# ---- design 1 ----
### Clock network drawn from the DEF, design 1

The bar under the picture is 20 um long.
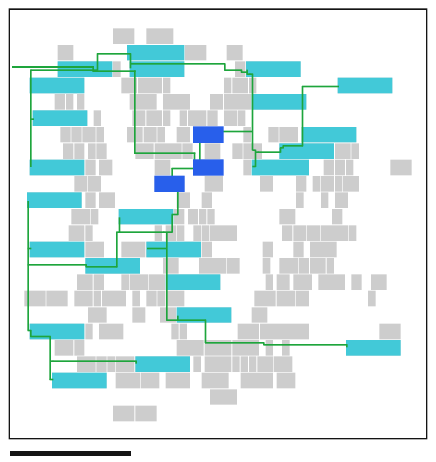

--- config.mk ---
export PLATFORM = sky130hd
export DESIGN_NAME = ps2_arrow_tx
export DESIGN_NICKNAME = d
export VERILOG_FILES = /design/src/rtl/ps2_arrow_tx.sv
export SDC_FILE = /design/constraint.sdc
export NUM_CORES = 1
export LEC_CHECK = 0
export CORE_AREA = 2 2 67 69
export DETAILED_ROUTE_END_ITERATION = 8
export DIE_AREA = 0 0 69 71
export HOLD_SLACK_MARGIN = 0.05
export PLACE_DENSITY = 0.55
export SLEW_MARGIN = 15
export SYNTH_ARGS = -nofsm -noshare
export SYNTH_HDL_FRONTEND = slang
export SYNTH_SLANG_ARGS = --single-unit
--- constraint.sdc ---
create_clock -name clk -period 2.3 [get_ports clk]
set_input_delay 0.46 -clock clk [delete_from_list [all_inputs] [get_ports clk]]
set_output_delay 0.46 -clock clk [all_outputs]
set_load 0.005 [all_outputs]
--- src/rtl/ps2_arrow_tx.sv ---
// rtl/ps2_arrow_tx.sv - PS/2 device transmitter reporting arrow-key make/break sequences
module ps2_arrow_tx #(
    parameter int HALF_BIT = 2,
    parameter int GAP_BITS = 1
) (
    input  logic clk,
    input  logic rst_n,
    input  logic left,
    input  logic down,
    input  logic right,
    input  logic up,
    output logic ps2_clk,
    output logic ps2_data,
    output logic busy
);
    localparam int PW      = $clog2(HALF_BIT + 1);
    localparam int GAP_CYC = 2 * HALF_BIT * GAP_BITS;
    localparam int GW      = (GAP_CYC > 1) ? $clog2(GAP_CYC) : 1;

    typedef enum logic [1:0] {IDLE, FRAME, GAP} state_t;

    // Key vectors use bit 3 = left, 2 = down, 1 = right, 0 = up.
    state_t          state, state_n;
    logic [PW-1:0]   phase, phase_n;
    logic            low_half, low_half_n;
    logic [3:0]      bit_idx, bit_idx_n;
    logic [1:0]      byte_idx, byte_idx_n;
    logic [GW-1:0]   gap_cnt, gap_cnt_n;
    logic [1:0]      sel, sel_n;
    logic            kind, kind_n;
    logic [3:0]      reported, reported_n;
    logic            ps2_clk_n, ps2_data_n, busy_n;

    logic [3:0]      keys;
    logic [3:0]      dirty;
    logic [1:0]      pick;
    logic [7:0]      code;
    logic [7:0]      cur_byte;
    logic            last_byte;
    logic            byte_done;

    assign keys  = {left, down, right, up};
    assign dirty = keys ^ reported;
    assign pick  = dirty[3] ? 2'd3 : dirty[2] ? 2'd2 : dirty[1] ? 2'd1 : 2'd0;

    // Scancode of the key being reported.
    always_comb begin
        case (sel)
            2'd3:    code = 8'h6B;
            2'd2:    code = 8'h72;
            2'd1:    code = 8'h74;
            default: code = 8'h75;
        endcase
    end

    // Make is E0,code; break is E0,F0,code.
    always_comb begin
        if (byte_idx == 2'd0)
            cur_byte = 8'hE0;
        else if (!kind && byte_idx == 2'd1)
            cur_byte = 8'hF0;
        else
            cur_byte = code;
    end

    assign last_byte = (byte_idx == (kind ? 2'd1 : 2'd2));

    // Frame bit i: 0 start, 1..8 data LSB first, 9 odd parity, 10 stop.
    function automatic logic frame_bit(input logic [7:0] b, input logic [3:0] i);
        if (i == 4'd0)
            return 1'b0;
        else if (i <= 4'd8)
            return b[3'(i - 4'd1)];
        else if (i == 4'd9)
            return ~^b;
        else
            return 1'b1;
    endfunction

    // State register; every output is registered here.
    always_ff @(posedge clk or negedge rst_n) begin
        if (!rst_n) begin
            state    <= IDLE;
            phase    <= '0;
            low_half <= 1'b0;
            bit_idx  <= '0;
            byte_idx <= '0;
            gap_cnt  <= '0;
            sel      <= '0;
            kind     <= 1'b0;
            reported <= '0;
            ps2_clk  <= 1'b1;
            ps2_data <= 1'b1;
            busy     <= 1'b0;
        end else begin
            state    <= state_n;
            phase    <= phase_n;
            low_half <= low_half_n;
            bit_idx  <= bit_idx_n;
            byte_idx <= byte_idx_n;
            gap_cnt  <= gap_cnt_n;
            sel      <= sel_n;
            kind     <= kind_n;
            reported <= reported_n;
            ps2_clk  <= ps2_clk_n;
            ps2_data <= ps2_data_n;
            busy     <= busy_n;
        end
    end

    // Next-state logic: key selection, bit timing, inter-byte gap.
    always_comb begin
        state_n    = state;
        phase_n    = phase;
        low_half_n = low_half;
        bit_idx_n  = bit_idx;
        byte_idx_n = byte_idx;
        gap_cnt_n  = gap_cnt;
        sel_n      = sel;
        kind_n     = kind;
        reported_n = reported;
        ps2_clk_n  = ps2_clk;
        ps2_data_n = ps2_data;
        busy_n     = busy;
        byte_done  = 1'b0;

        case (state)
            IDLE: begin
                busy_n     = 1'b0;
                ps2_clk_n  = 1'b1;
                ps2_data_n = 1'b1;
                if (|dirty) begin
                    sel_n      = pick;
                    kind_n     = keys[pick];
                    busy_n     = 1'b1;
                    byte_idx_n = 2'd0;
                    bit_idx_n  = 4'd0;
                    phase_n    = '0;
                    low_half_n = 1'b0;
                    ps2_data_n = 1'b0;
                    state_n    = FRAME;
                end
            end
            FRAME: begin
                if (phase == PW'(HALF_BIT - 1)) begin
                    phase_n = '0;
                    if (!low_half) begin
                        low_half_n = 1'b1;
                        ps2_clk_n  = 1'b0;
                    end else begin
                        low_half_n = 1'b0;
                        ps2_clk_n  = 1'b1;
                        if (bit_idx == 4'd10) begin
                            bit_idx_n  = 4'd0;
                            ps2_data_n = 1'b1;
                            if (GAP_CYC == 0) begin
                                byte_done = 1'b1;
                            end else begin
                                gap_cnt_n = '0;
                                state_n   = GAP;
                            end
                        end else begin
                            bit_idx_n  = bit_idx + 4'd1;
                            ps2_data_n = frame_bit(cur_byte, bit_idx + 4'd1);
                        end
                    end
                end else begin
                    phase_n = phase + PW'(1);
                end
            end
            GAP: begin
                ps2_clk_n  = 1'b1;
                ps2_data_n = 1'b1;
                if (gap_cnt == GW'(GAP_CYC - 1))
                    byte_done = 1'b1;
                else
                    gap_cnt_n = gap_cnt + GW'(1);
            end
            default: state_n = IDLE;
        endcase

        // End of a byte's gap: either start the next frame or retire the sequence.
        if (byte_done) begin
            phase_n    = '0;
            low_half_n = 1'b0;
            bit_idx_n  = 4'd0;
            gap_cnt_n  = '0;
            ps2_clk_n  = 1'b1;
            if (last_byte) begin
                state_n         = IDLE;
                busy_n          = 1'b0;
                byte_idx_n      = 2'd0;
                ps2_data_n      = 1'b1;
                reported_n[sel] = kind;
            end else begin
                state_n    = FRAME;
                byte_idx_n = byte_idx + 2'd1;
                ps2_data_n = 1'b0;
            end
        end
    end
endmodule

# ---- design 2 ----
$ cat src/rtl/camera_capture_ctrl_pkg.sv
// camera_pkg: shared types and default widths for the camera capture
// sequencer. Ports: none (package only).
package camera_pkg;

    localparam int PIX_W_DEF = 20;
    localparam int TMO_W_DEF = 24;

    typedef enum logic [1:0] {
        IDLE    = 2'd0,
        ARMED   = 2'd1,
        CAPTURE = 2'd2
    } cap_state_e;

endpackage

$ cat src/rtl/camera_capture_ctrl_if.sv
// Command, config, sensor-tap and status bundle for camera_capture_ctrl.
// slave: sequencer side; master: controller/sensor side.
interface camera_capture_ctrl_if #(
    parameter int PIX_W = camera_pkg::PIX_W_DEF,
    parameter int TMO_W = camera_pkg::TMO_W_DEF
);
    logic             cmd_start;
    logic             cmd_stop;
    logic [7:0]       cfg_num_frames;
    logic [PIX_W-1:0] cfg_frame_pixels;
    logic [TMO_W-1:0] cfg_timeout;
    logic             cam_valid;
    logic             cam_sof;
    logic             cap_enable;
    logic             busy;
    logic             done;
    logic [15:0]      frames_done;
    logic             err_short;
    logic             err_long;
    logic             err_timeout;

    modport slave (
        input  cmd_start, cmd_stop,
        input  cfg_num_frames, cfg_frame_pixels, cfg_timeout,
        input  cam_valid, cam_sof,
        output cap_enable, busy, done, frames_done,
        output err_short, err_long, err_timeout
    );

    modport master (
        output cmd_start, cmd_stop,
        output cfg_num_frames, cfg_frame_pixels, cfg_timeout,
        output cam_valid, cam_sof,
        input  cap_enable, busy, done, frames_done,
        input  err_short, err_long, err_timeout
    );
endinterface

$ cat src/rtl/camera_watchdog.sv
// Stall watchdog: counts run cycles without clear; pulses expire at limit.
// Ports: clk, rst_n, clear, run, limit (0 = off), expire.
module camera_watchdog #(
    parameter int TMO_W = camera_pkg::TMO_W_DEF
) (
    input  logic             clk,
    input  logic             rst_n,
    input  logic             clear,
    input  logic             run,
    input  logic [TMO_W-1:0] limit,
    output logic             expire
);
    localparam logic [TMO_W-1:0] ONE = 1;

    logic [TMO_W-1:0] cnt;

    // cnt holds the idle cycles already elapsed, so the cycle that
    // would make it reach limit is the expiring one.
    assign expire = run && !clear && (limit != '0)
                    && (cnt == limit - ONE);

    always_ff @(posedge clk or negedge rst_n) begin
        if (!rst_n) begin
            cnt <= '0;
        end else if (!run || clear || expire) begin
            cnt <= '0;
        end else begin
            cnt <= cnt + ONE;
        end
    end
endmodule

$ cat src/rtl/camera_capture_ctrl.sv
// Frame-aligned capture sequencer: gates cap_enable to whole frames.
// Ports: clk, rst_n, bus (camera_capture_ctrl_if.slave).
module camera_capture_ctrl
    import camera_pkg::*;
#(
    parameter int PIX_W = PIX_W_DEF,
    parameter int TMO_W = TMO_W_DEF
) (
    input  logic                  clk,
    input  logic                  rst_n,
    camera_capture_ctrl_if.slave  bus
);
    localparam logic [PIX_W-1:0] PIX_ONE = 1;

    cap_state_e       state_q, state_d;
    logic             in_frame_q, in_frame_d;
    logic             stop_q, stop_d;
    logic [PIX_W-1:0] pix_q, pix_d;
    logic [15:0]      frames_q, frames_d;
    logic             e_short_q, e_short_d;
    logic             e_long_q, e_long_d;
    logic             e_tmo_q, e_tmo_d;
    logic             done_q, done_d;
    logic [7:0]       num_q, num_d;
    logic [PIX_W-1:0] fpix_q, fpix_d;
    logic [TMO_W-1:0] tmo_q, tmo_d;

    logic sof;
    logic accept;
    logic cap_en;
    logic expire;
    logic start_acc;

    assign sof       = bus.cam_valid && bus.cam_sof;
    assign start_acc = bus.cmd_start && (state_q == IDLE);

    camera_watchdog #(.TMO_W(TMO_W)) u_wdog (
        .clk    (clk),
        .rst_n  (rst_n),
        .clear  (bus.cam_valid || start_acc),
        .run    (state_q != IDLE),
        .limit  (tmo_q),
        .expire (expire)
    );

    always_comb begin
        state_d    = state_q;
        in_frame_d = in_frame_q;
        stop_d     = stop_q;
        pix_d      = pix_q;
        frames_d   = frames_q;
        e_short_d  = e_short_q;
        e_long_d   = e_long_q;
        e_tmo_d    = e_tmo_q;
        num_d      = num_q;
        fpix_d     = fpix_q;
        tmo_d      = tmo_q;
        accept     = 1'b0;
        cap_en     = 1'b0;
        done_d     = 1'b0;

        unique case (state_q)
            IDLE: begin
                if (bus.cmd_start) begin
                    state_d    = ARMED;
                    in_frame_d = 1'b0;
                    stop_d     = 1'b0;
                    pix_d      = '0;
                    frames_d   = '0;
                    e_short_d  = 1'b0;
                    e_long_d   = 1'b0;
                    e_tmo_d    = 1'b0;
                    num_d      = bus.cfg_num_frames;
                    fpix_d     = bus.cfg_frame_pixels;
                    tmo_d      = bus.cfg_timeout;
                end
            end
            ARMED: begin
                cap_en = sof;
                if (expire) begin
                    state_d = IDLE;
                    e_tmo_d = 1'b1;
                end else if (bus.cmd_stop) begin
                    state_d  = IDLE;
                    frames_d = '0;
                end else if (sof) begin
                    state_d    = CAPTURE;
                    in_frame_d = 1'b1;
                    pix_d      = PIX_ONE;
                    accept     = 1'b1;
                end
            end
            CAPTURE: begin
                cap_en = in_frame_q || sof;
                if (expire) begin
                    // partial frame is dropped, not counted
                    state_d    = IDLE;
                    e_tmo_d    = 1'b1;
                    in_frame_d = 1'b0;
                    pix_d      = '0;
                end else if (bus.cmd_stop && !in_frame_q) begin
                    state_d = IDLE;
                end else begin
                    if (bus.cmd_stop) stop_d = 1'b1;
                    if (sof) begin
                        if (in_frame_q) e_short_d = 1'b1;
                        in_frame_d = 1'b1;
                        pix_d      = PIX_ONE;
                        accept     = 1'b1;
                    end else if (bus.cam_valid) begin
                        if (in_frame_q) begin
                            pix_d  = pix_q + PIX_ONE;
                            accept = 1'b1;
                        end else begin
                            e_long_d = 1'b1;
                        end
                    end
                end
            end
            default: state_d = IDLE;
        endcase

        // a counted beat that lands on the configured length closes
        // the frame; with length 1 the SOF beat opens and closes it
        if (accept && (pix_d == fpix_q)) begin
            frames_d   = frames_q + 16'd1;
            in_frame_d = 1'b0;
            pix_d      = '0;
            if (((num_q != 8'd0) && (frames_d == {8'd0, num_q}))
                || stop_d) begin
                state_d = IDLE;
            end
        end

        done_d = (state_q != IDLE) && (state_d == IDLE);
    end

    always_ff @(posedge clk or negedge rst_n) begin
        if (!rst_n) begin
            state_q    <= IDLE;
            in_frame_q <= 1'b0;
            stop_q     <= 1'b0;
            pix_q      <= '0;
            frames_q   <= '0;
            e_short_q  <= 1'b0;
            e_long_q   <= 1'b0;
            e_tmo_q    <= 1'b0;
            done_q     <= 1'b0;
            num_q      <= '0;
            fpix_q     <= '0;
            tmo_q      <= '0;
        end else begin
            state_q    <= state_d;
            in_frame_q <= in_frame_d;
            stop_q     <= stop_d;
            pix_q      <= pix_d;
            frames_q   <= frames_d;
            e_short_q  <= e_short_d;
            e_long_q   <= e_long_d;
            e_tmo_q    <= e_tmo_d;
            done_q     <= done_d;
            num_q      <= num_d;
            fpix_q     <= fpix_d;
            tmo_q      <= tmo_d;
        end
    end

    assign bus.cap_enable  = cap_en;
    assign bus.busy        = (state_q != IDLE);
    assign bus.done        = done_q;
    assign bus.frames_done = frames_q;
    assign bus.err_short   = e_short_q;
    assign bus.err_long    = e_long_q;
    assign bus.err_timeout = e_tmo_q;
endmodule
$ cat src/flat_wrapper.sv
// flat-port wrapper written by rule: the top's interface ports become plain ports
module camera_capture_ctrl_flat import camera_pkg::*;
#(
    parameter int PIX_W = PIX_W_DEF,
    parameter int TMO_W = TMO_W_DEF
)
  (clk, rst_n, bus_cmd_start, bus_cmd_stop, bus_cfg_num_frames, bus_cfg_frame_pixels, bus_cfg_timeout, bus_cam_valid, bus_cam_sof, bus_cap_enable, bus_busy, bus_done, bus_frames_done, bus_err_short, bus_err_long, bus_err_timeout);
  camera_capture_ctrl_if #(.PIX_W(PIX_W), .TMO_W(TMO_W)) bus_i ();
  input  logic clk;
  input  logic rst_n;
  input wire logic [$bits(bus_i.cmd_start)-1:0] bus_cmd_start;
  input wire logic [$bits(bus_i.cmd_stop)-1:0] bus_cmd_stop;
  input wire logic [$bits(bus_i.cfg_num_frames)-1:0] bus_cfg_num_frames;
  input wire logic [$bits(bus_i.cfg_frame_pixels)-1:0] bus_cfg_frame_pixels;
  input wire logic [$bits(bus_i.cfg_timeout)-1:0] bus_cfg_timeout;
  input wire logic [$bits(bus_i.cam_valid)-1:0] bus_cam_valid;
  input wire logic [$bits(bus_i.cam_sof)-1:0] bus_cam_sof;
  output wire logic [$bits(bus_i.cap_enable)-1:0] bus_cap_enable;
  output wire logic [$bits(bus_i.busy)-1:0] bus_busy;
  output wire logic [$bits(bus_i.done)-1:0] bus_done;
  output wire logic [$bits(bus_i.frames_done)-1:0] bus_frames_done;
  output wire logic [$bits(bus_i.err_short)-1:0] bus_err_short;
  output wire logic [$bits(bus_i.err_long)-1:0] bus_err_long;
  output wire logic [$bits(bus_i.err_timeout)-1:0] bus_err_timeout;
  assign bus_i.cmd_start = bus_cmd_start;
  assign bus_i.cmd_stop = bus_cmd_stop;
  assign bus_i.cfg_num_frames = bus_cfg_num_frames;
  assign bus_i.cfg_frame_pixels = bus_cfg_frame_pixels;
  assign bus_i.cfg_timeout = bus_cfg_timeout;
  assign bus_i.cam_valid = bus_cam_valid;
  assign bus_i.cam_sof = bus_cam_sof;
  assign bus_cap_enable = bus_i.cap_enable;
  assign bus_busy = bus_i.busy;
  assign bus_done = bus_i.done;
  assign bus_frames_done = bus_i.frames_done;
  assign bus_err_short = bus_i.err_short;
  assign bus_err_long = bus_i.err_long;
  assign bus_err_timeout = bus_i.err_timeout;
  camera_capture_ctrl #(.PIX_W(PIX_W), .TMO_W(TMO_W)) u_core (.clk(clk), .rst_n(rst_n), .bus(bus_i));
endmodule
$ cat config.mk
export PLATFORM = sky130hd
export DESIGN_NAME = camera_capture_ctrl_flat
export DESIGN_NICKNAME = d
export VERILOG_FILES = /design/src/rtl/camera_capture_ctrl_pkg.sv /design/src/rtl/camera_capture_ctrl_if.sv /design/src/rtl/camera_watchdog.sv /design/src/rtl/camera_capture_ctrl.sv /design/src/flat_wrapper.sv
export SDC_FILE = /design/constraint.sdc
export NUM_CORES = 1
export LEC_CHECK = 0
export CAP_MARGIN = 20
export CORE_MARGIN = 5
export CORE_UTILIZATION = 53
export DETAILED_ROUTE_END_ITERATION = 6
export GPL_TIMING_DRIVEN = 0
export PLACE_DENSITY_LB_ADDON = 0.12
export SYNTH_ARGS = -nofsm -noshare
export SYNTH_HDL_FRONTEND = slang
export SYNTH_SLANG_ARGS = --single-unit
$ cat constraint.sdc
create_clock -name clk -period 3.5 [get_ports clk]
set_input_delay 0.875 -clock clk [delete_from_list [all_inputs] [get_ports clk]]
set_output_delay 0.875 -clock clk [all_outputs]
set_load 0.02 [all_outputs]
### Clock network drawn from the DEF, design 2

The bar under the picture is 50 um long.
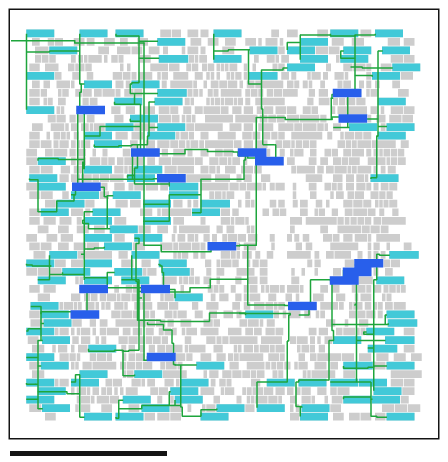
[cyan] flip-flops | count: 120
[green] clock wires | length: 1910 um
[blue] cells driving clock nets | count: 17
routed clock nets: 18
flops lie: spread over the die
Latency at later pin: 430 ps
Setup Skew: 10.6 ps
clk pwr: 1.77 mW
clock group share of total power: 0.235

### Where the registers sit, design 2

Other sequential cells in the stronger gray, the rest of the logic in the fainter gray.
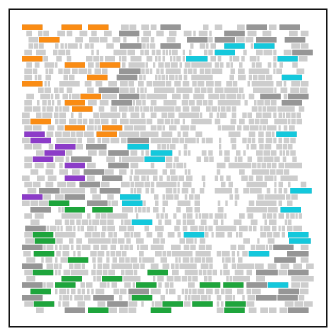
[green] u_core.u_wdog.cnt | placed flops: 24
[purple] u_core.num_q | placed flops: 8 | where: middle left
[cyan] u_core.pix_q | placed flops: 20
[orange] u_core.bus.frames_done | placed flops: 16 | where: upper left
Flop area: 0.00302 mm^2
register share of the cell area: 0.261
Final Core Density: 0.730

==> out/qor.txt, design 2 <==
Final WS setup - -42.2 ps
top sig layer - met4
die area - 0.0187 mm^2
Net Switching - 3.22 mW
status - complete, but fails checks
initial antenna violation count - 0
f_max - 0.282 GHz
setup violators final - 13
Final Instance Area - 0.0115 mm^2
Std-Cell Rows - 46
Synth area leader - dfrtp_1
WS Path Type - reg2reg
Synth Instances - 969
GP Congestion - 0.951
failing checks - setup timing
Multiplexer share - 0.0846
Non-clock buffering overhead - 0.149
design 2: per-stage QoR:
stage	hold slack, ps	utilization
after floorplan	474	-
after global placement	492	0.608
after detailed placement	501	0.609
after CTS	320	0.700
after global routing	321	0.730
final	313	0.730
design 2: repair_timing:
action | CTS | global route
resized | 142 | 78
cloned | 0 | 2
setup endpoints to repair | 68 | 64
setup buffers | 47 | 28
pin swaps | 33 | 40
### Layout detail, design 1

Region (7, 8) to (27, 28) um. Cells in gray, sequential cells in the stronger gray; small squares are vias.
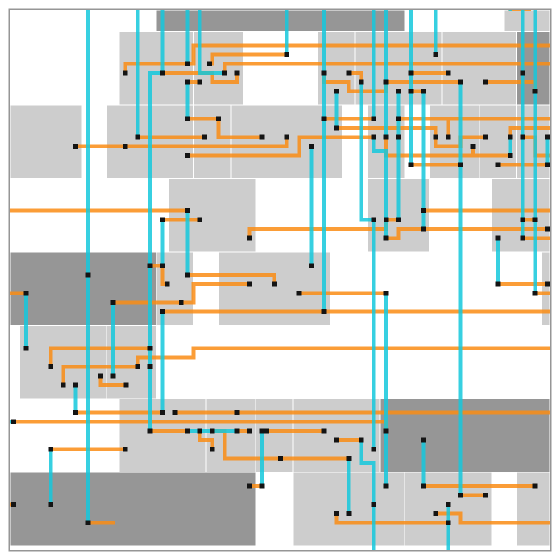
[orange] met1
[cyan] met2
sequential cells in the window: 3
cells with their middle in the window: 28
most frequent: xnor2_1 (4)
netlist names of flops here include: reported (3)

About 'Clock network drawn from the DEF' of design 1:
[cyan] flip-flops | count: 23
[green] clock wires | length: 316 um
[blue] cells driving clock nets | count: 3
routed clock nets: 4
flops lie: spread over the die
Latency at later pin: 260 ps
clock group share of total power: 0.126
clk pwr: 0.253 mW
Setup Skew: 9.55 ps

==> out/qor.txt, design 1 <==
status - finished clean
setup violators final - 0
Synth Register Bits - 23
Dominant Register Cell - dfrtp_1
YS warnings - 0
unrepaired setup endpoints after global routing - false
# clock sinks - 23
Routed Antenna Nets - 0
vias per cell - 5.39
Die H - 71 um
Power Total - 2.01 mW
Area leader share - 0.318
Synth area leader - dfrtp_1
Worst Path Required - 2470 ps
io pins - 9
crit path max fanout - 5
ys async rst share - 1.00
Avg WL per Cell - 13.8 um
distinct cell type count after synthesis - 45
crit-path leading delay family - AND-OR/OR-AND gates
P_seq - 0.628 mW
area of placed instances - 0.00183 mm^2
Worst setup SP type - flop
Synth top cell by count - dfrtp_1
Comb pwr share - 0.561
## design 1: metrics by stage
step                 util  hold WS, ps
floorplan               -          164
global placement    0.436          467
detailed placement  0.436          480
CTS                 0.446          503
global route        0.446          543
finish              0.446          501
## design 1: cell type report
cell class / instances / area (um^2) / share of cell area
clock buffers: 4 / 45.0 / 0.0240
repair buffers: 15 / 133 / 0.0707
inverters: 18 / 67.6 / 0.0360
well taps: 52 / 65.1 / 0.0347
flip-flops and latches: 23 / 578 / 0.308
multi-input cells: 139 / 988 / 0.527

# ---- design 3 ----
### Where the registers sit, design 3

Other sequential cells in the stronger gray, the rest of the logic in the fainter gray.
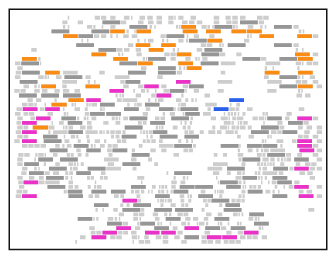

`config.mk`:
```
export PLATFORM = sky130hd
export DESIGN_NAME = fetch_stage
export DESIGN_NICKNAME = d
export VERILOG_FILES = /design/src/rtl/riscv_pkg.sv /design/src/rtl/if_id_reg.sv /design/src/rtl/fetch_stage.sv
export SDC_FILE = /design/constraint.sdc
export NUM_CORES = 1
export LEC_CHECK = 0
export CAP_MARGIN = 5
export CORE_ASPECT_RATIO = 0.75
export CORE_MARGIN = 2
export CORE_UTILIZATION = 32
export DETAILED_ROUTE_END_ITERATION = 6
export PLACE_DENSITY = 0.64
export SYNTH_ARGS = -nofsm -noshare
export SYNTH_HDL_FRONTEND = slang
export SYNTH_SLANG_ARGS = --single-unit
```
`constraint.sdc`:
```
create_clock -name clk_i -period 3.9 [get_ports clk_i]
set_input_delay 0.39 -clock clk_i [delete_from_list [all_inputs] [get_ports clk_i]]
set_output_delay 0.39 -clock clk_i [all_outputs]
set_load 0.02 [all_outputs]
```
`src/rtl/riscv_pkg.sv`:
```
// -----------------------------------------------------------------------------
// riscv_pkg
// Shared types and constants for the instruction-fetch front end.
//   fetch_state_t    : fetch FSM states (IDLE, REQ, HOLD, DROP)
//   NOP_INSTR        : canonical NOP (addi x0,x0,0) presented for empty IF/ID slots
//   RESET_PC_DEFAULT : default first fetch address (4-byte aligned)
// -----------------------------------------------------------------------------
package riscv_pkg;

  typedef enum logic [1:0] {
    IDLE = 2'd0,
    REQ  = 2'd1,
    HOLD = 2'd2,
    DROP = 2'd3
  } fetch_state_t;

  localparam logic [31:0] NOP_INSTR        = 32'h0000_0013;
  localparam logic [31:0] RESET_PC_DEFAULT = 32'h0000_0000;

endpackage

```
`src/rtl/if_id_reg.sv`:
```
// -----------------------------------------------------------------------------
// if_id_reg
// IF/ID pipeline register with flush, stall and bubble injection.
// Priority each clock: flush (bubble) > stall (hold) > load (capture) > bubble.
// A bubble is NOP_INSTR with valid=0 and zeroed PC fields.
// Ports:
//   clk_i, rst_n_i   clock, asynchronous active-low reset
//   flush_i          force a bubble into the slot
//   stall_i          hold the current slot contents
//   load_i           capture instr_i / pc_i as a valid instruction
//   instr_i, pc_i    incoming instruction and its address
//   instr_o, pc_o    registered instruction and address
//   pc_plus4_o       registered pc_o + 4 (modulo 2^DATA_WIDTH)
//   valid_o          slot holds a real instruction
// -----------------------------------------------------------------------------
module if_id_reg
  import riscv_pkg::*;
#(
  parameter int DATA_WIDTH = 32
) (
  input  logic                  clk_i,
  input  logic                  rst_n_i,
  input  logic                  flush_i,
  input  logic                  stall_i,
  input  logic                  load_i,
  input  logic [DATA_WIDTH-1:0] instr_i,
  input  logic [DATA_WIDTH-1:0] pc_i,
  output logic [DATA_WIDTH-1:0] instr_o,
  output logic [DATA_WIDTH-1:0] pc_o,
  output logic [DATA_WIDTH-1:0] pc_plus4_o,
  output logic                  valid_o
);

  localparam logic [DATA_WIDTH-1:0] NOP  = DATA_WIDTH'(NOP_INSTR);
  localparam logic [DATA_WIDTH-1:0] FOUR = DATA_WIDTH'(4);
  localparam logic [DATA_WIDTH-1:0] ZERO = '0;

  logic bubble;

  // An unstalled slot with nothing to load still has to be emptied.
  assign bubble = flush_i || (!stall_i && !load_i);

  always_ff @(posedge clk_i or negedge rst_n_i) begin
    if (!rst_n_i) begin
      instr_o    <= NOP;
      pc_o       <= ZERO;
      pc_plus4_o <= ZERO;
      valid_o    <= 1'b0;
    end else if (bubble) begin
      instr_o    <= NOP;
      pc_o       <= ZERO;
      pc_plus4_o <= ZERO;
      valid_o    <= 1'b0;
    end else if (!stall_i) begin
      instr_o    <= instr_i;
      pc_o       <= pc_i;
      pc_plus4_o <= pc_i + FOUR;
      valid_o    <= 1'b1;
    end
  end

endmodule

```
`src/rtl/fetch_stage.sv`:
```
// -----------------------------------------------------------------------------
// fetch_stage
// Instruction-fetch stage plus IF/ID register. Owns PCF, runs a req/ready
// handshake with instruction memory, parks a response that arrives while the
// pipeline is stalled, and throws away a fetch that is still in flight when a
// redirect arrives. Empty IF/ID slots present NOP (addi x0,x0,0).
//
// Parameters:
//   DATA_WIDTH  instruction/address width
//   RESET_PC    first fetch address (4-byte aligned)
// Ports:
//   clk_i, rst_n_i          clock, asynchronous active-low reset
//   PCSrc_i, PCTarget_i     redirect request and target (bits [1:0] ignored)
//   StallF_i                freeze PCF and IF/ID
//   FlushD_i                load a bubble into IF/ID (wins over stall/load)
//   imem_req_o, imem_addr_o fetch request / address (address = PCF)
//   imem_rdata_i            instruction, valid with imem_ready_i
//   imem_ready_i            completes the outstanding request
//   InstrD_o, PCD_o         decode-stage instruction and its PC
//   PCPlus4D_o              PCD_o + 4
//   ValidD_o                IF/ID slot holds a real instruction
// Optional feature (macro FETCH_PERF_CNT_EN):
//   FetchCount_o            counts valid IF/ID loads, wraps at 2^32
//   BubbleCount_o           counts bubble IF/ID loads (flush included), wraps
// -----------------------------------------------------------------------------
module fetch_stage
  import riscv_pkg::*;
#(
  parameter int                    DATA_WIDTH = 32,
  parameter logic [DATA_WIDTH-1:0] RESET_PC   = DATA_WIDTH'(RESET_PC_DEFAULT)
) (
  input  logic                  clk_i,
  input  logic                  rst_n_i,
  input  logic                  PCSrc_i,
  input  logic [DATA_WIDTH-1:0] PCTarget_i,
  input  logic                  StallF_i,
  input  logic                  FlushD_i,
  output logic                  imem_req_o,
  output logic [DATA_WIDTH-1:0] imem_addr_o,
  input  logic [DATA_WIDTH-1:0] imem_rdata_i,
  input  logic                  imem_ready_i,
  output logic [DATA_WIDTH-1:0] InstrD_o,
  output logic [DATA_WIDTH-1:0] PCD_o,
  output logic [DATA_WIDTH-1:0] PCPlus4D_o,
  output logic                  ValidD_o
`ifdef FETCH_PERF_CNT_EN
  ,
  output logic [31:0]           FetchCount_o,
  output logic [31:0]           BubbleCount_o
`endif
);

  localparam logic [DATA_WIDTH-1:0] FOUR = DATA_WIDTH'(4);

  fetch_state_t          state_q;
  logic [DATA_WIDTH-1:0] pcf_q;
  logic [DATA_WIDTH-1:0] pcf_plus4;
  logic [DATA_WIDTH-1:0] target_al;
  logic [DATA_WIDTH-1:0] hold_instr_q;
  logic [DATA_WIDTH-1:0] drop_target_q;
  logic                  ifid_load;
  logic [DATA_WIDTH-1:0] ifid_instr;
  logic                  unused_target_lsb;

  // Redirect targets are forced word-aligned; the low bits are dropped.
  assign target_al         = {PCTarget_i[DATA_WIDTH-1:2], 2'b00};
  assign unused_target_lsb = ^PCTarget_i[1:0];
  assign pcf_plus4         = pcf_q + FOUR;

  // DROP keeps the request up: the old fetch must still be completed.
  assign imem_req_o  = (state_q == REQ) || (state_q == DROP);
  assign imem_addr_o = pcf_q;

  // What IF/ID would capture if neither stalled nor flushed. In REQ with a
  // stall the same response goes into the hold register instead.
  always_comb begin
    ifid_load  = 1'b0;
    ifid_instr = imem_rdata_i;
    case (state_q)
      REQ:  ifid_load = imem_ready_i && !PCSrc_i;
      HOLD: begin
        ifid_load  = !PCSrc_i;
        ifid_instr = hold_instr_q;
      end
      default: ifid_load = 1'b0;
    endcase
  end

  // Fetch FSM and PCF
  always_ff @(posedge clk_i or negedge rst_n_i) begin
    if (!rst_n_i) begin
      state_q <= IDLE;
      pcf_q   <= RESET_PC;
    end else begin
      case (state_q)
        IDLE: state_q <= REQ;
        REQ: begin
          if (PCSrc_i) begin
            if (imem_ready_i) begin
              pcf_q <= target_al;
            end else begin
              state_q <= DROP;
            end
          end else if (imem_ready_i) begin
            if (StallF_i) begin
              state_q <= HOLD;
            end else begin
              pcf_q <= pcf_plus4;
            end
          end
        end
        HOLD: begin
          // A redirect beats a stall release: the parked instruction is stale.
          if (PCSrc_i) begin
            pcf_q   <= target_al;
            state_q <= REQ;
          end else if (!StallF_i) begin
            pcf_q   <= pcf_plus4;
            state_q <= REQ;
          end
        end
        DROP: begin
          // A redirect arriving on the completing cycle is the newest target.
          if (imem_ready_i) begin
            pcf_q   <= PCSrc_i ? target_al : drop_target_q;
            state_q <= REQ;
          end
        end
        default: state_q <= IDLE;
      endcase
    end
  end

  // Parked response and pending redirect target; qualified by the FSM state,
  // so they need no reset.
  always_ff @(posedge clk_i) begin
    if (state_q == REQ && imem_ready_i && !PCSrc_i && StallF_i) begin
      hold_instr_q <= imem_rdata_i;
    end
    if (PCSrc_i && (state_q == DROP || (state_q == REQ && !imem_ready_i))) begin
      drop_target_q <= target_al;
    end
  end

  // IF/ID boundary
  if_id_reg #(
    .DATA_WIDTH (DATA_WIDTH)
  ) u_if_id_reg (
    .clk_i      (clk_i),
    .rst_n_i    (rst_n_i),
    .flush_i    (FlushD_i),
    .stall_i    (StallF_i),
    .load_i     (ifid_load),
    .instr_i    (ifid_instr),
    .pc_i       (pcf_q),
    .instr_o    (InstrD_o),
    .pc_o       (PCD_o),
    .pc_plus4_o (PCPlus4D_o),
    .valid_o    (ValidD_o)
  );

`ifdef FETCH_PERF_CNT_EN
  logic valid_load;
  logic bubble_load;

  // Mirrors the IF/ID priority: flush > stall > load > bubble.
  assign valid_load  = !FlushD_i && !StallF_i && ifid_load;
  assign bubble_load = FlushD_i || (!StallF_i && !ifid_load);

  always_ff @(posedge clk_i or negedge rst_n_i) begin
    if (!rst_n_i) begin
      FetchCount_o  <= 32'd0;
      BubbleCount_o <= 32'd0;
    end else begin
      if (valid_load)  FetchCount_o  <= FetchCount_o + 32'd1;
      if (bubble_load) BubbleCount_o <= BubbleCount_o + 32'd1;
    end
  end
`endif

endmodule

```
# ---- design 4 ----
==> src/rtl/au_sum_eq_det_pipe.sv <==
// au_sum_eq_det_pipe
// Two-stage valid/ready pipeline that flags (a + b + ci) mod 2^WIDTH == k
// without forming the sum: each bit compares the carry it needs against the
// carry the lower bit would produce, so no carry chain sits in front of z.
//
// Build option: define AU_SUM_EQ_DET_CNT_EN to add the saturating match
// counter (cnt_clr_i / match_cnt_o ports).
//
// Ports:
//   clk_i        clock, rising edge
//   rst_i        synchronous active-high reset
//   in_valid_i   input transaction present
//   in_ready_o   block can accept an input (combinational from out_ready_i)
//   a_i, b_i     addends
//   ci_i         carry-in
//   k_i          compare value
//   out_valid_o  result present
//   out_ready_i  downstream accepts the result
//   z_o          1 when (a + b + ci) mod 2^WIDTH == k
//   cnt_clr_i    synchronous counter clear (counter builds only)
//   match_cnt_o  saturating count of delivered z=1 results (counter builds only)
module au_sum_eq_det_pipe #(
  parameter int WIDTH = 8,
  parameter int CNT_W = 16
) (
  input  logic             clk_i,
  input  logic             rst_i,
  input  logic             in_valid_i,
  output logic             in_ready_o,
  input  logic [WIDTH-1:0] a_i,
  input  logic [WIDTH-1:0] b_i,
  input  logic             ci_i,
  input  logic [WIDTH-1:0] k_i,
  output logic             out_valid_o,
  input  logic             out_ready_i,
  output logic             z_o
`ifdef AU_SUM_EQ_DET_CNT_EN
  ,
  input  logic             cnt_clr_i,
  output logic [CNT_W-1:0] match_cnt_o
`endif
);

  // Elaboration-time parameter sanity checks
  if (WIDTH < 1) begin : g_bad_width
    $fatal(1, "au_sum_eq_det_pipe: parameter WIDTH=%0d must be >= 1", WIDTH);
  end
`ifdef AU_SUM_EQ_DET_CNT_EN
  if (CNT_W < 1) begin : g_bad_cnt_w
    $fatal(1, "au_sum_eq_det_pipe: parameter CNT_W=%0d must be >= 1", CNT_W);
  end
`endif

  // Per-bit carry compare: r = carry needed into bit i, t = carry out of bit i
  logic [WIDTH-1:0] req_c;
  logic [WIDTH-1:0] gen_c;
  logic [WIDTH:0]   cin_all;
  logic [WIDTH-1:0] match_c;

  assign req_c   = a_i ^ b_i ^ k_i;
  assign gen_c   = (a_i & b_i) | ((a_i | b_i) & ~k_i);
  // Bit 0 sees ci; bit i sees t[i-1]; t[WIDTH-1] falls off the top (mod 2^WIDTH)
  assign cin_all = {gen_c, ci_i};
  assign match_c = ~(req_c ^ cin_all[WIDTH-1:0]);

  // Pipeline state
  logic             s1_valid_q, s1_valid_d;
  logic [WIDTH-1:0] s1_match_q, s1_match_d;
  logic             out_valid_q, out_valid_d;
  logic             z_q, z_d;

  logic s2_adv;
  logic s1_adv;
  logic in_xfer;

  assign s2_adv     = !out_valid_q || out_ready_i;
  assign s1_adv     = !s1_valid_q || s2_adv;
  assign in_ready_o = s1_adv && !rst_i;
  assign in_xfer    = in_valid_i && in_ready_o;

  // Next-state for both stages
  always_comb begin
    s1_valid_d  = s1_valid_q;
    s1_match_d  = s1_match_q;
    out_valid_d = out_valid_q;
    z_d         = z_q;
    if (s1_adv) begin
      s1_valid_d = in_xfer;
      if (in_xfer) s1_match_d = match_c;
    end
    if (s2_adv) begin
      out_valid_d = s1_valid_q;
      if (s1_valid_q) z_d = &s1_match_q;
    end
  end

  always_ff @(posedge clk_i) begin
    if (rst_i) begin
      s1_valid_q  <= 1'b0;
      s1_match_q  <= '0;
      out_valid_q <= 1'b0;
      z_q         <= 1'b0;
    end else begin
      s1_valid_q  <= s1_valid_d;
      s1_match_q  <= s1_match_d;
      out_valid_q <= out_valid_d;
      z_q         <= z_d;
    end
  end

  assign out_valid_o = out_valid_q;
  assign z_o         = z_q;

`ifdef AU_SUM_EQ_DET_CNT_EN
  // Saturating count of delivered matches; clear wins over a same-cycle count
  logic [CNT_W-1:0] cnt_q, cnt_d;
  logic             out_xfer;

  assign out_xfer = out_valid_q && out_ready_i;

  always_comb begin
    cnt_d = cnt_q;
    if (cnt_clr_i) begin
      cnt_d = '0;
    end else if (out_xfer && z_q && (cnt_q != {CNT_W{1'b1}})) begin
      cnt_d = cnt_q + CNT_W'(1);
    end
  end

  always_ff @(posedge clk_i) begin
    if (rst_i) cnt_q <= '0;
    else       cnt_q <= cnt_d;
  end

  assign match_cnt_o = cnt_q;
`endif

endmodule
==> config.mk <==
export PLATFORM = sky130hd
export DESIGN_NAME = au_sum_eq_det_pipe
export DESIGN_NICKNAME = d
export VERILOG_FILES = /design/src/rtl/au_sum_eq_det_pipe.sv
export SDC_FILE = /design/constraint.sdc
export NUM_CORES = 1
export LEC_CHECK = 0
export ABC_AREA = 1
export CORE_MARGIN = 3
export CORE_UTILIZATION = 46
export CTS_BUF_LIST = sky130_fd_sc_hd__clkbuf_8
export DETAILED_ROUTE_END_ITERATION = 12
export GPL_ROUTABILITY_DRIVEN = 0
export PLACE_DENSITY = 0.87
export SLEW_MARGIN = 10
export SYNTH_ARGS = -nofsm -noshare
export SYNTH_HDL_FRONTEND = slang
export SYNTH_SLANG_ARGS = --single-unit
==> constraint.sdc <==
create_clock -name clk_i -period 2 [get_ports clk_i]
set_input_delay 0.5 -clock clk_i [delete_from_list [all_inputs] [get_ports clk_i]]
set_output_delay 0.5 -clock clk_i [all_outputs]
set_load 0.01 [all_outputs]
### Pin map, design 4

Pins as bars across the die edge, other pins in gray.
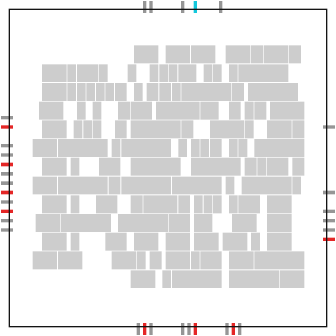
[cyan] out_ready_i | pins: 1 | direction: input | edge: top
[red] a_i | pins: 8 | direction: input | edge: 4 left, 3 bottom, 1 right
all pins by edge: 12 left, 9 bottom, 6 right, 5 top
Die H: 45.9 um
count of input and output buffers: 31
Chip Width: 45.9 um

### The clock network, design 4

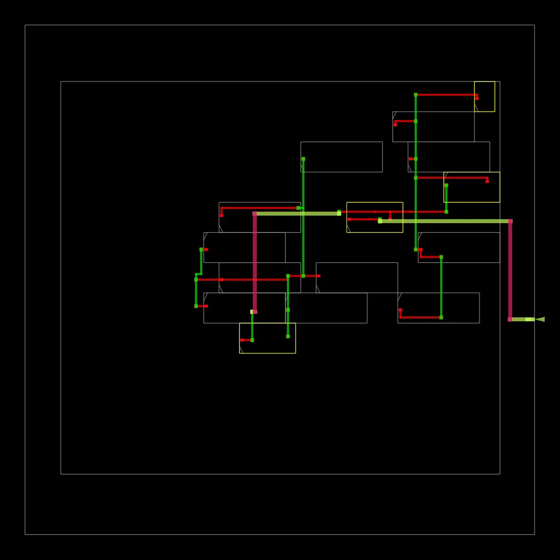
flip-flops: 11
Latency at later pin: 240 ps
Setup Skew: 1.55 ps

==> out/qor.txt, design 4 <==
Synth Instances - 91
Worst Path Required - 1500 ps
vias in the first global route - 694
register share of the cell area - 0.199
met3 Usage GRT - 0.0474
diode count - 0
Pins Over Slew Limit - 0
Post-synth EDFFs - 0
status - finished clean
Dominant Register Cell - dfxtp_1
TritonCTS clock tree - yes
Hold-fix buffers, CTS - 0
met2 Use GR - 0.346
Avg WL per Cell - 11.0 um
slowest stage delay, CP - 510 ps
clock group share of total power - 0.334
WHS Endpoint - s1_match_q[7]
crit path from - rst_i
cell area after synthesis - 732 um^2
maxcap violations - 0
==> design 4: stage by stage <==
| step | setup TNS, ps | instances | setup WS [ps] | hold WS (ps) | util |
|---|---|---|---|---|---|
| floorplan | 0 | 91 | 567 | 447 | - |
| global placement | -195 | 138 | -195 | 463 | 0.758 |
| detailed placement | -222 | 138 | -222 | 470 | 0.758 |
| CTS | 0 | 142 | 42.6 | 483 | 0.791 |
| global route | 0 | 142 | 22.6 | 506 | 0.791 |
| finish | 0 | 142 | 43.9 | 486 | 0.791 |
### The clock network, design 3

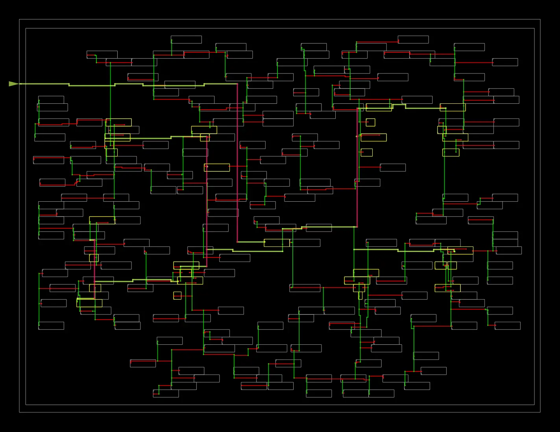
clk pwr: 1.73 mW
clock buf count: 17

About 'Where the registers sit' of design 3:
[blue] state_q | placed flops: 2
[orange] u_if_id_reg.instr_o | placed flops: 32 | where: a band across the top
[magenta] u_if_id_reg.pc_o | placed flops: 30
not colored: 123
register share of the cell area: 0.456
Final Core Density: 0.438
Flop area: 0.00499 mm^2
P_seq: 2.78 mW

==> out/qor.txt, design 3 <==
YS warnings - 0
crit path from - state_q[1]
capture point of the worst path - imem_req_o
TritonCTS clock tree - yes
unrepaired setup endpoints after global routing - false
distinct cell type count after synthesis - 53
Chip Width - 188 um
grt ovf - 0
total CTS buffers - 17
Max IR drop VDD - 0.000339 V
Synth Register Bits - 187
Initial Util - 0.325
Area leader share - 0.376
Worst Path Required - 3510 ps
Final WS setup - 1260 ps
status - finished clean
total track usage - 0.180
initial antenna violation count - 3
Synth Seq Share - 0.615
Synth Instances - 696
largest net degree at the start of global routing - 91
Net Switching - 2.48 mW
# Cells Yosys - 696
Flop pwr share - 0.417
Pins Over Slew Limit - 0
## design 3: area by class of cell
class                   count  area [um^2]  area share
flip-flops and latches    187         4990       0.456
multi-input cells         445         2850       0.261
repair buffers            208         2050       0.188
clock buffers              17          425      0.0389
well taps                 338          423      0.0387
clock inverters            15          148      0.0135
inverters                  11         41.3     0.00377
diodes                      2         5.00    0.000457
## design 3: routing by layer
metal,share of wire,track usage
met1,0.48,0.257
met2,0.44,0.265
met3,0.059,0.0523
met4,0.014,0.0514
met5,0.00055,0

# ---- design 5 ----
## src/rtl/demux_8way_stream.sv

```systemverilog
// 1-to-8 stream demultiplexer: each output channel is a one-entry EMPTY/FULL buffer.
// Optional per-channel delivered-byte counters are built when DEMUX_COUNT_EN is defined.
module demux_8way_stream #(
    parameter int WIDTH = 8
) (
    input  logic               clk,
    input  logic               rst,
    input  logic [WIDTH-1:0]   in_data,
    input  logic [2:0]         in_dest,
    input  logic               in_valid,
    output logic               in_ready,
    output logic [8*WIDTH-1:0] out_data,
    output logic [7:0]         out_valid,
    input  logic [7:0]         out_ready,
    input  logic [2:0]         count_sel,
    output logic [7:0]         count_out
);

    typedef enum logic {
        ST_EMPTY = 1'b0,
        ST_FULL  = 1'b1
    } chan_state_e;

    logic [7:0] w_full;
    logic [7:0] w_load;
    logic [7:0] w_drain;
    logic       w_in_xfer;

    // A FULL destination can still accept when its consumer drains in the same cycle.
    assign in_ready  = !rst && (!w_full[in_dest] || out_ready[in_dest]);
    assign w_in_xfer = in_valid && in_ready;

`ifdef DEMUX_COUNT_EN
    logic [63:0] w_cnt_flat;
`endif

    genvar gi;
    generate
        for (gi = 0; gi < 8; gi++) begin : g_chan
            chan_state_e      r_state;
            logic [WIDTH-1:0] r_data;

            assign w_load[gi]  = w_in_xfer && (in_dest == 3'(gi));
            assign w_drain[gi] = (r_state == ST_FULL) && out_ready[gi];

            always_ff @(posedge clk) begin
                if (rst) begin
                    r_state <= ST_EMPTY;
                    r_data  <= '0;
                end else begin
                    case (r_state)
                        ST_EMPTY: if (w_load[gi]) r_state <= ST_FULL;
                        ST_FULL:  if (w_drain[gi] && !w_load[gi]) r_state <= ST_EMPTY;
                        default:  r_state <= ST_EMPTY;
                    endcase
                    if (w_load[gi]) begin
                        r_data <= in_data;
                    end
                end
            end

            assign w_full[gi]                     = (r_state == ST_FULL);
            assign out_valid[gi]                  = (r_state == ST_FULL);
            assign out_data[gi*WIDTH +: WIDTH]    = r_data;

`ifdef DEMUX_COUNT_EN
            logic [7:0] r_cnt;

            always_ff @(posedge clk) begin
                if (rst) begin
                    r_cnt <= '0;
                end else if (w_drain[gi]) begin
                    r_cnt <= r_cnt + 8'd1;
                end
            end

            assign w_cnt_flat[gi*8 +: 8] = r_cnt;
`endif
        end
    endgenerate

`ifdef DEMUX_COUNT_EN
    assign count_out = w_cnt_flat[{count_sel, 3'b000} +: 8];
`else
    logic w_unused_count_sel;
    assign w_unused_count_sel = ^count_sel;
    assign count_out          = 8'd0;
`endif

endmodule

```

## config.mk

```make
export PLATFORM = sky130hd
export DESIGN_NAME = demux_8way_stream
export DESIGN_NICKNAME = d
export VERILOG_FILES = /design/src/rtl/demux_8way_stream.sv
export SDC_FILE = /design/constraint.sdc
export NUM_CORES = 1
export LEC_CHECK = 0
export CAP_MARGIN = 10
export CORE_ASPECT_RATIO = 1.4
export CORE_MARGIN = 2
export CORE_UTILIZATION = 44
export CTS_CLUSTER_DIAMETER = 40
export DETAILED_ROUTE_END_ITERATION = 8
export PLACE_DENSITY = 0.78
export SYNTH_ARGS = -nofsm -noshare
export SYNTH_HDL_FRONTEND = slang
export SYNTH_SLANG_ARGS = --single-unit
```

## constraint.sdc

```tcl
create_clock -name clk -period 1.5 [get_ports clk]
set_clock_uncertainty 0.15 [all_clocks]
set_input_delay 0.3 -clock clk [delete_from_list [all_inputs] [get_ports clk]]
set_output_delay 0.3 -clock clk [all_outputs]
set_load 0.03 [all_outputs]
```

# ---- design 6 ----
==> config.mk <==
export PLATFORM = sky130hd
export DESIGN_NAME = mips_alu_unit
export DESIGN_NICKNAME = d
export VERILOG_FILES = /design/src/rtl/mips_alu_pkg.sv /design/src/rtl/mips_alu_unit_adder.sv /design/src/rtl/mips_alu_unit.sv
export SDC_FILE = /design/constraint.sdc
export NUM_CORES = 1
export LEC_CHECK = 0
export CORE_MARGIN = 3
export CORE_UTILIZATION = 55
export CTS_CLUSTER_DIAMETER = 40
export DETAILED_ROUTE_END_ITERATION = 16
export HOLD_SLACK_MARGIN = 0.15
export PLACE_DENSITY = 0.9
export SLEW_MARGIN = 20
export SYNTH_ARGS = -nofsm -noshare
export SYNTH_HDL_FRONTEND = slang
export SYNTH_SLANG_ARGS = --single-unit
==> constraint.sdc <==
create_clock -name clk -period 7 [get_ports clk]
set_input_delay 1.05 -clock clk [delete_from_list [all_inputs] [get_ports clk]]
set_output_delay 1.05 -clock clk [all_outputs]
set_load 0.05 [all_outputs]
==> src/rtl/mips_alu_pkg.sv <==
// Shared encodings for the execute-stage ALU: function codes from the control
// unit and the internal ALU control values they decode to.
package mips_alu_pkg;

  localparam logic [5:0] OP_ADD = 6'h20;
  localparam logic [5:0] OP_SUB = 6'h22;
  localparam logic [5:0] OP_AND = 6'h24;
  localparam logic [5:0] OP_OR  = 6'h25;
  localparam logic [5:0] OP_XOR = 6'h26;
  localparam logic [5:0] OP_NOR = 6'h27;
  localparam logic [5:0] OP_SLT = 6'h2A;

  localparam logic [3:0] CTL_AND = 4'b0000;
  localparam logic [3:0] CTL_OR  = 4'b0001;
  localparam logic [3:0] CTL_ADD = 4'b0010;
  localparam logic [3:0] CTL_XOR = 4'b0011;
  localparam logic [3:0] CTL_SUB = 4'b0110;
  localparam logic [3:0] CTL_SLT = 4'b0111;
  localparam logic [3:0] CTL_NOR = 4'b1100;

endpackage

==> src/rtl/mips_alu_unit_adder.sv <==
// Flag-less modulo-2^WIDTH adder used for the PC-increment and branch-target paths.
module mips_alu_unit_adder #(
  parameter int WIDTH = 32
) (
  input  logic [WIDTH-1:0] a,
  input  logic [WIDTH-1:0] b,
  output logic [WIDTH-1:0] sum
);

  assign sum = a + b;

endmodule

==> src/rtl/mips_alu_unit.sv <==
// Execute stage of the single-cycle MIPS core: op decode, ALU, PC/branch adders
// and a small status register of captured flags.
module mips_alu_unit
  import mips_alu_pkg::*;
#(
  parameter int WIDTH  = 32,
  parameter int PC_INC = 4
) (
  input  logic             clk,
  input  logic             reset,
  input  logic [5:0]       alu_op,
  input  logic [WIDTH-1:0] a,
  input  logic [WIDTH-1:0] b,
  input  logic             cin,
  input  logic [WIDTH-1:0] pc_in,
  input  logic [WIDTH-1:0] br_off,
  input  logic             flag_en,
  output logic [3:0]       alu_ctl,
  output logic [WIDTH-1:0] alu_res,
  output logic             zero,
  output logic             ovf,
  output logic             cout,
  output logic [WIDTH-1:0] pc_plus4,
  output logic [WIDTH-1:0] br_target,
  output logic             zero_q,
  output logic             ovf_q,
  output logic             cout_q,
  output logic             ovf_sticky
);

  logic [WIDTH:0]   sum_ext;
  logic [WIDTH-1:0] b_eff;
  logic             zero_d, ovf_d, cout_d, ovf_sticky_d, ovf_sticky_q;

  // Unknown function codes fall back to ADD so stray encodings still compute an address.
  function automatic logic [3:0] decode_op(input logic [5:0] op);
    case (op)
      OP_ADD:  return CTL_ADD;
      OP_SUB:  return CTL_SUB;
      OP_SLT:  return CTL_SLT;
      OP_XOR:  return CTL_XOR;
      OP_AND:  return CTL_AND;
      OP_OR:   return CTL_OR;
      OP_NOR:  return CTL_NOR;
      default: return CTL_ADD;
    endcase
  endfunction

  assign alu_ctl = decode_op(alu_op);

  always_comb begin
    sum_ext = '0;
    b_eff   = b;
    alu_res = '0;
    ovf     = 1'b0;
    cout    = 1'b0;
    case (alu_ctl)
      CTL_ADD: begin
        sum_ext = {1'b0, a} + {1'b0, b} + {{WIDTH{1'b0}}, cin};
        alu_res = sum_ext[WIDTH-1:0];
        cout    = sum_ext[WIDTH];
        ovf     = (a[WIDTH-1] == b_eff[WIDTH-1]) && (alu_res[WIDTH-1] != a[WIDTH-1]);
      end
      CTL_SUB: begin
        b_eff   = ~b;
        sum_ext = {1'b0, a} + {1'b0, b_eff} + {{WIDTH{1'b0}}, 1'b1};
        alu_res = sum_ext[WIDTH-1:0];
        cout    = sum_ext[WIDTH];
        ovf     = (a[WIDTH-1] == b_eff[WIDTH-1]) && (alu_res[WIDTH-1] != a[WIDTH-1]);
      end
      // A true signed compare, not the sign of a-b, so overflowing differences stay correct.
      CTL_SLT: alu_res = {{(WIDTH-1){1'b0}}, ($signed(a) < $signed(b))};
      CTL_AND: alu_res = a & b;
      CTL_OR:  alu_res = a | b;
      CTL_XOR: alu_res = a ^ b;
      CTL_NOR: alu_res = ~(a | b);
      default: alu_res = '0;
    endcase
  end

  assign zero = (alu_res == '0);

  mips_alu_unit_adder #(.WIDTH(WIDTH)) u_pc_adder (
    .a   (pc_in),
    .b   (WIDTH'(PC_INC)),
    .sum (pc_plus4)
  );

  mips_alu_unit_adder #(.WIDTH(WIDTH)) u_br_adder (
    .a   (pc_plus4),
    .b   (br_off),
    .sum (br_target)
  );

  always_comb begin
    zero_d       = zero_q;
    ovf_d        = ovf_q;
    cout_d       = cout_q;
    ovf_sticky_d = ovf_sticky_q;
    if (flag_en) begin
      zero_d       = zero;
      ovf_d        = ovf;
      cout_d       = cout;
      ovf_sticky_d = ovf_sticky_q | ovf;
    end
  end

  always_ff @(posedge clk or negedge reset) begin
    if (!reset) begin
      zero_q       <= 1'b0;
      ovf_q        <= 1'b0;
      cout_q       <= 1'b0;
      ovf_sticky_q <= 1'b0;
    end else begin
      zero_q       <= zero_d;
      ovf_q        <= ovf_d;
      cout_q       <= cout_d;
      ovf_sticky_q <= ovf_sticky_d;
    end
  end

  assign ovf_sticky = ovf_sticky_q;

endmodule

# ---- design 7 ----
## config.mk

```make
export PLATFORM = sky130hd
export DESIGN_NAME = m_load_de
export DESIGN_NICKNAME = d
export VERILOG_FILES = /design/src/rtl/m_load_de.sv
export SDC_FILE = /design/constraint.sdc
export NUM_CORES = 1
export LEC_CHECK = 0
export CAP_MARGIN = 10
export CELL_PAD_IN_SITES_DETAIL_PLACEMENT = 0
export CELL_PAD_IN_SITES_GLOBAL_PLACEMENT = 1
export CORE_UTILIZATION = 38
export CTS_CLUSTER_DIAMETER = 80
export DETAILED_ROUTE_END_ITERATION = 8
export PLACE_DENSITY_LB_ADDON = 0.1
export SYNTH_ARGS = -nofsm -noshare
export SYNTH_HDL_FRONTEND = slang
export SYNTH_SLANG_ARGS = --single-unit
```

## constraint.sdc

```tcl
create_clock -name i_clk -period 3.7 [get_ports i_clk]
set_clock_uncertainty 0.1 [all_clocks]
set_input_delay 0.74 -clock i_clk [delete_from_list [all_inputs] [get_ports i_clk]]
set_output_delay 0.74 -clock i_clk [all_outputs]
set_load 0.005 [all_outputs]
```

## src/rtl/m_load_de.sv

```systemverilog
// M-stage load unit: issues a word-aligned data-memory read with byte enables,
// then extracts and sign/zero-extends the addressed byte, half-word or word and
// returns it over a valid/ready handshake. Misaligned or illegal requests and
// memory timeouts come back as error responses with zero data.
module m_load_de #(
    parameter int unsigned TIMEOUT = 16,
    parameter int unsigned CNT_W   = 5
) (
    input  logic        i_clk,
    input  logic        i_rst_n,
    input  logic        i_valid,
    output logic        o_ready,
    input  logic [2:0]  i_deOp,
    input  logic [31:0] i_Addr,
    output logic        o_m_rd_req,
    output logic [31:0] o_m_rd_addr,
    output logic [3:0]  o_m_rd_byteen,
    input  logic        i_m_rd_ack,
    input  logic        i_m_rd_valid,
    input  logic [31:0] i_m_rd_data,
    output logic        o_resp_valid,
    input  logic        i_resp_ready,
    output logic [31:0] o_resp_data,
    output logic        o_resp_err
);

    localparam logic [2:0] OpLw  = 3'd0;
    localparam logic [2:0] OpLh  = 3'd1;
    localparam logic [2:0] OpLhu = 3'd2;
    localparam logic [2:0] OpLb  = 3'd3;
    localparam logic [2:0] OpLbu = 3'd4;

    // Last counter value still inside the timeout window; unused when TIMEOUT is 0.
    localparam logic [CNT_W-1:0] TimeoutLast = CNT_W'((TIMEOUT == 0) ? 0 : TIMEOUT - 1);

    typedef enum logic [1:0] {
        StIdle,
        StReq,
        StWait,
        StResp
    } state_e;

    state_e           state_q;
    logic [2:0]       op_q;
    logic [1:0]       addr_lo_q;
    logic [CNT_W-1:0] cnt_q;

    logic [3:0]  req_byteen;
    logic        req_bad;
    logic        timeout_hit;
    logic [15:0] sel_half;
    logic [7:0]  sel_byte;
    logic [31:0] ext_data;

    // Decode the incoming request: lane enables and misaligned/illegal detection.
    always_comb begin
        req_byteen = 4'b0000;
        req_bad    = 1'b0;
        unique case (i_deOp)
            OpLw: begin
                req_byteen = 4'b1111;
                req_bad    = (i_Addr[1:0] != 2'b00);
            end
            OpLh, OpLhu: begin
                req_byteen = i_Addr[1] ? 4'b1100 : 4'b0011;
                req_bad    = i_Addr[0];
            end
            OpLb, OpLbu: begin
                req_byteen = 4'b0001 << i_Addr[1:0];
            end
            default: begin
                req_bad = 1'b1;
            end
        endcase
    end

    // Timeout fires on the last in-window cycle unless completion also happens then.
    always_comb begin
        timeout_hit = (TIMEOUT != 0) && (cnt_q == TimeoutLast);
    end

    // Lane selection and extension of the returned word using the captured op/address.
    always_comb begin
        sel_half = addr_lo_q[1] ? i_m_rd_data[31:16] : i_m_rd_data[15:0];
        unique case (addr_lo_q)
            2'd0:    sel_byte = i_m_rd_data[7:0];
            2'd1:    sel_byte = i_m_rd_data[15:8];
            2'd2:    sel_byte = i_m_rd_data[23:16];
            default: sel_byte = i_m_rd_data[31:24];
        endcase
        unique case (op_q)
            OpLw:    ext_data = i_m_rd_data;
            OpLh:    ext_data = {{16{sel_half[15]}}, sel_half};
            OpLhu:   ext_data = {16'h0000, sel_half};
            OpLb:    ext_data = {{24{sel_byte[7]}}, sel_byte};
            OpLbu:   ext_data = {24'h000000, sel_byte};
            default: ext_data = 32'h0000_0000;
        endcase
    end

    // Control FSM with all handshake and bus outputs registered.
    always_ff @(posedge i_clk or negedge i_rst_n) begin
        if (!i_rst_n) begin
            state_q       <= StIdle;
            op_q          <= OpLw;
            addr_lo_q     <= 2'b00;
            cnt_q         <= '0;
            o_ready       <= 1'b1;
            o_m_rd_req    <= 1'b0;
            o_m_rd_addr   <= 32'h0000_0000;
            o_m_rd_byteen <= 4'b0000;
            o_resp_valid  <= 1'b0;
            o_resp_data   <= 32'h0000_0000;
            o_resp_err    <= 1'b0;
        end else begin
            unique case (state_q)
                StIdle: begin
                    if (i_valid) begin
                        op_q          <= i_deOp;
                        addr_lo_q     <= i_Addr[1:0];
                        o_m_rd_addr   <= {i_Addr[31:2], 2'b00};
                        o_m_rd_byteen <= req_byteen;
                        cnt_q         <= '0;
                        o_ready       <= 1'b0;
                        if (req_bad) begin
                            // Rejected without touching memory.
                            state_q      <= StResp;
                            o_resp_valid <= 1'b1;
                            o_resp_data  <= 32'h0000_0000;
                            o_resp_err   <= 1'b1;
                        end else begin
                            state_q    <= StReq;
                            o_m_rd_req <= 1'b1;
                        end
                    end
                end
                StReq: begin
                    cnt_q <= cnt_q + 1'b1;
                    if (i_m_rd_ack && i_m_rd_valid) begin
                        state_q      <= StResp;
                        o_m_rd_req   <= 1'b0;
                        o_resp_valid <= 1'b1;
                        o_resp_data  <= ext_data;
                        o_resp_err   <= 1'b0;
                    end else if (timeout_hit) begin
                        state_q      <= StResp;
                        o_m_rd_req   <= 1'b0;
                        o_resp_valid <= 1'b1;
                        o_resp_data  <= 32'h0000_0000;
                        o_resp_err   <= 1'b1;
                    end else if (i_m_rd_ack) begin
                        state_q    <= StWait;
                        o_m_rd_req <= 1'b0;
                    end
                end
                StWait: begin
                    cnt_q <= cnt_q + 1'b1;
                    if (i_m_rd_valid) begin
                        state_q      <= StResp;
                        o_resp_valid <= 1'b1;
                        o_resp_data  <= ext_data;
                        o_resp_err   <= 1'b0;
                    end else if (timeout_hit) begin
                        state_q      <= StResp;
                        o_resp_valid <= 1'b1;
                        o_resp_data  <= 32'h0000_0000;
                        o_resp_err   <= 1'b1;
                    end
                end
                StResp: begin
                    // Data/err stay put after the handshake; only valid drops.
                    if (i_resp_ready) begin
                        state_q      <= StIdle;
                        o_resp_valid <= 1'b0;
                        o_ready      <= 1'b1;
                    end
                end
                default: begin
                    state_q <= StIdle;
                end
            endcase
        end
    end

endmodule

```

# ---- design 8 ----
===== src/rtl/wb_host_initiator.sv =====
// Single-outstanding Wishbone classic master: turns a valid/ready command into
// one bus cycle and returns a registered response, aborting on ack timeout.
module wb_host_initiator #(
    parameter int unsigned TIMEOUT_CYCLES = 255
) (
    input  logic        wb_clk_i,
    input  logic        wb_rst_i,
    input  logic        cmd_valid_i,
    output logic        cmd_ready_o,
    input  logic        cmd_we_i,
    input  logic [31:0] cmd_adr_i,
    input  logic [31:0] cmd_dat_i,
    input  logic [3:0]  cmd_sel_i,
    output logic        rsp_valid_o,
    input  logic        rsp_ready_i,
    output logic [31:0] rsp_dat_o,
    output logic        rsp_err_o,
    output logic        busy_o,
    output logic        wbm_cyc_o,
    output logic        wbm_stb_o,
    output logic        wbm_we_o,
    output logic [31:0] wbm_adr_o,
    output logic [31:0] wbm_dat_o,
    output logic [3:0]  wbm_sel_o,
    input  logic [31:0] wbm_dat_i,
    input  logic        wbm_ack_i
);

    localparam int unsigned CNT_W = 8;
    // Abort decision is taken on the edge that ends the last allowed BUS cycle.
    localparam logic [CNT_W-1:0] CNT_LAST = CNT_W'(TIMEOUT_CYCLES - 1);

    typedef enum logic [1:0] {
        ST_IDLE = 2'd0,
        ST_BUS  = 2'd1,
        ST_RESP = 2'd2
    } state_e;

    state_e             state_q, state_d;
    logic [CNT_W-1:0]   cnt_q, cnt_d;
    logic               cyc_q, cyc_d;
    logic               we_q, we_d;
    logic [31:0]        adr_q, adr_d;
    logic [31:0]        dat_q, dat_d;
    logic [3:0]         sel_q, sel_d;
    logic               rsp_valid_q, rsp_valid_d;
    logic [31:0]        rsp_dat_q, rsp_dat_d;
    logic               rsp_err_q, rsp_err_d;
    logic               busy_q, busy_d;

    always_comb begin
        state_d     = state_q;
        cnt_d       = cnt_q;
        cyc_d       = cyc_q;
        we_d        = we_q;
        adr_d       = adr_q;
        dat_d       = dat_q;
        sel_d       = sel_q;
        rsp_valid_d = rsp_valid_q;
        rsp_dat_d   = rsp_dat_q;
        rsp_err_d   = rsp_err_q;
        busy_d      = busy_q;

        unique case (state_q)
            ST_IDLE: begin
                if (cmd_valid_i) begin
                    state_d = ST_BUS;
                    cnt_d   = '0;
                    cyc_d   = 1'b1;
                    we_d    = cmd_we_i;
                    adr_d   = cmd_adr_i;
                    dat_d   = cmd_dat_i;
                    sel_d   = cmd_sel_i;
                    busy_d  = 1'b1;
                end
            end
            ST_BUS: begin
                // Ack takes priority over a timeout expiring in the same cycle.
                if (wbm_ack_i) begin
                    state_d     = ST_RESP;
                    cyc_d       = 1'b0;
                    rsp_valid_d = 1'b1;
                    rsp_err_d   = 1'b0;
                    rsp_dat_d   = we_q ? 32'h0 : wbm_dat_i;
                end else if (cnt_q == CNT_LAST) begin
                    state_d     = ST_RESP;
                    cyc_d       = 1'b0;
                    rsp_valid_d = 1'b1;
                    rsp_err_d   = 1'b1;
                    rsp_dat_d   = 32'h0;
                end else begin
                    cnt_d = cnt_q + CNT_W'(1);
                end
            end
            ST_RESP: begin
                if (rsp_ready_i) begin
                    state_d     = ST_IDLE;
                    rsp_valid_d = 1'b0;
                    busy_d      = 1'b0;
                end
            end
            default: begin
                state_d = ST_IDLE;
            end
        endcase
    end

    always_ff @(posedge wb_clk_i) begin
        if (wb_rst_i) begin
            state_q     <= ST_IDLE;
            cnt_q       <= '0;
            cyc_q       <= 1'b0;
            we_q        <= 1'b0;
            adr_q       <= '0;
            dat_q       <= '0;
            sel_q       <= '0;
            rsp_valid_q <= 1'b0;
            rsp_dat_q   <= '0;
            rsp_err_q   <= 1'b0;
            busy_q      <= 1'b0;
        end else begin
            state_q     <= state_d;
            cnt_q       <= cnt_d;
            cyc_q       <= cyc_d;
            we_q        <= we_d;
            adr_q       <= adr_d;
            dat_q       <= dat_d;
            sel_q       <= sel_d;
            rsp_valid_q <= rsp_valid_d;
            rsp_dat_q   <= rsp_dat_d;
            rsp_err_q   <= rsp_err_d;
            busy_q      <= busy_d;
        end
    end

    assign cmd_ready_o = (state_q == ST_IDLE);
    assign rsp_valid_o = rsp_valid_q;
    assign rsp_dat_o   = rsp_dat_q;
    assign rsp_err_o   = rsp_err_q;
    assign busy_o      = busy_q;
    assign wbm_cyc_o   = cyc_q;
    assign wbm_stb_o   = cyc_q;
    assign wbm_we_o    = we_q;
    assign wbm_adr_o   = adr_q;
    assign wbm_dat_o   = dat_q;
    assign wbm_sel_o   = sel_q;

endmodule


===== config.mk =====
export PLATFORM = sky130hd
export DESIGN_NAME = wb_host_initiator
export DESIGN_NICKNAME = d
export VERILOG_FILES = /design/src/rtl/wb_host_initiator.sv
export SDC_FILE = /design/constraint.sdc
export NUM_CORES = 1
export LEC_CHECK = 0
export ABC_AREA = 1
export CORE_UTILIZATION = 55
export CTS_BUF_LIST = sky130_fd_sc_hd__clkbuf_16
export DETAILED_ROUTE_END_ITERATION = 10
export DONT_BUFFER_PORTS = 1
export PLACE_DENSITY = 0.7
export SYNTH_ARGS = -nofsm -noshare
export SYNTH_HDL_FRONTEND = slang
export SYNTH_SLANG_ARGS = --single-unit

===== constraint.sdc =====
create_clock -name wb_clk_i -period 2.9 [get_ports wb_clk_i]
set_input_delay 0.58 -clock wb_clk_i [delete_from_list [all_inputs] [get_ports wb_clk_i]]
set_output_delay 0.58 -clock wb_clk_i [all_outputs]
set_load 0.05 [all_outputs]

### The clock network, design 6

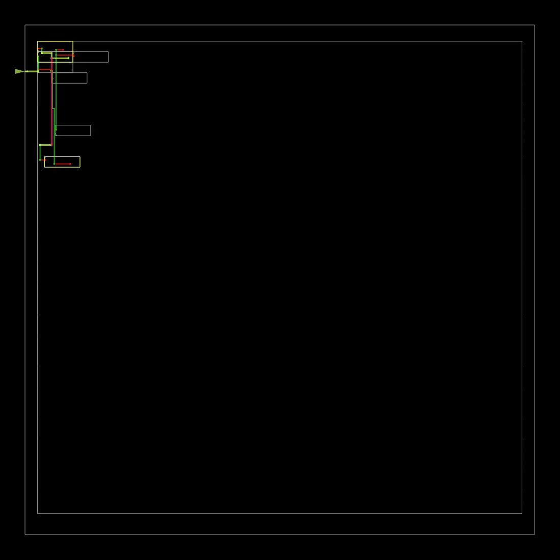
Setup Skew: 0 ps
total CTS buffers: 3
clock buf count: 3
# clock sinks: 4

==> out/qor.txt, design 6 <==
TNS Setup - 0 ps
P per Cell Area - 129 mW/mm^2
Initial Util - 0.569
total track usage - 0.346
grt ovf - 0
Net Switching - 0.880 mW
met1 wire length - 12700 um
P_seq - 0.0264 mW
critical path depth - 20
Top Layout Cells - clkdlybuf4s50_1 (236), ha_1 (133), inv_1 (124)
core area - 0.0154 mm^2
clk slew on worst S/H paths - 30 ps
status - finished clean
area fraction in full adders, half adders and majority gates - 0.200
tool warnings - 95
vias in the first global route - 10400
slowest stage delay, CP - 500 ps
Comb gate area - 0.00790 mm^2
dpl cells - 1701
H-tree Lvls - 1
Hold-fix buffers, CTS - 0
gr busiest metal - met2
post-synthesis area per instance - 6.78 um^2
DRT iter0 DRCs - 1089
Routed Antenna Nets - 0
Filler cells - 1288
Synth Seq Share - 0.0115
Pins Over Slew Limit - 0
design 6: kinds of logic after synthesis:
| logic type | count (synthesis) |
|---|---|
| multiplexers | 14 |
| XOR/XNOR | 91 |
| adder cells (fa/ha/maj) | 137 |
| buffers and inverters | 191 |
| AND-OR/OR-AND | 463 |
| AND/OR/NAND/NOR | 389 |
| flip-flops | 4 |
design 6: cell type report:
type                            count  area share
Inverter                          124      0.0406
Timing Repair Buffer              268       0.232
Multi-Input combinational cell   1094       0.689
Sequential cell                     4     0.00873
Tap cell                          211      0.0230
Clock buffer                        3     0.00655
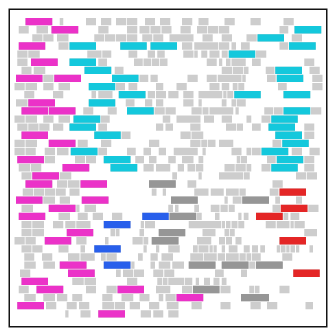
*Where the registers sit, design 7*
Other sequential cells in the stronger gray, the rest of the logic in the fainter gray.
[blue] o_m_rd_byteen | placed flops: 4
[cyan] o_resp_data | placed flops: 32
[red] cnt_q | placed flops: 5
[magenta] o_m_rd_addr | placed flops: 30 | where: a vertical strip on the left
P_seq: 1.50 mW
Flop area: 0.00205 mm^2
Final Core Density: 0.555
register share of the cell area: 0.355

### Pin map, design 7

Pins as bars across the die edge, other pins in gray.
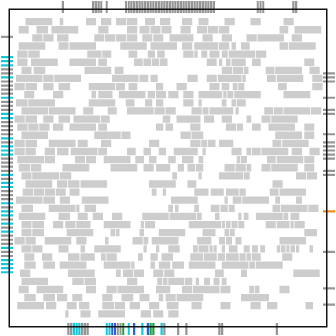
[green] i_deOp | pins: 3 | direction: input | edge: bottom
[blue] o_m_rd_byteen | pins: 4 | direction: output | edge: bottom
[orange] o_resp_err | pins: 1 | direction: output | edge: right
[cyan] i_Addr | pins: 32 | direction: input | edge: 24 left, 8 bottom
Die H: 106 um
count of input and output buffers: 142

==> out/qor.txt, design 7 <==
Multiplexer share - 0.186
area of placed instances - 0.00560 mm^2
Slew @ Worst Pin - 1100 ps
number of remaining DRC errors - 0
MI comb cells - 221
Detailed Place HPWL - 7610 um
grt ovf - 0
P per Cell Area - 745 mW/mm^2
Leak - 2.47 nW
# clock sinks - 82
Well Taps - 136
status - finished clean
total number of vias - 3196
largest cell class by area - sequential cells
ClkCell Share - 0.0320
==> design 7: worst max-delay path, cell delays in order <==
cell	delay, ps
clkdlybuf4s50_1	540
or4b_4	610
o2111ai_2	190
o211ai_2	400
buf_4	330
o2bb2ai_1	150
==> design 7: flip-flops by register name (all words and copies together), names as in the netlist <==
name           cells
o_resp_err         1
o_resp_valid       1
cnt_q              5
op_q               3
o_m_rd_addr       30
state_q            2
o_m_rd_req         1
o_resp_data       32
o_ready            1
o_m_rd_byteen      4
addr_lo_q          2
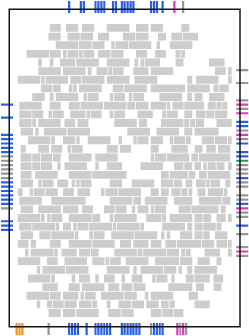
*Pin map, design 5*
Pins as bars across the die edge, other pins in gray.
[blue] out_data | pins: 64 | direction: output | edge: 22 bottom, 18 top, 16 left, 8 right
[orange] count_sel | pins: 3 | direction: input | edge: bottom
[magenta] out_ready | pins: 8 | direction: input | edge: 5 right, 2 bottom, 1 top
[green] in_ready | pins: 1 | direction: output | edge: right
all pins by edge: 32 right, 31 bottom, 23 left, 20 top
count of input and output buffers: 94
Die H: 99.5 um
Chip Width: 72.2 um

### Clock network drawn from the DEF, design 5

The bar under the picture is 20 um long.
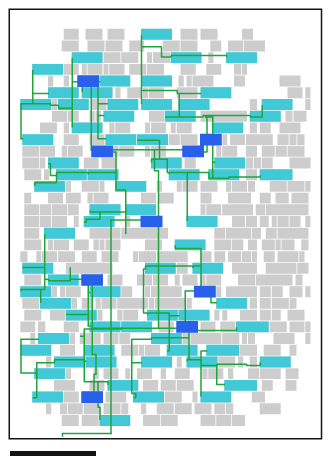
[blue] cells driving clock nets | count: 9
[green] clock wires | length: 819 um
[cyan] flip-flops | count: 72
routed clock nets: 10
clock group share of total power: 0.437
clk pwr: 1.89 mW
Latency at later pin: 340 ps

==> out/qor.txt, design 5 <==
status - complete, but fails checks
failing checks - setup timing
FF-to-FF path depth - 7
GP Congestion - 0.893
distinct cell type count after synthesis - 26
Hold Slack - 342 ps
# clock sinks - 72
Comb gate area - 0.00133 mm^2
buffers outside the clock class - 133
H-tree Lvls - 3
largest net degree at the start of global routing - 37
Final WS setup - -373 ps
vias per cell - 4.96
setup violators final - 20
Post-CTS Setup Bufs - 2
-- design 5: report_power, final --
group          switching [mW]  internal, mW  total (mW)
registers              0.0212          1.94        1.97
clock network           0.693          1.19        1.89
logic                   0.267         0.193       0.460
total                   0.981          3.33        4.31
-- design 5: per-layer routing --
layer	share of wire	global-route usage
met2	0.54	0.370
met5	0	0
met4	0.019	0.0871
met1	0.39	0.245
met3	0.045	0.0567
-- design 5: metrics by stage --
stage / instance area (um^2) / TNS [ps]
after CTS: 4400 / -1050
final: 4450 / -1460
after global placement: 3960 / -32610
after floorplan: 2910 / 0
after global routing: 4450 / -4330
after detailed placement: 3960 / -34630
### Pin map, design 8

Pins as bars across the die edge, other pins in gray.
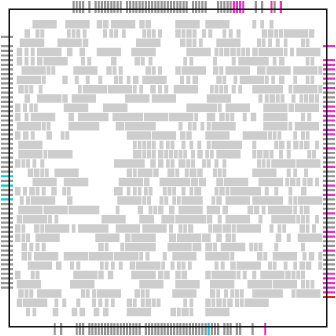
[red] busy_o | pins: 1 | direction: output | edge: right
[cyan] cmd_sel_i | pins: 4 | direction: input | edge: 3 left, 1 bottom
[magenta] rsp_dat_o | pins: 32 | direction: output | edge: 25 right, 6 top, 1 bottom
count of input and output buffers: 0
Chip Width: 92.5 um

==> out/qor.txt, design 8 <==
Post-CTS Setup Bufs - 0
register share of the cell area - 0.460
Well Taps - 102
Non-clock buffering overhead - 0.0125
WHS Endpoint - busy_o
Worst setup SP type - flop
P per Cell Area - 890 mW/mm^2
Area leader share - 0.511
Commonest Layout Cell - nor2_1
crit path max fanout - 59
cell area after synthesis - 0.00451 mm^2
Slew @ Worst Pin - 992 ps
met3 Usage GRT - 0.0837
H-tree Lvls - 4
# Cells Yosys - 629
met2 wire length - 4730 um
worst reg2reg setup slack - 670 ps
TNS Setup - 0 ps
top cells, area - dfxtp_1 (51%), nor2_1 (18%), o21ai_0 (11%), nand2_1 (5.6%), inv_1 (4.2%)
Top Consumer - sequential cells
status - finished clean
Mapped Nets - 737
diode count - 0
dpl cells - 698
Avg WL per Cell - 13.1 um
Slew headroom - 0.338
setup violators final - 0
Total Wirelength - 9560 um
met1 wire length - 3870 um
f_max - 0.448 GHz
## design 8: worst max-delay path, stage by stage (launching register included)
cell     delay, ps
dfxtp_1        340
inv_1           90
ha_1           150
inv_1           50
nor2_2         170
nand3_4        130
nand2_2        680
buf_4          280
o21ai_0        100
nand2_1        100
nor2_1          40
## design 8: logic make-up (layout without fill, tap and decap cells)
group           after synthesis  in the layout  synth area share
flops                       115            115             0.511
compound gates              111            111             0.124
fa+ha+maj                     2              2           0.00555
buf+inv                      89             87            0.0855
simple gates                312            312             0.275

# ---- design 9 ----
### Metal layers overlaid, design 9

The bar under the picture is 20 um long.
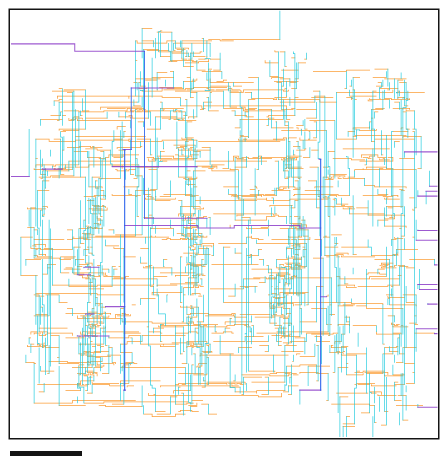

$ cat src/rtl/cic_pkg.sv
// Shared sizing helpers and parameter-range checks for the CIC decimator family.
package cic_pkg;

  function automatic int acc_w(input int order, input int r_log2);
    return order * r_log2 + 1;
  endfunction

  // Largest representable output before scaling; only R^ORDER itself exceeds it.
  function automatic logic [63:0] sat_limit(input int order, input int r_log2);
    return (64'd1 << (order * r_log2)) - 64'd1;
  endfunction

  function automatic bit params_ok(input int order, input int r_log2, input int out_w);
    return (order >= 1) && (order <= 4) &&
           (r_log2 >= 2) && (r_log2 <= 8) &&
           (out_w >= 4) && (out_w <= order * r_log2);
  endfunction

endpackage

$ cat src/rtl/cic_decimator_if.sv
// Control inputs and decimated/serial outputs of the CIC decimator.
interface cic_decimator_if #(
  parameter int OUT_W = 12
);
  logic             en;
  logic             data_in;
  logic             shift;
  logic [OUT_W-1:0] data_out;
  logic             new_data;
  logic             serial_data_out;
  logic             overrun;

  modport master (
    output en, data_in, shift,
    input  data_out, new_data, serial_data_out, overrun
  );

  modport slave (
    input  en, data_in, shift,
    output data_out, new_data, serial_data_out, overrun
  );
endinterface

$ cat src/rtl/cic_serializer.sv
// MSB-first parallel-to-serial register; load has priority over shift, output valid the cycle after load.
// Loading while bits remain unread sets a sticky overrun flag.
module cic_serializer #(
  parameter int OUT_W = 12
) (
  input  logic             clk,
  input  logic             rst_n,
  input  logic             load,
  input  logic [OUT_W-1:0] load_dat,
  input  logic             shift,
  output logic             serial_out,
  output logic             overrun
);
  localparam int CNT_W = $clog2(OUT_W + 1);

  logic [OUT_W-1:0] sreg;
  logic [CNT_W-1:0] bits_left;

  always_ff @(posedge clk or negedge rst_n) begin
    if (!rst_n) begin
      sreg      <= '0;
      bits_left <= '0;
      overrun   <= 1'b0;
    end else if (load) begin
      sreg      <= load_dat;
      bits_left <= CNT_W'(OUT_W);
      if (bits_left != '0) overrun <= 1'b1;
    end else if (shift && (bits_left != '0)) begin
      sreg      <= {sreg[OUT_W-2:0], 1'b0};
      bits_left <= bits_left - CNT_W'(1);
    end
  end

  assign serial_out = sreg[OUT_W-1];

endmodule

$ cat src/rtl/cic_decimator.sv
// Sinc^ORDER decimator for a 1-bit stream: output registered on the decimation tick, new_data pulses the cycle after.
// No backpressure; en stalls the filter path, the serial readout keeps running.
module cic_decimator
  import cic_pkg::*;
#(
  parameter int ORDER  = 2,
  parameter int R_LOG2 = 6,
  parameter int OUT_W  = 12
) (
  input  logic        clk,
  input  logic        rst_n,
  cic_decimator_if.slave bus
);
  localparam int ACC_W = acc_w(ORDER, R_LOG2);
  localparam int VW    = ORDER * R_LOG2;
  localparam logic [ACC_W-1:0] SAT = ACC_W'(sat_limit(ORDER, R_LOG2));
  localparam int WU_W  = $clog2(ORDER + 1);
  localparam logic [WU_W-1:0] WU_DONE = WU_W'(ORDER);

  if (!params_ok(ORDER, R_LOG2, OUT_W)) begin : g_param_check
    $error("cic_decimator: ORDER, R_LOG2 or OUT_W out of range");
  end

  logic [R_LOG2-1:0] dec_cnt;
  logic [WU_W-1:0]   warm_cnt;
  logic [OUT_W-1:0]  data_out_q;
  logic              new_data_q;
  logic              tick;

  assign tick = bus.en & (&dec_cnt);

  // Integrator cascade; every stage is registered, so stage k lags stage k-1 by one cycle.
  for (genvar k = 0; k < ORDER; k++) begin : g_int
    logic [ACC_W-1:0] acc_q;
    logic [ACC_W-1:0] addend;

    if (k == 0) begin : g_first
      assign addend = ACC_W'(bus.data_in);
    end else begin : g_rest
      assign addend = g_int[k-1].acc_q;
    end

    always_ff @(posedge clk or negedge rst_n) begin
      if (!rst_n)      acc_q <= '0;
      else if (bus.en) acc_q <= acc_q + addend;
    end
  end

  // Comb chain is combinational across stages; only the delays are registered on ticks.
  for (genvar k = 1; k <= ORDER; k++) begin : g_comb
    logic [ACC_W-1:0] stage_in;
    logic [ACC_W-1:0] dly_q;
    logic [ACC_W-1:0] diff;

    if (k == 1) begin : g_first
      assign stage_in = g_int[ORDER-1].acc_q;
    end else begin : g_rest
      assign stage_in = g_comb[k-1].diff;
    end

    assign diff = stage_in - dly_q;

    always_ff @(posedge clk or negedge rst_n) begin
      if (!rst_n)    dly_q <= '0;
      else if (tick) dly_q <= stage_in;
    end
  end

  logic [ACC_W-1:0] comb_out;
  logic [VW-1:0]    sat_val;
  logic [OUT_W-1:0] scaled;

  assign comb_out = g_comb[ORDER].diff;
  assign sat_val  = (comb_out > SAT) ? SAT[VW-1:0] : comb_out[VW-1:0];
  assign scaled   = OUT_W'(sat_val >> (VW - OUT_W));

  always_ff @(posedge clk or negedge rst_n) begin
    if (!rst_n) begin
      dec_cnt    <= '0;
      warm_cnt   <= '0;
      data_out_q <= '0;
      new_data_q <= 1'b0;
    end else begin
      new_data_q <= 1'b0;
      if (bus.en) dec_cnt <= dec_cnt + R_LOG2'(1);
      if (tick) begin
        if (warm_cnt != WU_DONE) begin
          warm_cnt <= warm_cnt + WU_W'(1);
        end else begin
          data_out_q <= scaled;
          new_data_q <= 1'b1;
        end
      end
    end
  end

  assign bus.data_out = data_out_q;
  assign bus.new_data = new_data_q;

  cic_serializer #(
    .OUT_W (OUT_W)
  ) u_serializer (
    .clk        (clk),
    .rst_n      (rst_n),
    .load       (new_data_q),
    .load_dat   (data_out_q),
    .shift      (bus.shift),
    .serial_out (bus.serial_data_out),
    .overrun    (bus.overrun)
  );

endmodule

$ cat src/flat_wrapper.sv
// flat-port wrapper written by rule: the top's interface ports become plain ports
module cic_decimator_flat import cic_pkg::*;
#(
  parameter int ORDER  = 2,
  parameter int R_LOG2 = 6,
  parameter int OUT_W  = 12
)
  (clk, rst_n, bus_en, bus_data_in, bus_shift, bus_data_out, bus_new_data, bus_serial_data_out, bus_overrun);
  cic_decimator_if #(.OUT_W(OUT_W)) bus_i ();
  input  logic clk;
  input  logic rst_n;
  input wire logic [$bits(bus_i.en)-1:0] bus_en;
  input wire logic [$bits(bus_i.data_in)-1:0] bus_data_in;
  input wire logic [$bits(bus_i.shift)-1:0] bus_shift;
  output wire logic [$bits(bus_i.data_out)-1:0] bus_data_out;
  output wire logic [$bits(bus_i.new_data)-1:0] bus_new_data;
  output wire logic [$bits(bus_i.serial_data_out)-1:0] bus_serial_data_out;
  output wire logic [$bits(bus_i.overrun)-1:0] bus_overrun;
  assign bus_i.en = bus_en;
  assign bus_i.data_in = bus_data_in;
  assign bus_i.shift = bus_shift;
  assign bus_data_out = bus_i.data_out;
  assign bus_new_data = bus_i.new_data;
  assign bus_serial_data_out = bus_i.serial_data_out;
  assign bus_overrun = bus_i.overrun;
  cic_decimator #(.ORDER(ORDER), .R_LOG2(R_LOG2), .OUT_W(OUT_W)) u_core (.clk(clk), .rst_n(rst_n), .bus(bus_i));
endmodule
$ cat config.mk
export PLATFORM = sky130hd
export DESIGN_NAME = cic_decimator_flat
export DESIGN_NICKNAME = d
export VERILOG_FILES = /design/src/rtl/cic_pkg.sv /design/src/rtl/cic_decimator_if.sv /design/src/rtl/cic_serializer.sv /design/src/rtl/cic_decimator.sv /design/src/flat_wrapper.sv
export SDC_FILE = /design/constraint.sdc
export NUM_CORES = 1
export LEC_CHECK = 0
export CAP_MARGIN = 5
export CORE_MARGIN = 2
export CORE_UTILIZATION = 40
export DETAILED_ROUTE_END_ITERATION = 8
export PLACE_DENSITY = 0.54
export SLEW_MARGIN = 0
export SYNTH_ARGS = -nofsm -noshare
export SYNTH_HDL_FRONTEND = slang
export SYNTH_SLANG_ARGS = --single-unit
$ cat constraint.sdc
create_clock -name clk -period 5 [get_ports clk]
set_input_delay 1 -clock clk [delete_from_list [all_inputs] [get_ports clk]]
set_output_delay 1 -clock clk [all_outputs]
set_load 0.005 [all_outputs]
# ---- design 10 ----
`config.mk`:
```
export PLATFORM = sky130hd
export DESIGN_NAME = sipo_stream_buf
export DESIGN_NICKNAME = d
export VERILOG_FILES = /design/src/rtl/sipo_stream_buf.sv
export SDC_FILE = /design/constraint.sdc
export NUM_CORES = 1
export LEC_CHECK = 0
export CAP_MARGIN = 30
export CORE_MARGIN = 10
export CORE_UTILIZATION = 35
export DETAILED_ROUTE_END_ITERATION = 8
export PLACE_DENSITY = 0.6
export SLEW_MARGIN = 5
export SYNTH_ARGS = -nofsm -noshare
export SYNTH_HDL_FRONTEND = slang
export SYNTH_SLANG_ARGS = --single-unit
```
`constraint.sdc`:
```
create_clock -name clk -period 4.6 [get_ports clk]
set_input_delay 0.92 -clock clk [delete_from_list [all_inputs] [get_ports clk]]
set_output_delay 0.92 -clock clk [all_outputs]
set_load 0.02 [all_outputs]
```
`src/rtl/sipo_stream_buf.sv`:
```
`default_nettype none
// ============================================================================
//  Module   : sipo_stream_buf
//  Purpose  : Serial-in / parallel-out stream buffer. Assembles a serial bit
//             stream into WORD_W-bit words and queues them in a DEPTH-entry
//             FIFO that drains over a valid/ready parallel port. A held
//             flush request commits a zero-padded partial word.
//
//  Ports    : clk        - clock
//             reset      - synchronous, active-high reset
//             sin_val    - serial bit valid
//             sin_bit    - serial data bit
//             sin_rdy    - serial bit accepted when sin_val && sin_rdy
//             flush_req  - level request to commit a partial word
//             flush_ack  - one-cycle pulse on the edge the flush completes
//             out_val    - FIFO not empty
//             out_data   - head word of the FIFO (combinational read)
//             out_rdy    - consumer pops the head when out_val && out_rdy
//             count      - number of stored words
//             bitcnt     - bits held in the shift register (0..WORD_W-1)
//             full       - count == DEPTH
//
//  Revision : 1.0 - initial release
// ============================================================================
module sipo_stream_buf #(
    parameter int WORD_W    = 32,
    parameter int DEPTH     = 8,
    parameter bit MSB_FIRST = 1'b1
) (
    input  logic                        clk,
    input  logic                        reset,
    input  logic                        sin_val,
    input  logic                        sin_bit,
    output logic                        sin_rdy,
    input  logic                        flush_req,
    output logic                        flush_ack,
    output logic                        out_val,
    output logic [WORD_W-1:0]           out_data,
    input  logic                        out_rdy,
    output logic [$clog2(DEPTH+1)-1:0]  count,
    output logic [$clog2(WORD_W+1)-1:0] bitcnt,
    output logic                        full
);

    localparam int c_CNT_W = $clog2(DEPTH + 1);
    localparam int c_BIT_W = $clog2(WORD_W + 1);
    localparam int c_PTR_W = $clog2(DEPTH);

    localparam logic [c_BIT_W-1:0] c_WORD_BITS = c_BIT_W'(WORD_W);
    localparam logic [c_BIT_W-1:0] c_LAST_BIT  = c_BIT_W'(WORD_W - 1);
    localparam logic [c_CNT_W-1:0] c_DEPTH_CNT = c_CNT_W'(DEPTH);

    // Flush state machine
    localparam logic [0:0] c_S_FILL       = 1'b0;
    localparam logic [0:0] c_S_FLUSH_WAIT = 1'b1;

    // ------------------------------------------------------------------------
    // Storage and state
    // ------------------------------------------------------------------------
    logic [WORD_W-1:0]  r_mem [DEPTH];
    logic [WORD_W-1:0]  r_shift;
    logic [c_BIT_W-1:0] r_bitcnt;
    logic [c_PTR_W-1:0] r_wr_ptr;
    logic [c_PTR_W-1:0] r_rd_ptr;
    logic [c_CNT_W-1:0] r_count;
    logic               r_full;
    logic [0:0]         r_state;

    // ------------------------------------------------------------------------
    // Combinational datapath
    // ------------------------------------------------------------------------
    logic               w_in_wait;
    logic               w_sin_rdy;
    logic               w_accept;
    logic [WORD_W-1:0]  w_shift_acc;
    logic [WORD_W-1:0]  w_shift_cur;
    logic [c_BIT_W-1:0] w_nbits;
    logic [c_BIT_W-1:0] w_pad_sh;
    logic [WORD_W-1:0]  w_padded;
    logic               w_word_done;
    logic               w_fill_req;
    logic               w_flush_empty;
    logic               w_flush_commit_fill;
    logic               w_flush_park;
    logic               w_flush_commit_wait;
    logic               w_pad_commit;
    logic               w_push;
    logic               w_pop;
    logic [WORD_W-1:0]  w_push_data;
    logic [c_CNT_W-1:0] w_count_nxt;

    assign w_in_wait = (r_state == c_S_FLUSH_WAIT);

    // Only the word-completing bit is stalled while full; partial bits keep
    // flowing. Built purely from registered state, so no path from out_rdy.
    assign w_sin_rdy = !w_in_wait && !(r_full && (r_bitcnt == c_LAST_BIT));
    assign w_accept  = sin_val && w_sin_rdy;

    // Shift register contents including this cycle's bit, if any. A flush
    // commit in the same cycle pads this value, so the new bit goes in first.
    assign w_shift_cur = w_accept ? w_shift_acc : r_shift;
    assign w_nbits     = r_bitcnt + (w_accept ? c_BIT_W'(1) : c_BIT_W'(0));
    assign w_word_done = w_accept && (r_bitcnt == c_LAST_BIT);

    // Distance the received bits must travel to reach their padded position.
    // Only used for 1..WORD_W-1 bits, so the shift is always 1..WORD_W-1.
    assign w_pad_sh = c_WORD_BITS - w_nbits;

    generate
        if (MSB_FIRST) begin : g_msb_first
            // First bit ends up in the MSB: shift left, new bit at bit 0.
            // Padding moves the received bits up and fills zeros below.
            assign w_shift_acc = {r_shift[WORD_W-2:0], sin_bit};
            assign w_padded    = w_shift_cur << w_pad_sh;
        end else begin : g_lsb_first
            // First bit ends up in the LSB: shift right, new bit at the top.
            // Padding moves the received bits down and fills zeros above.
            assign w_shift_acc = {sin_bit, r_shift[WORD_W-1:1]};
            assign w_padded    = w_shift_cur >> w_pad_sh;
        end
    endgenerate

    // Flush decisions use the bit count from before this cycle's bit.
    assign w_fill_req          = !w_in_wait && flush_req;
    assign w_flush_empty       = w_fill_req && (r_bitcnt == '0);
    // A word-completing bit already commits a full word; no extra empty one.
    assign w_flush_commit_fill = w_fill_req && (r_bitcnt != '0) && !w_word_done && !r_full;
    // A full FIFO can never coincide with a word-completing bit (stalled).
    assign w_flush_park        = w_fill_req && (r_bitcnt != '0) && r_full;
    assign w_flush_commit_wait = w_in_wait && !r_full;
    assign w_pad_commit        = w_flush_commit_fill || w_flush_commit_wait;

    // Neither push source can fire while full: the completing bit is stalled
    // and both padded commits require !r_full.
    assign w_push      = w_word_done || w_pad_commit;
    assign w_push_data = w_word_done ? w_shift_cur : w_padded;
    assign w_pop       = (r_count != '0) && out_rdy;

    assign flush_ack = w_flush_empty || (w_fill_req && w_word_done) || w_pad_commit;

    always_comb begin
        w_count_nxt = r_count;
        if (w_push && !w_pop) begin
            w_count_nxt = r_count + c_CNT_W'(1);
        end else if (!w_push && w_pop) begin
            w_count_nxt = r_count - c_CNT_W'(1);
        end
    end

    // ------------------------------------------------------------------------
    // Control and shift register
    // ------------------------------------------------------------------------
    always_ff @(posedge clk) begin
        if (reset) begin
            r_shift  <= '0;
            r_bitcnt <= '0;
            r_wr_ptr <= '0;
            r_rd_ptr <= '0;
            r_count  <= '0;
            r_full   <= 1'b0;
            r_state  <= c_S_FILL;
        end else begin
            // Pointers wrap naturally since DEPTH is a power of two.
            if (w_push) begin
                r_wr_ptr <= r_wr_ptr + c_PTR_W'(1);
            end
            if (w_pop) begin
                r_rd_ptr <= r_rd_ptr + c_PTR_W'(1);
            end

            r_count <= w_count_nxt;
            r_full  <= (w_count_nxt == c_DEPTH_CNT);

            if (w_push) begin
                r_shift  <= '0;
                r_bitcnt <= '0;
            end else if (w_accept) begin
                r_shift  <= w_shift_acc;
                r_bitcnt <= w_nbits;
            end

            case (r_state)
                c_S_FILL: begin
                    if (w_flush_park) begin
                        r_state <= c_S_FLUSH_WAIT;
                    end
                end
                c_S_FLUSH_WAIT: begin
                    if (w_flush_commit_wait) begin
                        r_state <= c_S_FILL;
                    end
                end
                default: r_state <= c_S_FILL;
            endcase
        end
    end

    // FIFO array carries no reset; out_data is don't-care while empty.
    always_ff @(posedge clk) begin
        if (w_push) begin
            r_mem[r_wr_ptr] <= w_push_data;
        end
    end

    // ------------------------------------------------------------------------
    // Outputs
    // ------------------------------------------------------------------------
    assign sin_rdy  = w_sin_rdy;
    assign out_val  = (r_count != '0);
    assign out_data = r_mem[r_rd_ptr];
    assign count    = r_count;
    assign bitcnt   = r_bitcnt;
    assign full     = r_full;

endmodule
`default_nettype wire
```
# ---- design 11 ----
<file path="src/rtl/data_mem_responder_pkg.sv">
// Shared types and defaults for the data-memory responder.
// Holds the FSM state encoding, default geometry and latency limits.
package data_mem_responder_pkg;

    typedef enum logic [1:0] {
        ST_IDLE = 2'd0,
        ST_BUSY = 2'd1,
        ST_RESP = 2'd2
    } state_e;

    localparam int DEF_DATA_W = 32;
    localparam int DEF_ADDR_W = 5;
    localparam int DEF_DEPTH  = 32;

    // Largest supported request-to-response latency.
    localparam int LAT_MAX = 16;

    // The countdown only ever holds LATENCY-2, so 4 bits cover LAT_MAX.
    localparam int CNT_W = $clog2(LAT_MAX);

    // Index width needed to address DEPTH words (at least one bit).
    function automatic int idx_width(input int depth);
        return (depth > 1) ? $clog2(depth) : 1;
    endfunction

endpackage

</file>
<file path="src/rtl/data_mem_array.sv">
// DEPTH x DATA_W word array: synchronous write, registered read,
// synchronous clear of every word and of the read register.
//
// Ports:
//   clk     rising-edge clock
//   rst     synchronous active-high clear of all words and rdata
//   we      write wdata to mem[addr] at the edge
//   re      capture mem[addr] into rdata at the edge
//   addr    word index (caller guarantees addr < DEPTH when we/re)
//   wdata   write data
//   rdata   registered read data, held between reads
module data_mem_array
    import data_mem_responder_pkg::*;
#(
    parameter int DATA_W = DEF_DATA_W,
    parameter int DEPTH  = DEF_DEPTH,
    parameter int IDX_W  = idx_width(DEF_DEPTH)
) (
    input  logic              clk,
    input  logic              rst,
    input  logic              we,
    input  logic              re,
    input  logic [IDX_W-1:0]  addr,
    input  logic [DATA_W-1:0] wdata,
    output logic [DATA_W-1:0] rdata
);

    logic [DATA_W-1:0] mem_q [DEPTH];
    logic [DATA_W-1:0] rdata_q;

    always_ff @(posedge clk) begin
        if (rst) begin
            for (int i = 0; i < DEPTH; i++) begin
                mem_q[i] <= '0;
            end
            rdata_q <= '0;
        end else begin
            if (we) begin
                mem_q[addr] <= wdata;
            end
            if (re) begin
                rdata_q <= mem_q[addr];
            end
        end
    end

    assign rdata = rdata_q;

endmodule

</file>
<file path="src/rtl/data_mem_responder.sv">
// Memory-side responder for the core's data port: one request at a
// time, fixed LATENCY, single response beat held until rsp_ready.
//
// Ports:
//   clk, rst              clock, synchronous active-high reset
//   req_valid/req_ready   request handshake
//   req_write             1 = store, 0 = load
//   req_addr, req_wdata   word index and store data
//   rsp_valid/rsp_ready   response handshake
//   rsp_rdata             load data (0 for stores and errors)
//   rsp_err               address was >= DEPTH
module data_mem_responder
    import data_mem_responder_pkg::*;
#(
    parameter int DATA_W  = DEF_DATA_W,
    parameter int ADDR_W  = DEF_ADDR_W,
    parameter int DEPTH   = DEF_DEPTH,
    parameter int LATENCY = 2
) (
    input  logic              clk,
    input  logic              rst,
    input  logic              req_valid,
    output logic              req_ready,
    input  logic              req_write,
    input  logic [ADDR_W-1:0] req_addr,
    input  logic [DATA_W-1:0] req_wdata,
    output logic              rsp_valid,
    input  logic              rsp_ready,
    output logic [DATA_W-1:0] rsp_rdata,
    output logic              rsp_err
);

    localparam int IDX_W = idx_width(DEPTH);

    // DEPTH may equal 2^ADDR_W, so compare with one extra bit.
    localparam logic [ADDR_W:0] DEPTH_L = (ADDR_W + 1)'(DEPTH);

    localparam logic [CNT_W-1:0] CNT_INIT =
        (LATENCY > 1) ? CNT_W'(LATENCY - 2) : '0;

    state_e            state_q;
    logic [CNT_W-1:0]  cnt_q;
    logic              wr_q;
    logic [ADDR_W-1:0] addr_q;
    logic [DATA_W-1:0] wdata_q;
    logic              req_ready_q;
    logic              rsp_valid_q;
    logic              rsp_err_q;
    logic              load_ok_q;

    logic              accept_d;
    logic              enter_resp_d;
    logic              acc_write_d;
    logic [ADDR_W-1:0] acc_addr_d;
    logic [DATA_W-1:0] acc_wdata_d;
    logic              in_range_d;
    logic              mem_we_d;
    logic              mem_re_d;
    logic [DATA_W-1:0] arr_rdata;

    // With LATENCY=1 the array is accessed on the accept edge itself,
    // before the request has been latched, so the live inputs are used
    // while idle and the latched copy otherwise.
    always_comb begin
        accept_d     = (state_q == ST_IDLE) && req_valid && req_ready_q;
        enter_resp_d = 1'b0;
        if (state_q == ST_IDLE) begin
            enter_resp_d = accept_d && (LATENCY == 1);
        end else if (state_q == ST_BUSY) begin
            enter_resp_d = (cnt_q == '0);
        end
        if (state_q == ST_IDLE) begin
            acc_write_d = req_write;
            acc_addr_d  = req_addr;
            acc_wdata_d = req_wdata;
        end else begin
            acc_write_d = wr_q;
            acc_addr_d  = addr_q;
            acc_wdata_d = wdata_q;
        end
        in_range_d = ({1'b0, acc_addr_d} < DEPTH_L);
        mem_we_d   = !rst && enter_resp_d && acc_write_d && in_range_d;
        mem_re_d   = !rst && enter_resp_d && !acc_write_d && in_range_d;
    end

    always_ff @(posedge clk) begin
        if (rst) begin
            state_q     <= ST_IDLE;
            cnt_q       <= '0;
            wr_q        <= 1'b0;
            addr_q      <= '0;
            wdata_q     <= '0;
            req_ready_q <= 1'b1;
            rsp_valid_q <= 1'b0;
            rsp_err_q   <= 1'b0;
            load_ok_q   <= 1'b0;
        end else begin
            unique case (state_q)
                ST_IDLE: begin
                    if (accept_d) begin
                        wr_q        <= req_write;
                        addr_q      <= req_addr;
                        wdata_q     <= req_wdata;
                        req_ready_q <= 1'b0;
                        cnt_q       <= CNT_INIT;
                        state_q     <= (LATENCY == 1) ? ST_RESP : ST_BUSY;
                    end
                end
                ST_BUSY: begin
                    if (cnt_q != '0) begin
                        cnt_q <= cnt_q - CNT_W'(1);
                    end else begin
                        state_q <= ST_RESP;
                    end
                end
                ST_RESP: begin
                    if (rsp_ready) begin
                        state_q     <= ST_IDLE;
                        req_ready_q <= 1'b1;
                        rsp_valid_q <= 1'b0;
                        rsp_err_q   <= 1'b0;
                        load_ok_q   <= 1'b0;
                    end
                end
                default: begin
                    state_q     <= ST_IDLE;
                    req_ready_q <= 1'b1;
                    rsp_valid_q <= 1'b0;
                end
            endcase
            // Response fields are captured once, on the edge into RESP.
            if (enter_resp_d) begin
                rsp_valid_q <= 1'b1;
                rsp_err_q   <= !in_range_d;
                load_ok_q   <= !acc_write_d && in_range_d;
            end
        end
    end

    data_mem_array #(
        .DATA_W (DATA_W),
        .DEPTH  (DEPTH),
        .IDX_W  (IDX_W)
    ) u_array (
        .clk   (clk),
        .rst   (rst),
        .we    (mem_we_d),
        .re    (mem_re_d),
        .addr  (acc_addr_d[IDX_W-1:0]),
        .wdata (acc_wdata_d),
        .rdata (arr_rdata)
    );

    assign req_ready = req_ready_q;
    assign rsp_valid = rsp_valid_q;
    assign rsp_err   = rsp_err_q;
    // The array read register holds the last load; stores and errors
    // present zero instead.
    assign rsp_rdata = load_ok_q ? arr_rdata : '0;

endmodule

</file>
<file path="config.mk">
export PLATFORM = sky130hd
export DESIGN_NAME = data_mem_responder
export DESIGN_NICKNAME = d
export VERILOG_FILES = /design/src/rtl/data_mem_responder_pkg.sv /design/src/rtl/data_mem_array.sv /design/src/rtl/data_mem_responder.sv
export SDC_FILE = /design/constraint.sdc
export NUM_CORES = 2
export LEC_CHECK = 0
export CAP_MARGIN = 0
export CORE_UTILIZATION = 51
export DETAILED_ROUTE_END_ITERATION = 12
export GPL_TIMING_DRIVEN = 0
export PLACE_DENSITY = 0.7
export SYNTH_ARGS = -nofsm -noshare
export SYNTH_HDL_FRONTEND = slang
export SYNTH_HIERARCHICAL = 1
export SYNTH_SLANG_ARGS = --single-unit
export TNS_END_PERCENT = 50
</file>
<file path="constraint.sdc">
create_clock -name clk -period 8.75 [get_ports clk]
set_input_delay 1.75 -clock clk [delete_from_list [all_inputs] [get_ports clk]]
set_output_delay 1.75 -clock clk [all_outputs]
set_load 0.02 [all_outputs]
</file>
# ---- design 12 ----
### config.mk
export PLATFORM = sky130hd
export DESIGN_NAME = clk_div_gen_flat
export DESIGN_NICKNAME = d
export VERILOG_FILES = /design/src/rtl/clk_div_gen_if.sv /design/src/rtl/clk_div_gen.sv /design/src/flat_wrapper.sv
export SDC_FILE = /design/constraint.sdc
export NUM_CORES = 1
export LEC_CHECK = 0
export CELL_PAD_IN_SITES_DETAIL_PLACEMENT = 1
export CELL_PAD_IN_SITES_GLOBAL_PLACEMENT = 1
export CORE_ASPECT_RATIO = 1.2
export CORE_MARGIN = 4
export CORE_UTILIZATION = 53
export CTS_BUF_LIST = sky130_fd_sc_hd__clkbuf_8
export DETAILED_ROUTE_END_ITERATION = 8
export PLACE_DENSITY_LB_ADDON = 0.3
export SYNTH_ARGS = -nofsm -noshare
export SYNTH_HDL_FRONTEND = slang
export SYNTH_SLANG_ARGS = --single-unit
### constraint.sdc
create_clock -name clk -period 15 [get_ports clk]
set_input_delay 3 -clock clk [delete_from_list [all_inputs] [get_ports clk]]
set_output_delay 3 -clock clk [all_outputs]
set_load 0.02 [all_outputs]
### src/rtl/clk_div_gen_if.sv
// rtl/clk_div_gen_if.sv - control/status bundle for the multi-channel clock divider
// CLK_DIV_GEN_SYNC_EN adds the sync phase-align input to the bundle.
interface clk_div_gen_if #(
  parameter int NUM_CH = 4,
  parameter int CNT_W  = 27
);
  logic              en;
  logic              div_we;
  logic [3:0]        div_ch;
  logic [CNT_W-1:0]  div_val;
  logic [NUM_CH-1:0] clk_out;
  logic [NUM_CH-1:0] tick;
`ifdef CLK_DIV_GEN_SYNC_EN
  logic              sync;

  modport master (output en, div_we, div_ch, div_val, sync, input clk_out, tick);
  modport slave  (input en, div_we, div_ch, div_val, sync, output clk_out, tick);
`else
  modport master (output en, div_we, div_ch, div_val, input clk_out, tick);
  modport slave  (input en, div_we, div_ch, div_val, output clk_out, tick);
`endif
endinterface

### src/rtl/clk_div_gen.sv
// rtl/clk_div_gen.sv - NUM_CH independent 50% duty dividers with rising-edge ticks
// Optional macro CLK_DIV_GEN_SYNC_EN: sync input phase-aligns all channels.
module clk_div_gen #(
  parameter int NUM_CH       = 4,
  parameter int CNT_W        = 27,
  parameter int DEFAULT_HALF = 4_999_999
) (
  input  logic         clk,
  input  logic         rst,
  clk_div_gen_if.slave bus
);
  localparam logic [CNT_W-1:0] DEF_DIV = CNT_W'(DEFAULT_HALF);

  logic [CNT_W-1:0]  r_cnt    [NUM_CH];
  logic [CNT_W-1:0]  r_active [NUM_CH];
  logic [CNT_W-1:0]  r_shadow [NUM_CH];
  logic [NUM_CH-1:0] r_clk_out;
  logic [NUM_CH-1:0] r_tick;
  logic [NUM_CH-1:0] w_wr;
  logic [NUM_CH-1:0] w_tc;

  always_comb begin
    w_wr = '0;
    w_tc = '0;
    for (int i = 0; i < NUM_CH; i++) begin
      w_wr[i] = bus.div_we && (bus.div_ch == 4'(i));
      w_tc[i] = (r_cnt[i] == r_active[i]);
    end
  end

  always_ff @(posedge clk or posedge rst) begin
    if (rst) begin
      for (int i = 0; i < NUM_CH; i++) begin
        r_cnt[i]    <= '0;
        r_active[i] <= DEF_DIV;
        r_shadow[i] <= DEF_DIV;
      end
      r_clk_out <= '0;
      r_tick    <= '0;
    end
`ifdef CLK_DIV_GEN_SYNC_EN
    else if (bus.sync) begin
      for (int i = 0; i < NUM_CH; i++) begin
        r_cnt[i]    <= '0;
        r_active[i] <= r_shadow[i];
        if (w_wr[i]) r_shadow[i] <= bus.div_val;
      end
      r_clk_out <= '0;
      r_tick    <= '0;
    end
`endif
    else begin
      for (int i = 0; i < NUM_CH; i++) begin
        if (w_wr[i]) r_shadow[i] <= bus.div_val;
        // a write landing on the terminal edge bypasses the shadow
        if (bus.en && w_tc[i]) begin
          r_cnt[i]     <= '0;
          r_clk_out[i] <= ~r_clk_out[i];
          r_tick[i]    <= ~r_clk_out[i];
          r_active[i]  <= w_wr[i] ? bus.div_val : r_shadow[i];
        end else begin
          r_tick[i] <= 1'b0;
          if (bus.en) r_cnt[i] <= r_cnt[i] + CNT_W'(1);
        end
      end
    end
  end

  assign bus.clk_out = r_clk_out;
  assign bus.tick    = r_tick;
endmodule
### src/flat_wrapper.sv
// flat-port wrapper written by rule: the top's interface ports become plain ports
module clk_div_gen_flat 
#(
  parameter int NUM_CH       = 4,
  parameter int CNT_W        = 27,
  parameter int DEFAULT_HALF = 4_999_999
)
  (clk, rst, bus_en, bus_div_we, bus_div_ch, bus_div_val, bus_clk_out, bus_tick);
  clk_div_gen_if #(.NUM_CH(NUM_CH), .CNT_W(CNT_W)) bus_i ();
  input  logic clk;
  input  logic rst;
  input wire logic [$bits(bus_i.en)-1:0] bus_en;
  input wire logic [$bits(bus_i.div_we)-1:0] bus_div_we;
  input wire logic [$bits(bus_i.div_ch)-1:0] bus_div_ch;
  input wire logic [$bits(bus_i.div_val)-1:0] bus_div_val;
  output wire logic [$bits(bus_i.clk_out)-1:0] bus_clk_out;
  output wire logic [$bits(bus_i.tick)-1:0] bus_tick;
  assign bus_i.en = bus_en;
  assign bus_i.div_we = bus_div_we;
  assign bus_i.div_ch = bus_div_ch;
  assign bus_i.div_val = bus_div_val;
  assign bus_clk_out = bus_i.clk_out;
  assign bus_tick = bus_i.tick;
  clk_div_gen #(.NUM_CH(NUM_CH), .CNT_W(CNT_W), .DEFAULT_HALF(DEFAULT_HALF)) u_core (.clk(clk), .rst(rst), .bus(bus_i));
endmodule
### Clock network drawn from the DEF, design 12

The bar under the picture is 50 um long.
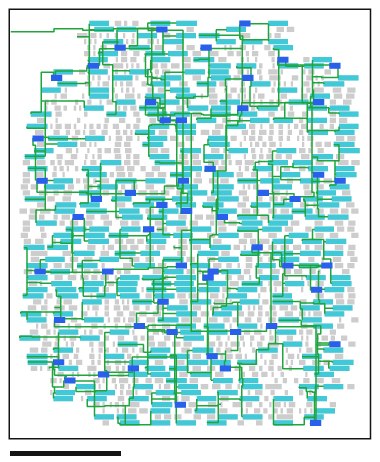
[green] clock wires | length: 4530 um
[cyan] flip-flops | count: 332
[blue] cells driving clock nets | count: 53
routed clock nets: 54
Setup Skew: 28.3 ps
clock group share of total power: 0.297
clk pwr: 0.778 mW
Latency at later pin: 610 ps

==> out/qor.txt, design 12 <==
Std-Cell Rows - 67
Slew headroom - 0.204
DRT iter0 DRCs - 485
Routed Antenna Nets - 0
Synth area leader - dfrtp_1
Worst EP arrival - 5950 ps
top cells by count - dfrtp_1 (228), xnor2_1 (136), nor2_1 (132)
Chip Width - 162 um
status - finished clean
area fraction in full adders, half adders and majority gates - 0.00333
P_seq - 1.32 mW
capture point of the worst path - u_core.r_active[104]
Filler cells - 2811
Dominant Register Cell - dfrtp_1
Synth Instances - 1193
Crit-path slowest cell - and4_2
count of input and output buffers - 42
GP Congestion - 0.825
# clock sinks - 332
-- design 12: layer usage --
layer	track usage	routed length, um	up-vias
met1	0.310	15200	4843
met3	0.0359	1690	62
met5	0	0	-
li1	-	-	4231
met2	0.430	18700	182
met4	0.0719	923	0
-- design 12: cell type report --
class,count,share of cell area
clock inverters,32,0.00885
inverters,12,0.00312
repair buffers,51,0.0290
well taps,379,0.0282
multi-input cells,803,0.374
clock buffers,68,0.0556
flip-flops and latches,332,0.502
-- design 12: critical path, delay by kind of cell --
family / cells / cell delay (ps)
buffers and inverters: 2 / 830
AND/OR/NAND/NOR: 3 / 1670
multiplexers: 1 / 400
### Metal layers overlaid, design 11

The bar under the picture is 100 um long.
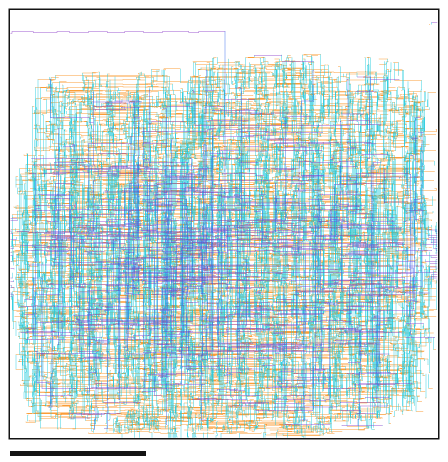
[cyan] met2 | wire length: 69.6 mm
[purple] met3 | wire length: 15100 um
[orange] met1 | wire length: 58.2 mm
[blue] met4 | wire length: 8420 um
Avg WL per Cell: 31.6 um
Total Wirelength: 151000 um

==> out/qor.txt, design 11 <==
worst-path cell chain - clkdlybuf4s50_1 > clkbuf_1 > nor4_1 > and2_1 > clkbuf_1 > clkbuf_1 > o221ai_1 > a211oi_1 > a31oi_1
met2 Use GR - 0.473
YS warnings - 6
Worst setup SP type - input pin
worst reg2reg setup slack - 4170 ps
crit path from - rst
maxcap violations - 1
P per Cell Area - 241 mW/mm^2
Pins Over Slew Limit - 11
end of the worst register-to-register path - u_array/mem_q[2][25]
Net Switching - 3.94 mW
invs w/o clock - 5
Synth Instances - 3222
status - complete, but fails checks
P_seq - 6.05 mW
clock root buffer - clkbuf_16
GP Congestion - 0.962
failing checks - capacitance limit, slew limit
ClkCell Share - 0.0614
Hold-fix buffers, CTS - 0
==> design 11: flip-flops by register name (all words and copies together), names as in the netlist <==
| register | flops |
|---|---|
| load_ok_q | 1 |
| u_array/rdata | 32 |
| wr_q | 1 |
| req_ready | 1 |
| u_array/mem_q | 1024 |
| state_q | 2 |
| rsp_valid | 1 |
| cnt_q | 4 |
| addr_q | 5 |
| wdata_q | 32 |
==> design 11: through the flow <==
stage / hold WS, ps / setup slack [ps]
finish: 476 / 3110
global route: 498 / 3070
CTS: 480 / 3410
detailed placement: 462 / 2700
global placement: 457 / 2780
floorplan: 445 / 4830
### Where the registers sit, design 10

Other sequential cells in the stronger gray, the rest of the logic in the fainter gray.
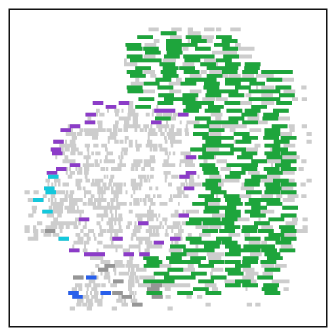
[purple] r_shift | placed flops: 32
[cyan] bitcnt | placed flops: 6 | where: middle left
[blue] count | placed flops: 4 | where: lower left
[green] r_mem | placed flops: 256
not colored: 11
P_seq: 3.20 mW
Final Core Density: 0.424
Flop area: 0.00875 mm^2

==> out/qor.txt, design 10 <==
met2 wire length - 17300 um
DP Worst Slack - 4.65 ps
Power Total - 7.56 mW
Initial Util - 0.356
initial antenna violation count - 0
Commonest Layout Cell - edfxtp_1
ao+oa area frac - 0.0775
io pins - 52
Final Instance Area - 0.0170 mm^2
Comb gate area - 0.00525 mm^2
crit-path leading delay family - simple AND/OR/NAND/NOR gates
clock buf count - 36
Avg WL per Cell - 22.7 um
Synth Instances - 978
Final WS setup - 429 ps
Crit path top cell by count - ha_1
Synth top cell by count - edfxtp_1
core area - 0.0400 mm^2
Non-clock buffering overhead - 0.0738
setup violators final - 0
Synth Register Bits - 309
DRT Pass-1 Iters - 6
status - finished clean
Hold WC Path Type - reg2reg
design 10: power by group:
part	switching, mW	internal, mW	total (mW)
sequential	0.125	3.08	3.20
clock	1.03	1.45	2.48
combinational	0.909	0.965	1.87
design 10: how the worst min path moves through the flow:
stage / startpoint / cells after the start / slack (ps) / to
final: r_shift[31] / 2 / 480 / r_shift[31]
after global routing: r_shift[31] / 2 / 520 / r_shift[31]
after CTS: r_shift[31] / 2 / 480 / r_shift[31]
after detailed placement: r_shift[31] / 2 / 470 / r_shift[31]
after global placement: r_shift[31] / 2 / 460 / r_shift[31]
after floorplan: r_shift[31] / 2 / 430 / r_shift[31]
### Clock network drawn from the DEF, design 9

The bar under the picture is 20 um long.
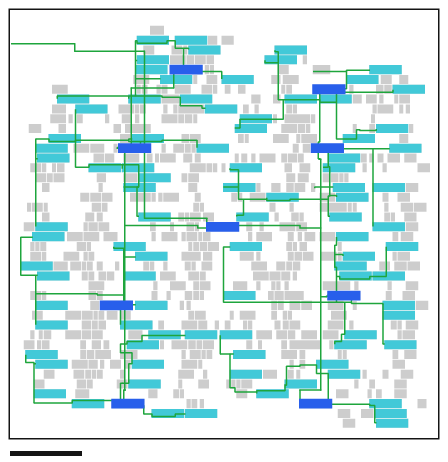
[green] clock wires | length: 1260 um
[blue] cells driving clock nets | count: 9
[cyan] flip-flops | count: 90
routed clock nets: 10
flops lie: spread over the die
Latency at later pin: 350 ps
clock group share of total power: 0.183

About 'Metal layers overlaid' of design 9:
[blue] met4 | wire length: 194 um
[purple] met3 | wire length: 247 um
[orange] met1 | wire length: 4310 um
[cyan] met2 | wire length: 4630 um
Total Wirelength: 9390 um
total number of vias: 3678
total track usage: 0.145
Avg WL per Cell: 12.9 um

==> out/qor.txt, design 9 <==
Worst setup SP type - flop
met1 wire length - 4310 um
io pins - 20
# Cells Yosys - 536
Comb gate area - 0.00279 mm^2
TritonCTS clock tree - yes
Mapped Nets - 585
post-synthesis area per instance - 9.79 um^2
status - finished clean
Top Consumer - combinational cells
Flop pwr share - 0.287
first-pass GRT wire length - 16500 um
Worst R2R Start - u_core.g_comb[1].stage_in[0]
comb pwr - 1.89 mW
Hold WC Path Type - reg2reg
Max IR drop VDD - 0.000254 V
[design 9: Yosys cell counts, types with 2 or more instances]
cell type,count
o41ai_1,3
nand2_1,59
ha_1,41
mux2i_1,11
fa_1,3
mux2_2,12
nor2_1,46
a31oi_4,2
nand4_1,5
o211ai_1,2
or4_1,4
xor2_1,16
nor2b_1,6
a31oi_1,5
o21a_1,5
xnor2_1,32
inv_1,35
a21oi_1,20
nand3_1,9
or3_1,3
clkbuf_1,13
nand2b_1,9
dfrtp_1,90
a31oi_2,8
o21ai_0,49
buf_1,2
o31a_1,3
o21bai_1,2
a21o_1,11
and3_1,2
nor3_1,8
nor4_1,2

## Gallery

The clock network.
image #1
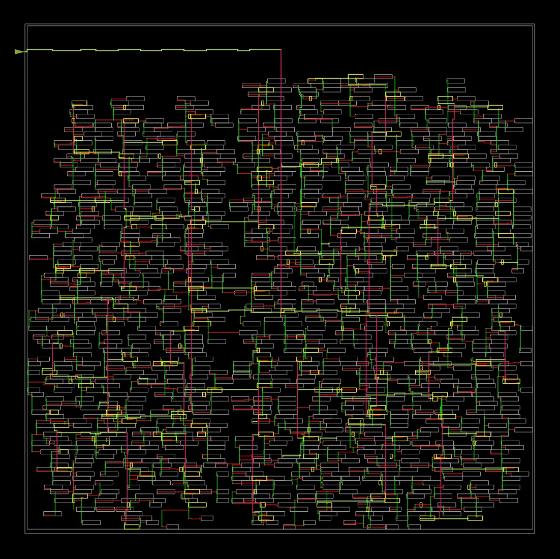
image #2
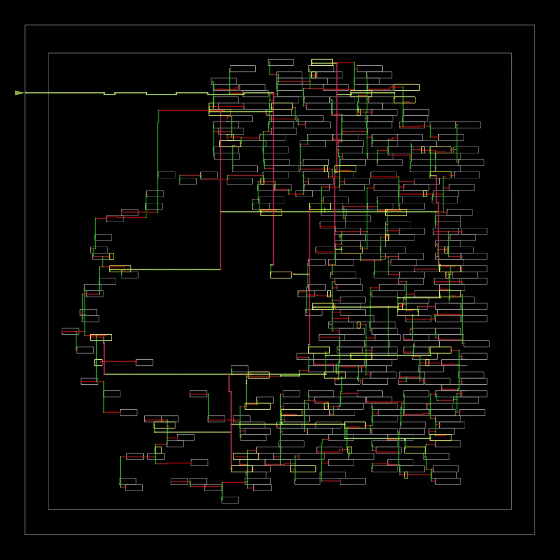
image #3
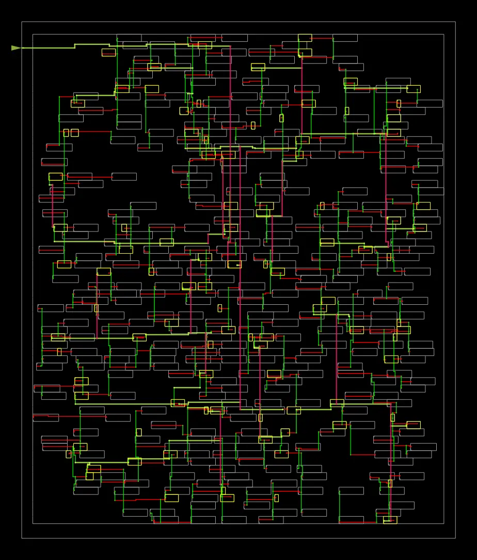
image #4
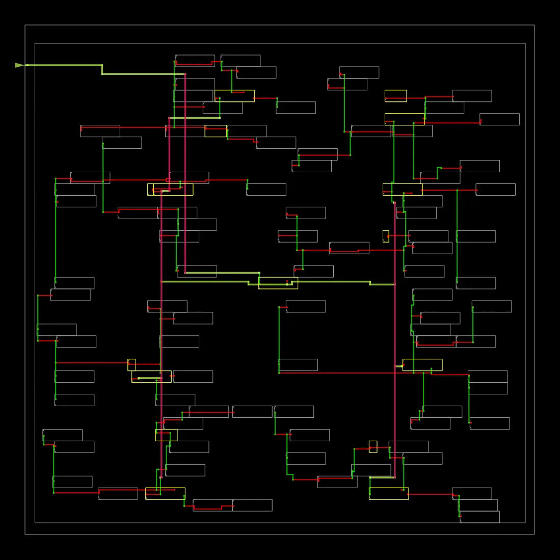
design 10 -> image #2
design 11 -> image #1
design 9 -> image #4
design 12 -> image #3
Of these, most clock buffers: image #1



==> screenshots <==
Where the registers sit.
shot_01.png
Other sequential cells in the stronger gray, the rest of the logic in the fainter gray.
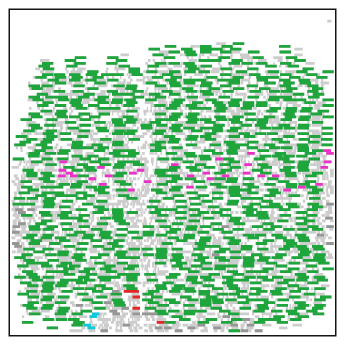
shot_02.png
Other sequential cells in the stronger gray, the rest of the logic in the fainter gray.
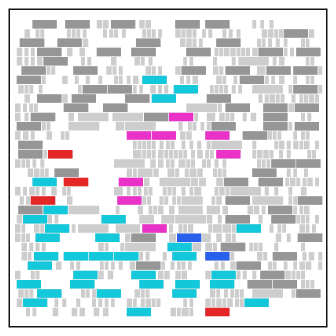
shot_03.png
Other sequential cells in the stronger gray, the rest of the logic in the fainter gray.
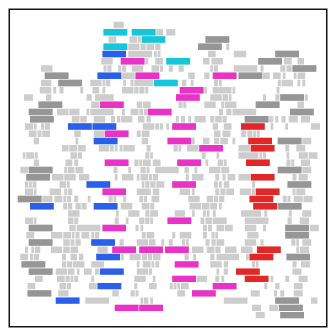
shot_04.png
Other cells in gray.
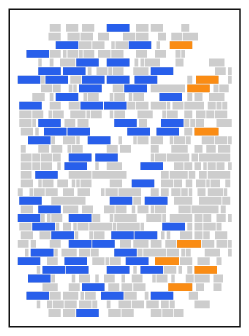
shot_05.png
Other sequential cells in the stronger gray, the rest of the logic in the fainter gray.
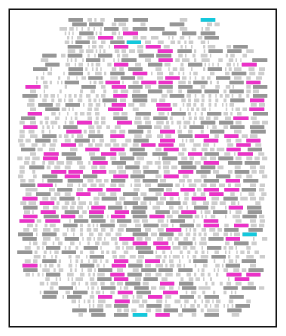
shot_06.png
Other sequential cells in the stronger gray, the rest of the logic in the fainter gray.
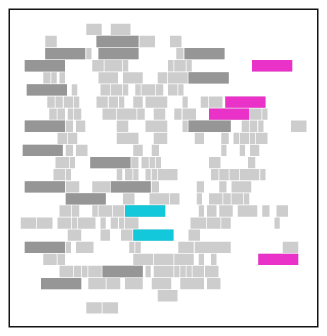
design 11: shot_01.png
design 5: shot_04.png
design 9: shot_03.png
design 1: shot_06.png
design 12: shot_05.png
design 8: shot_02.png
The one with the most cells is shot_01.png.
The one with the most sequential cells is shot_01.png.


==> notes/layouts.md <==
Pictures saved along the way, in no particular order.

Clock network drawn from the DEF.
Plate I
The bar under the picture is 50 um long.
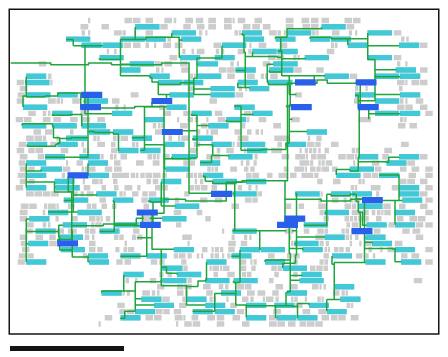
Plate II
The bar under the picture is 20 um long.
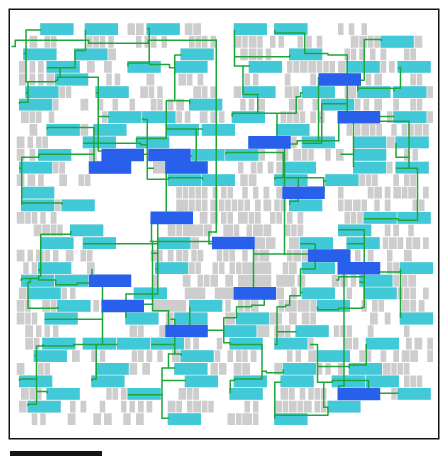
Plate III
The bar under the picture is 50 um long.
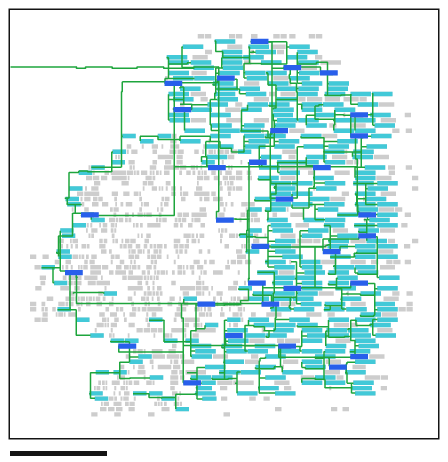
Plate IV
The bar under the picture is 50 um long.
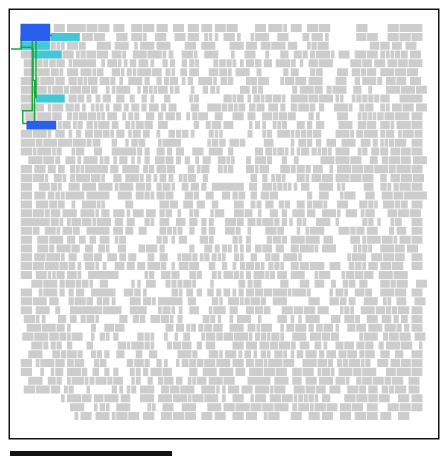
Plate V
The bar under the picture is 20 um long.
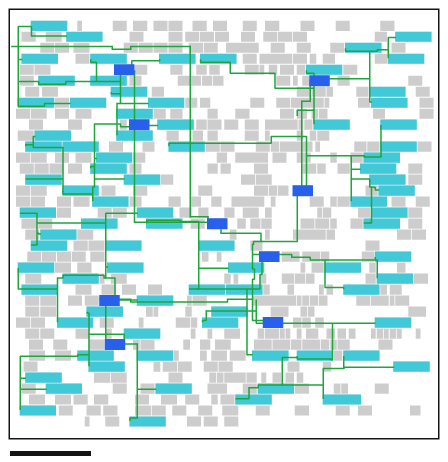
Plate VI
The bar under the picture is 10 um long.
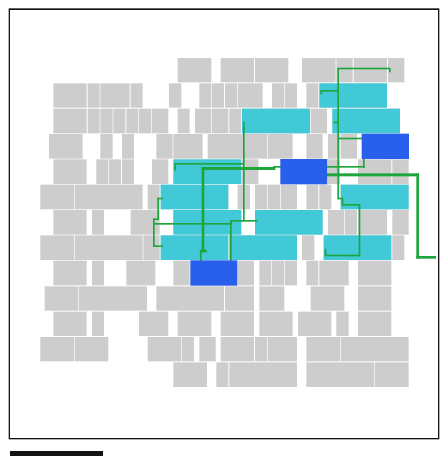
design 6: Plate IV
design 7: Plate V
design 10: Plate III
design 3: Plate I
design 4: Plate VI
design 8: Plate II
The one with the most sequential cells is Plate III.

Key to Plate IV:
[cyan] flip-flops | count: 4
[blue] cells driving clock nets | count: 3
[green] clock wires | length: 109 um
flops lie: upper left
routed clock nets: 4

Power figures rest on the tool's default switching activity, not on a simulated workload.
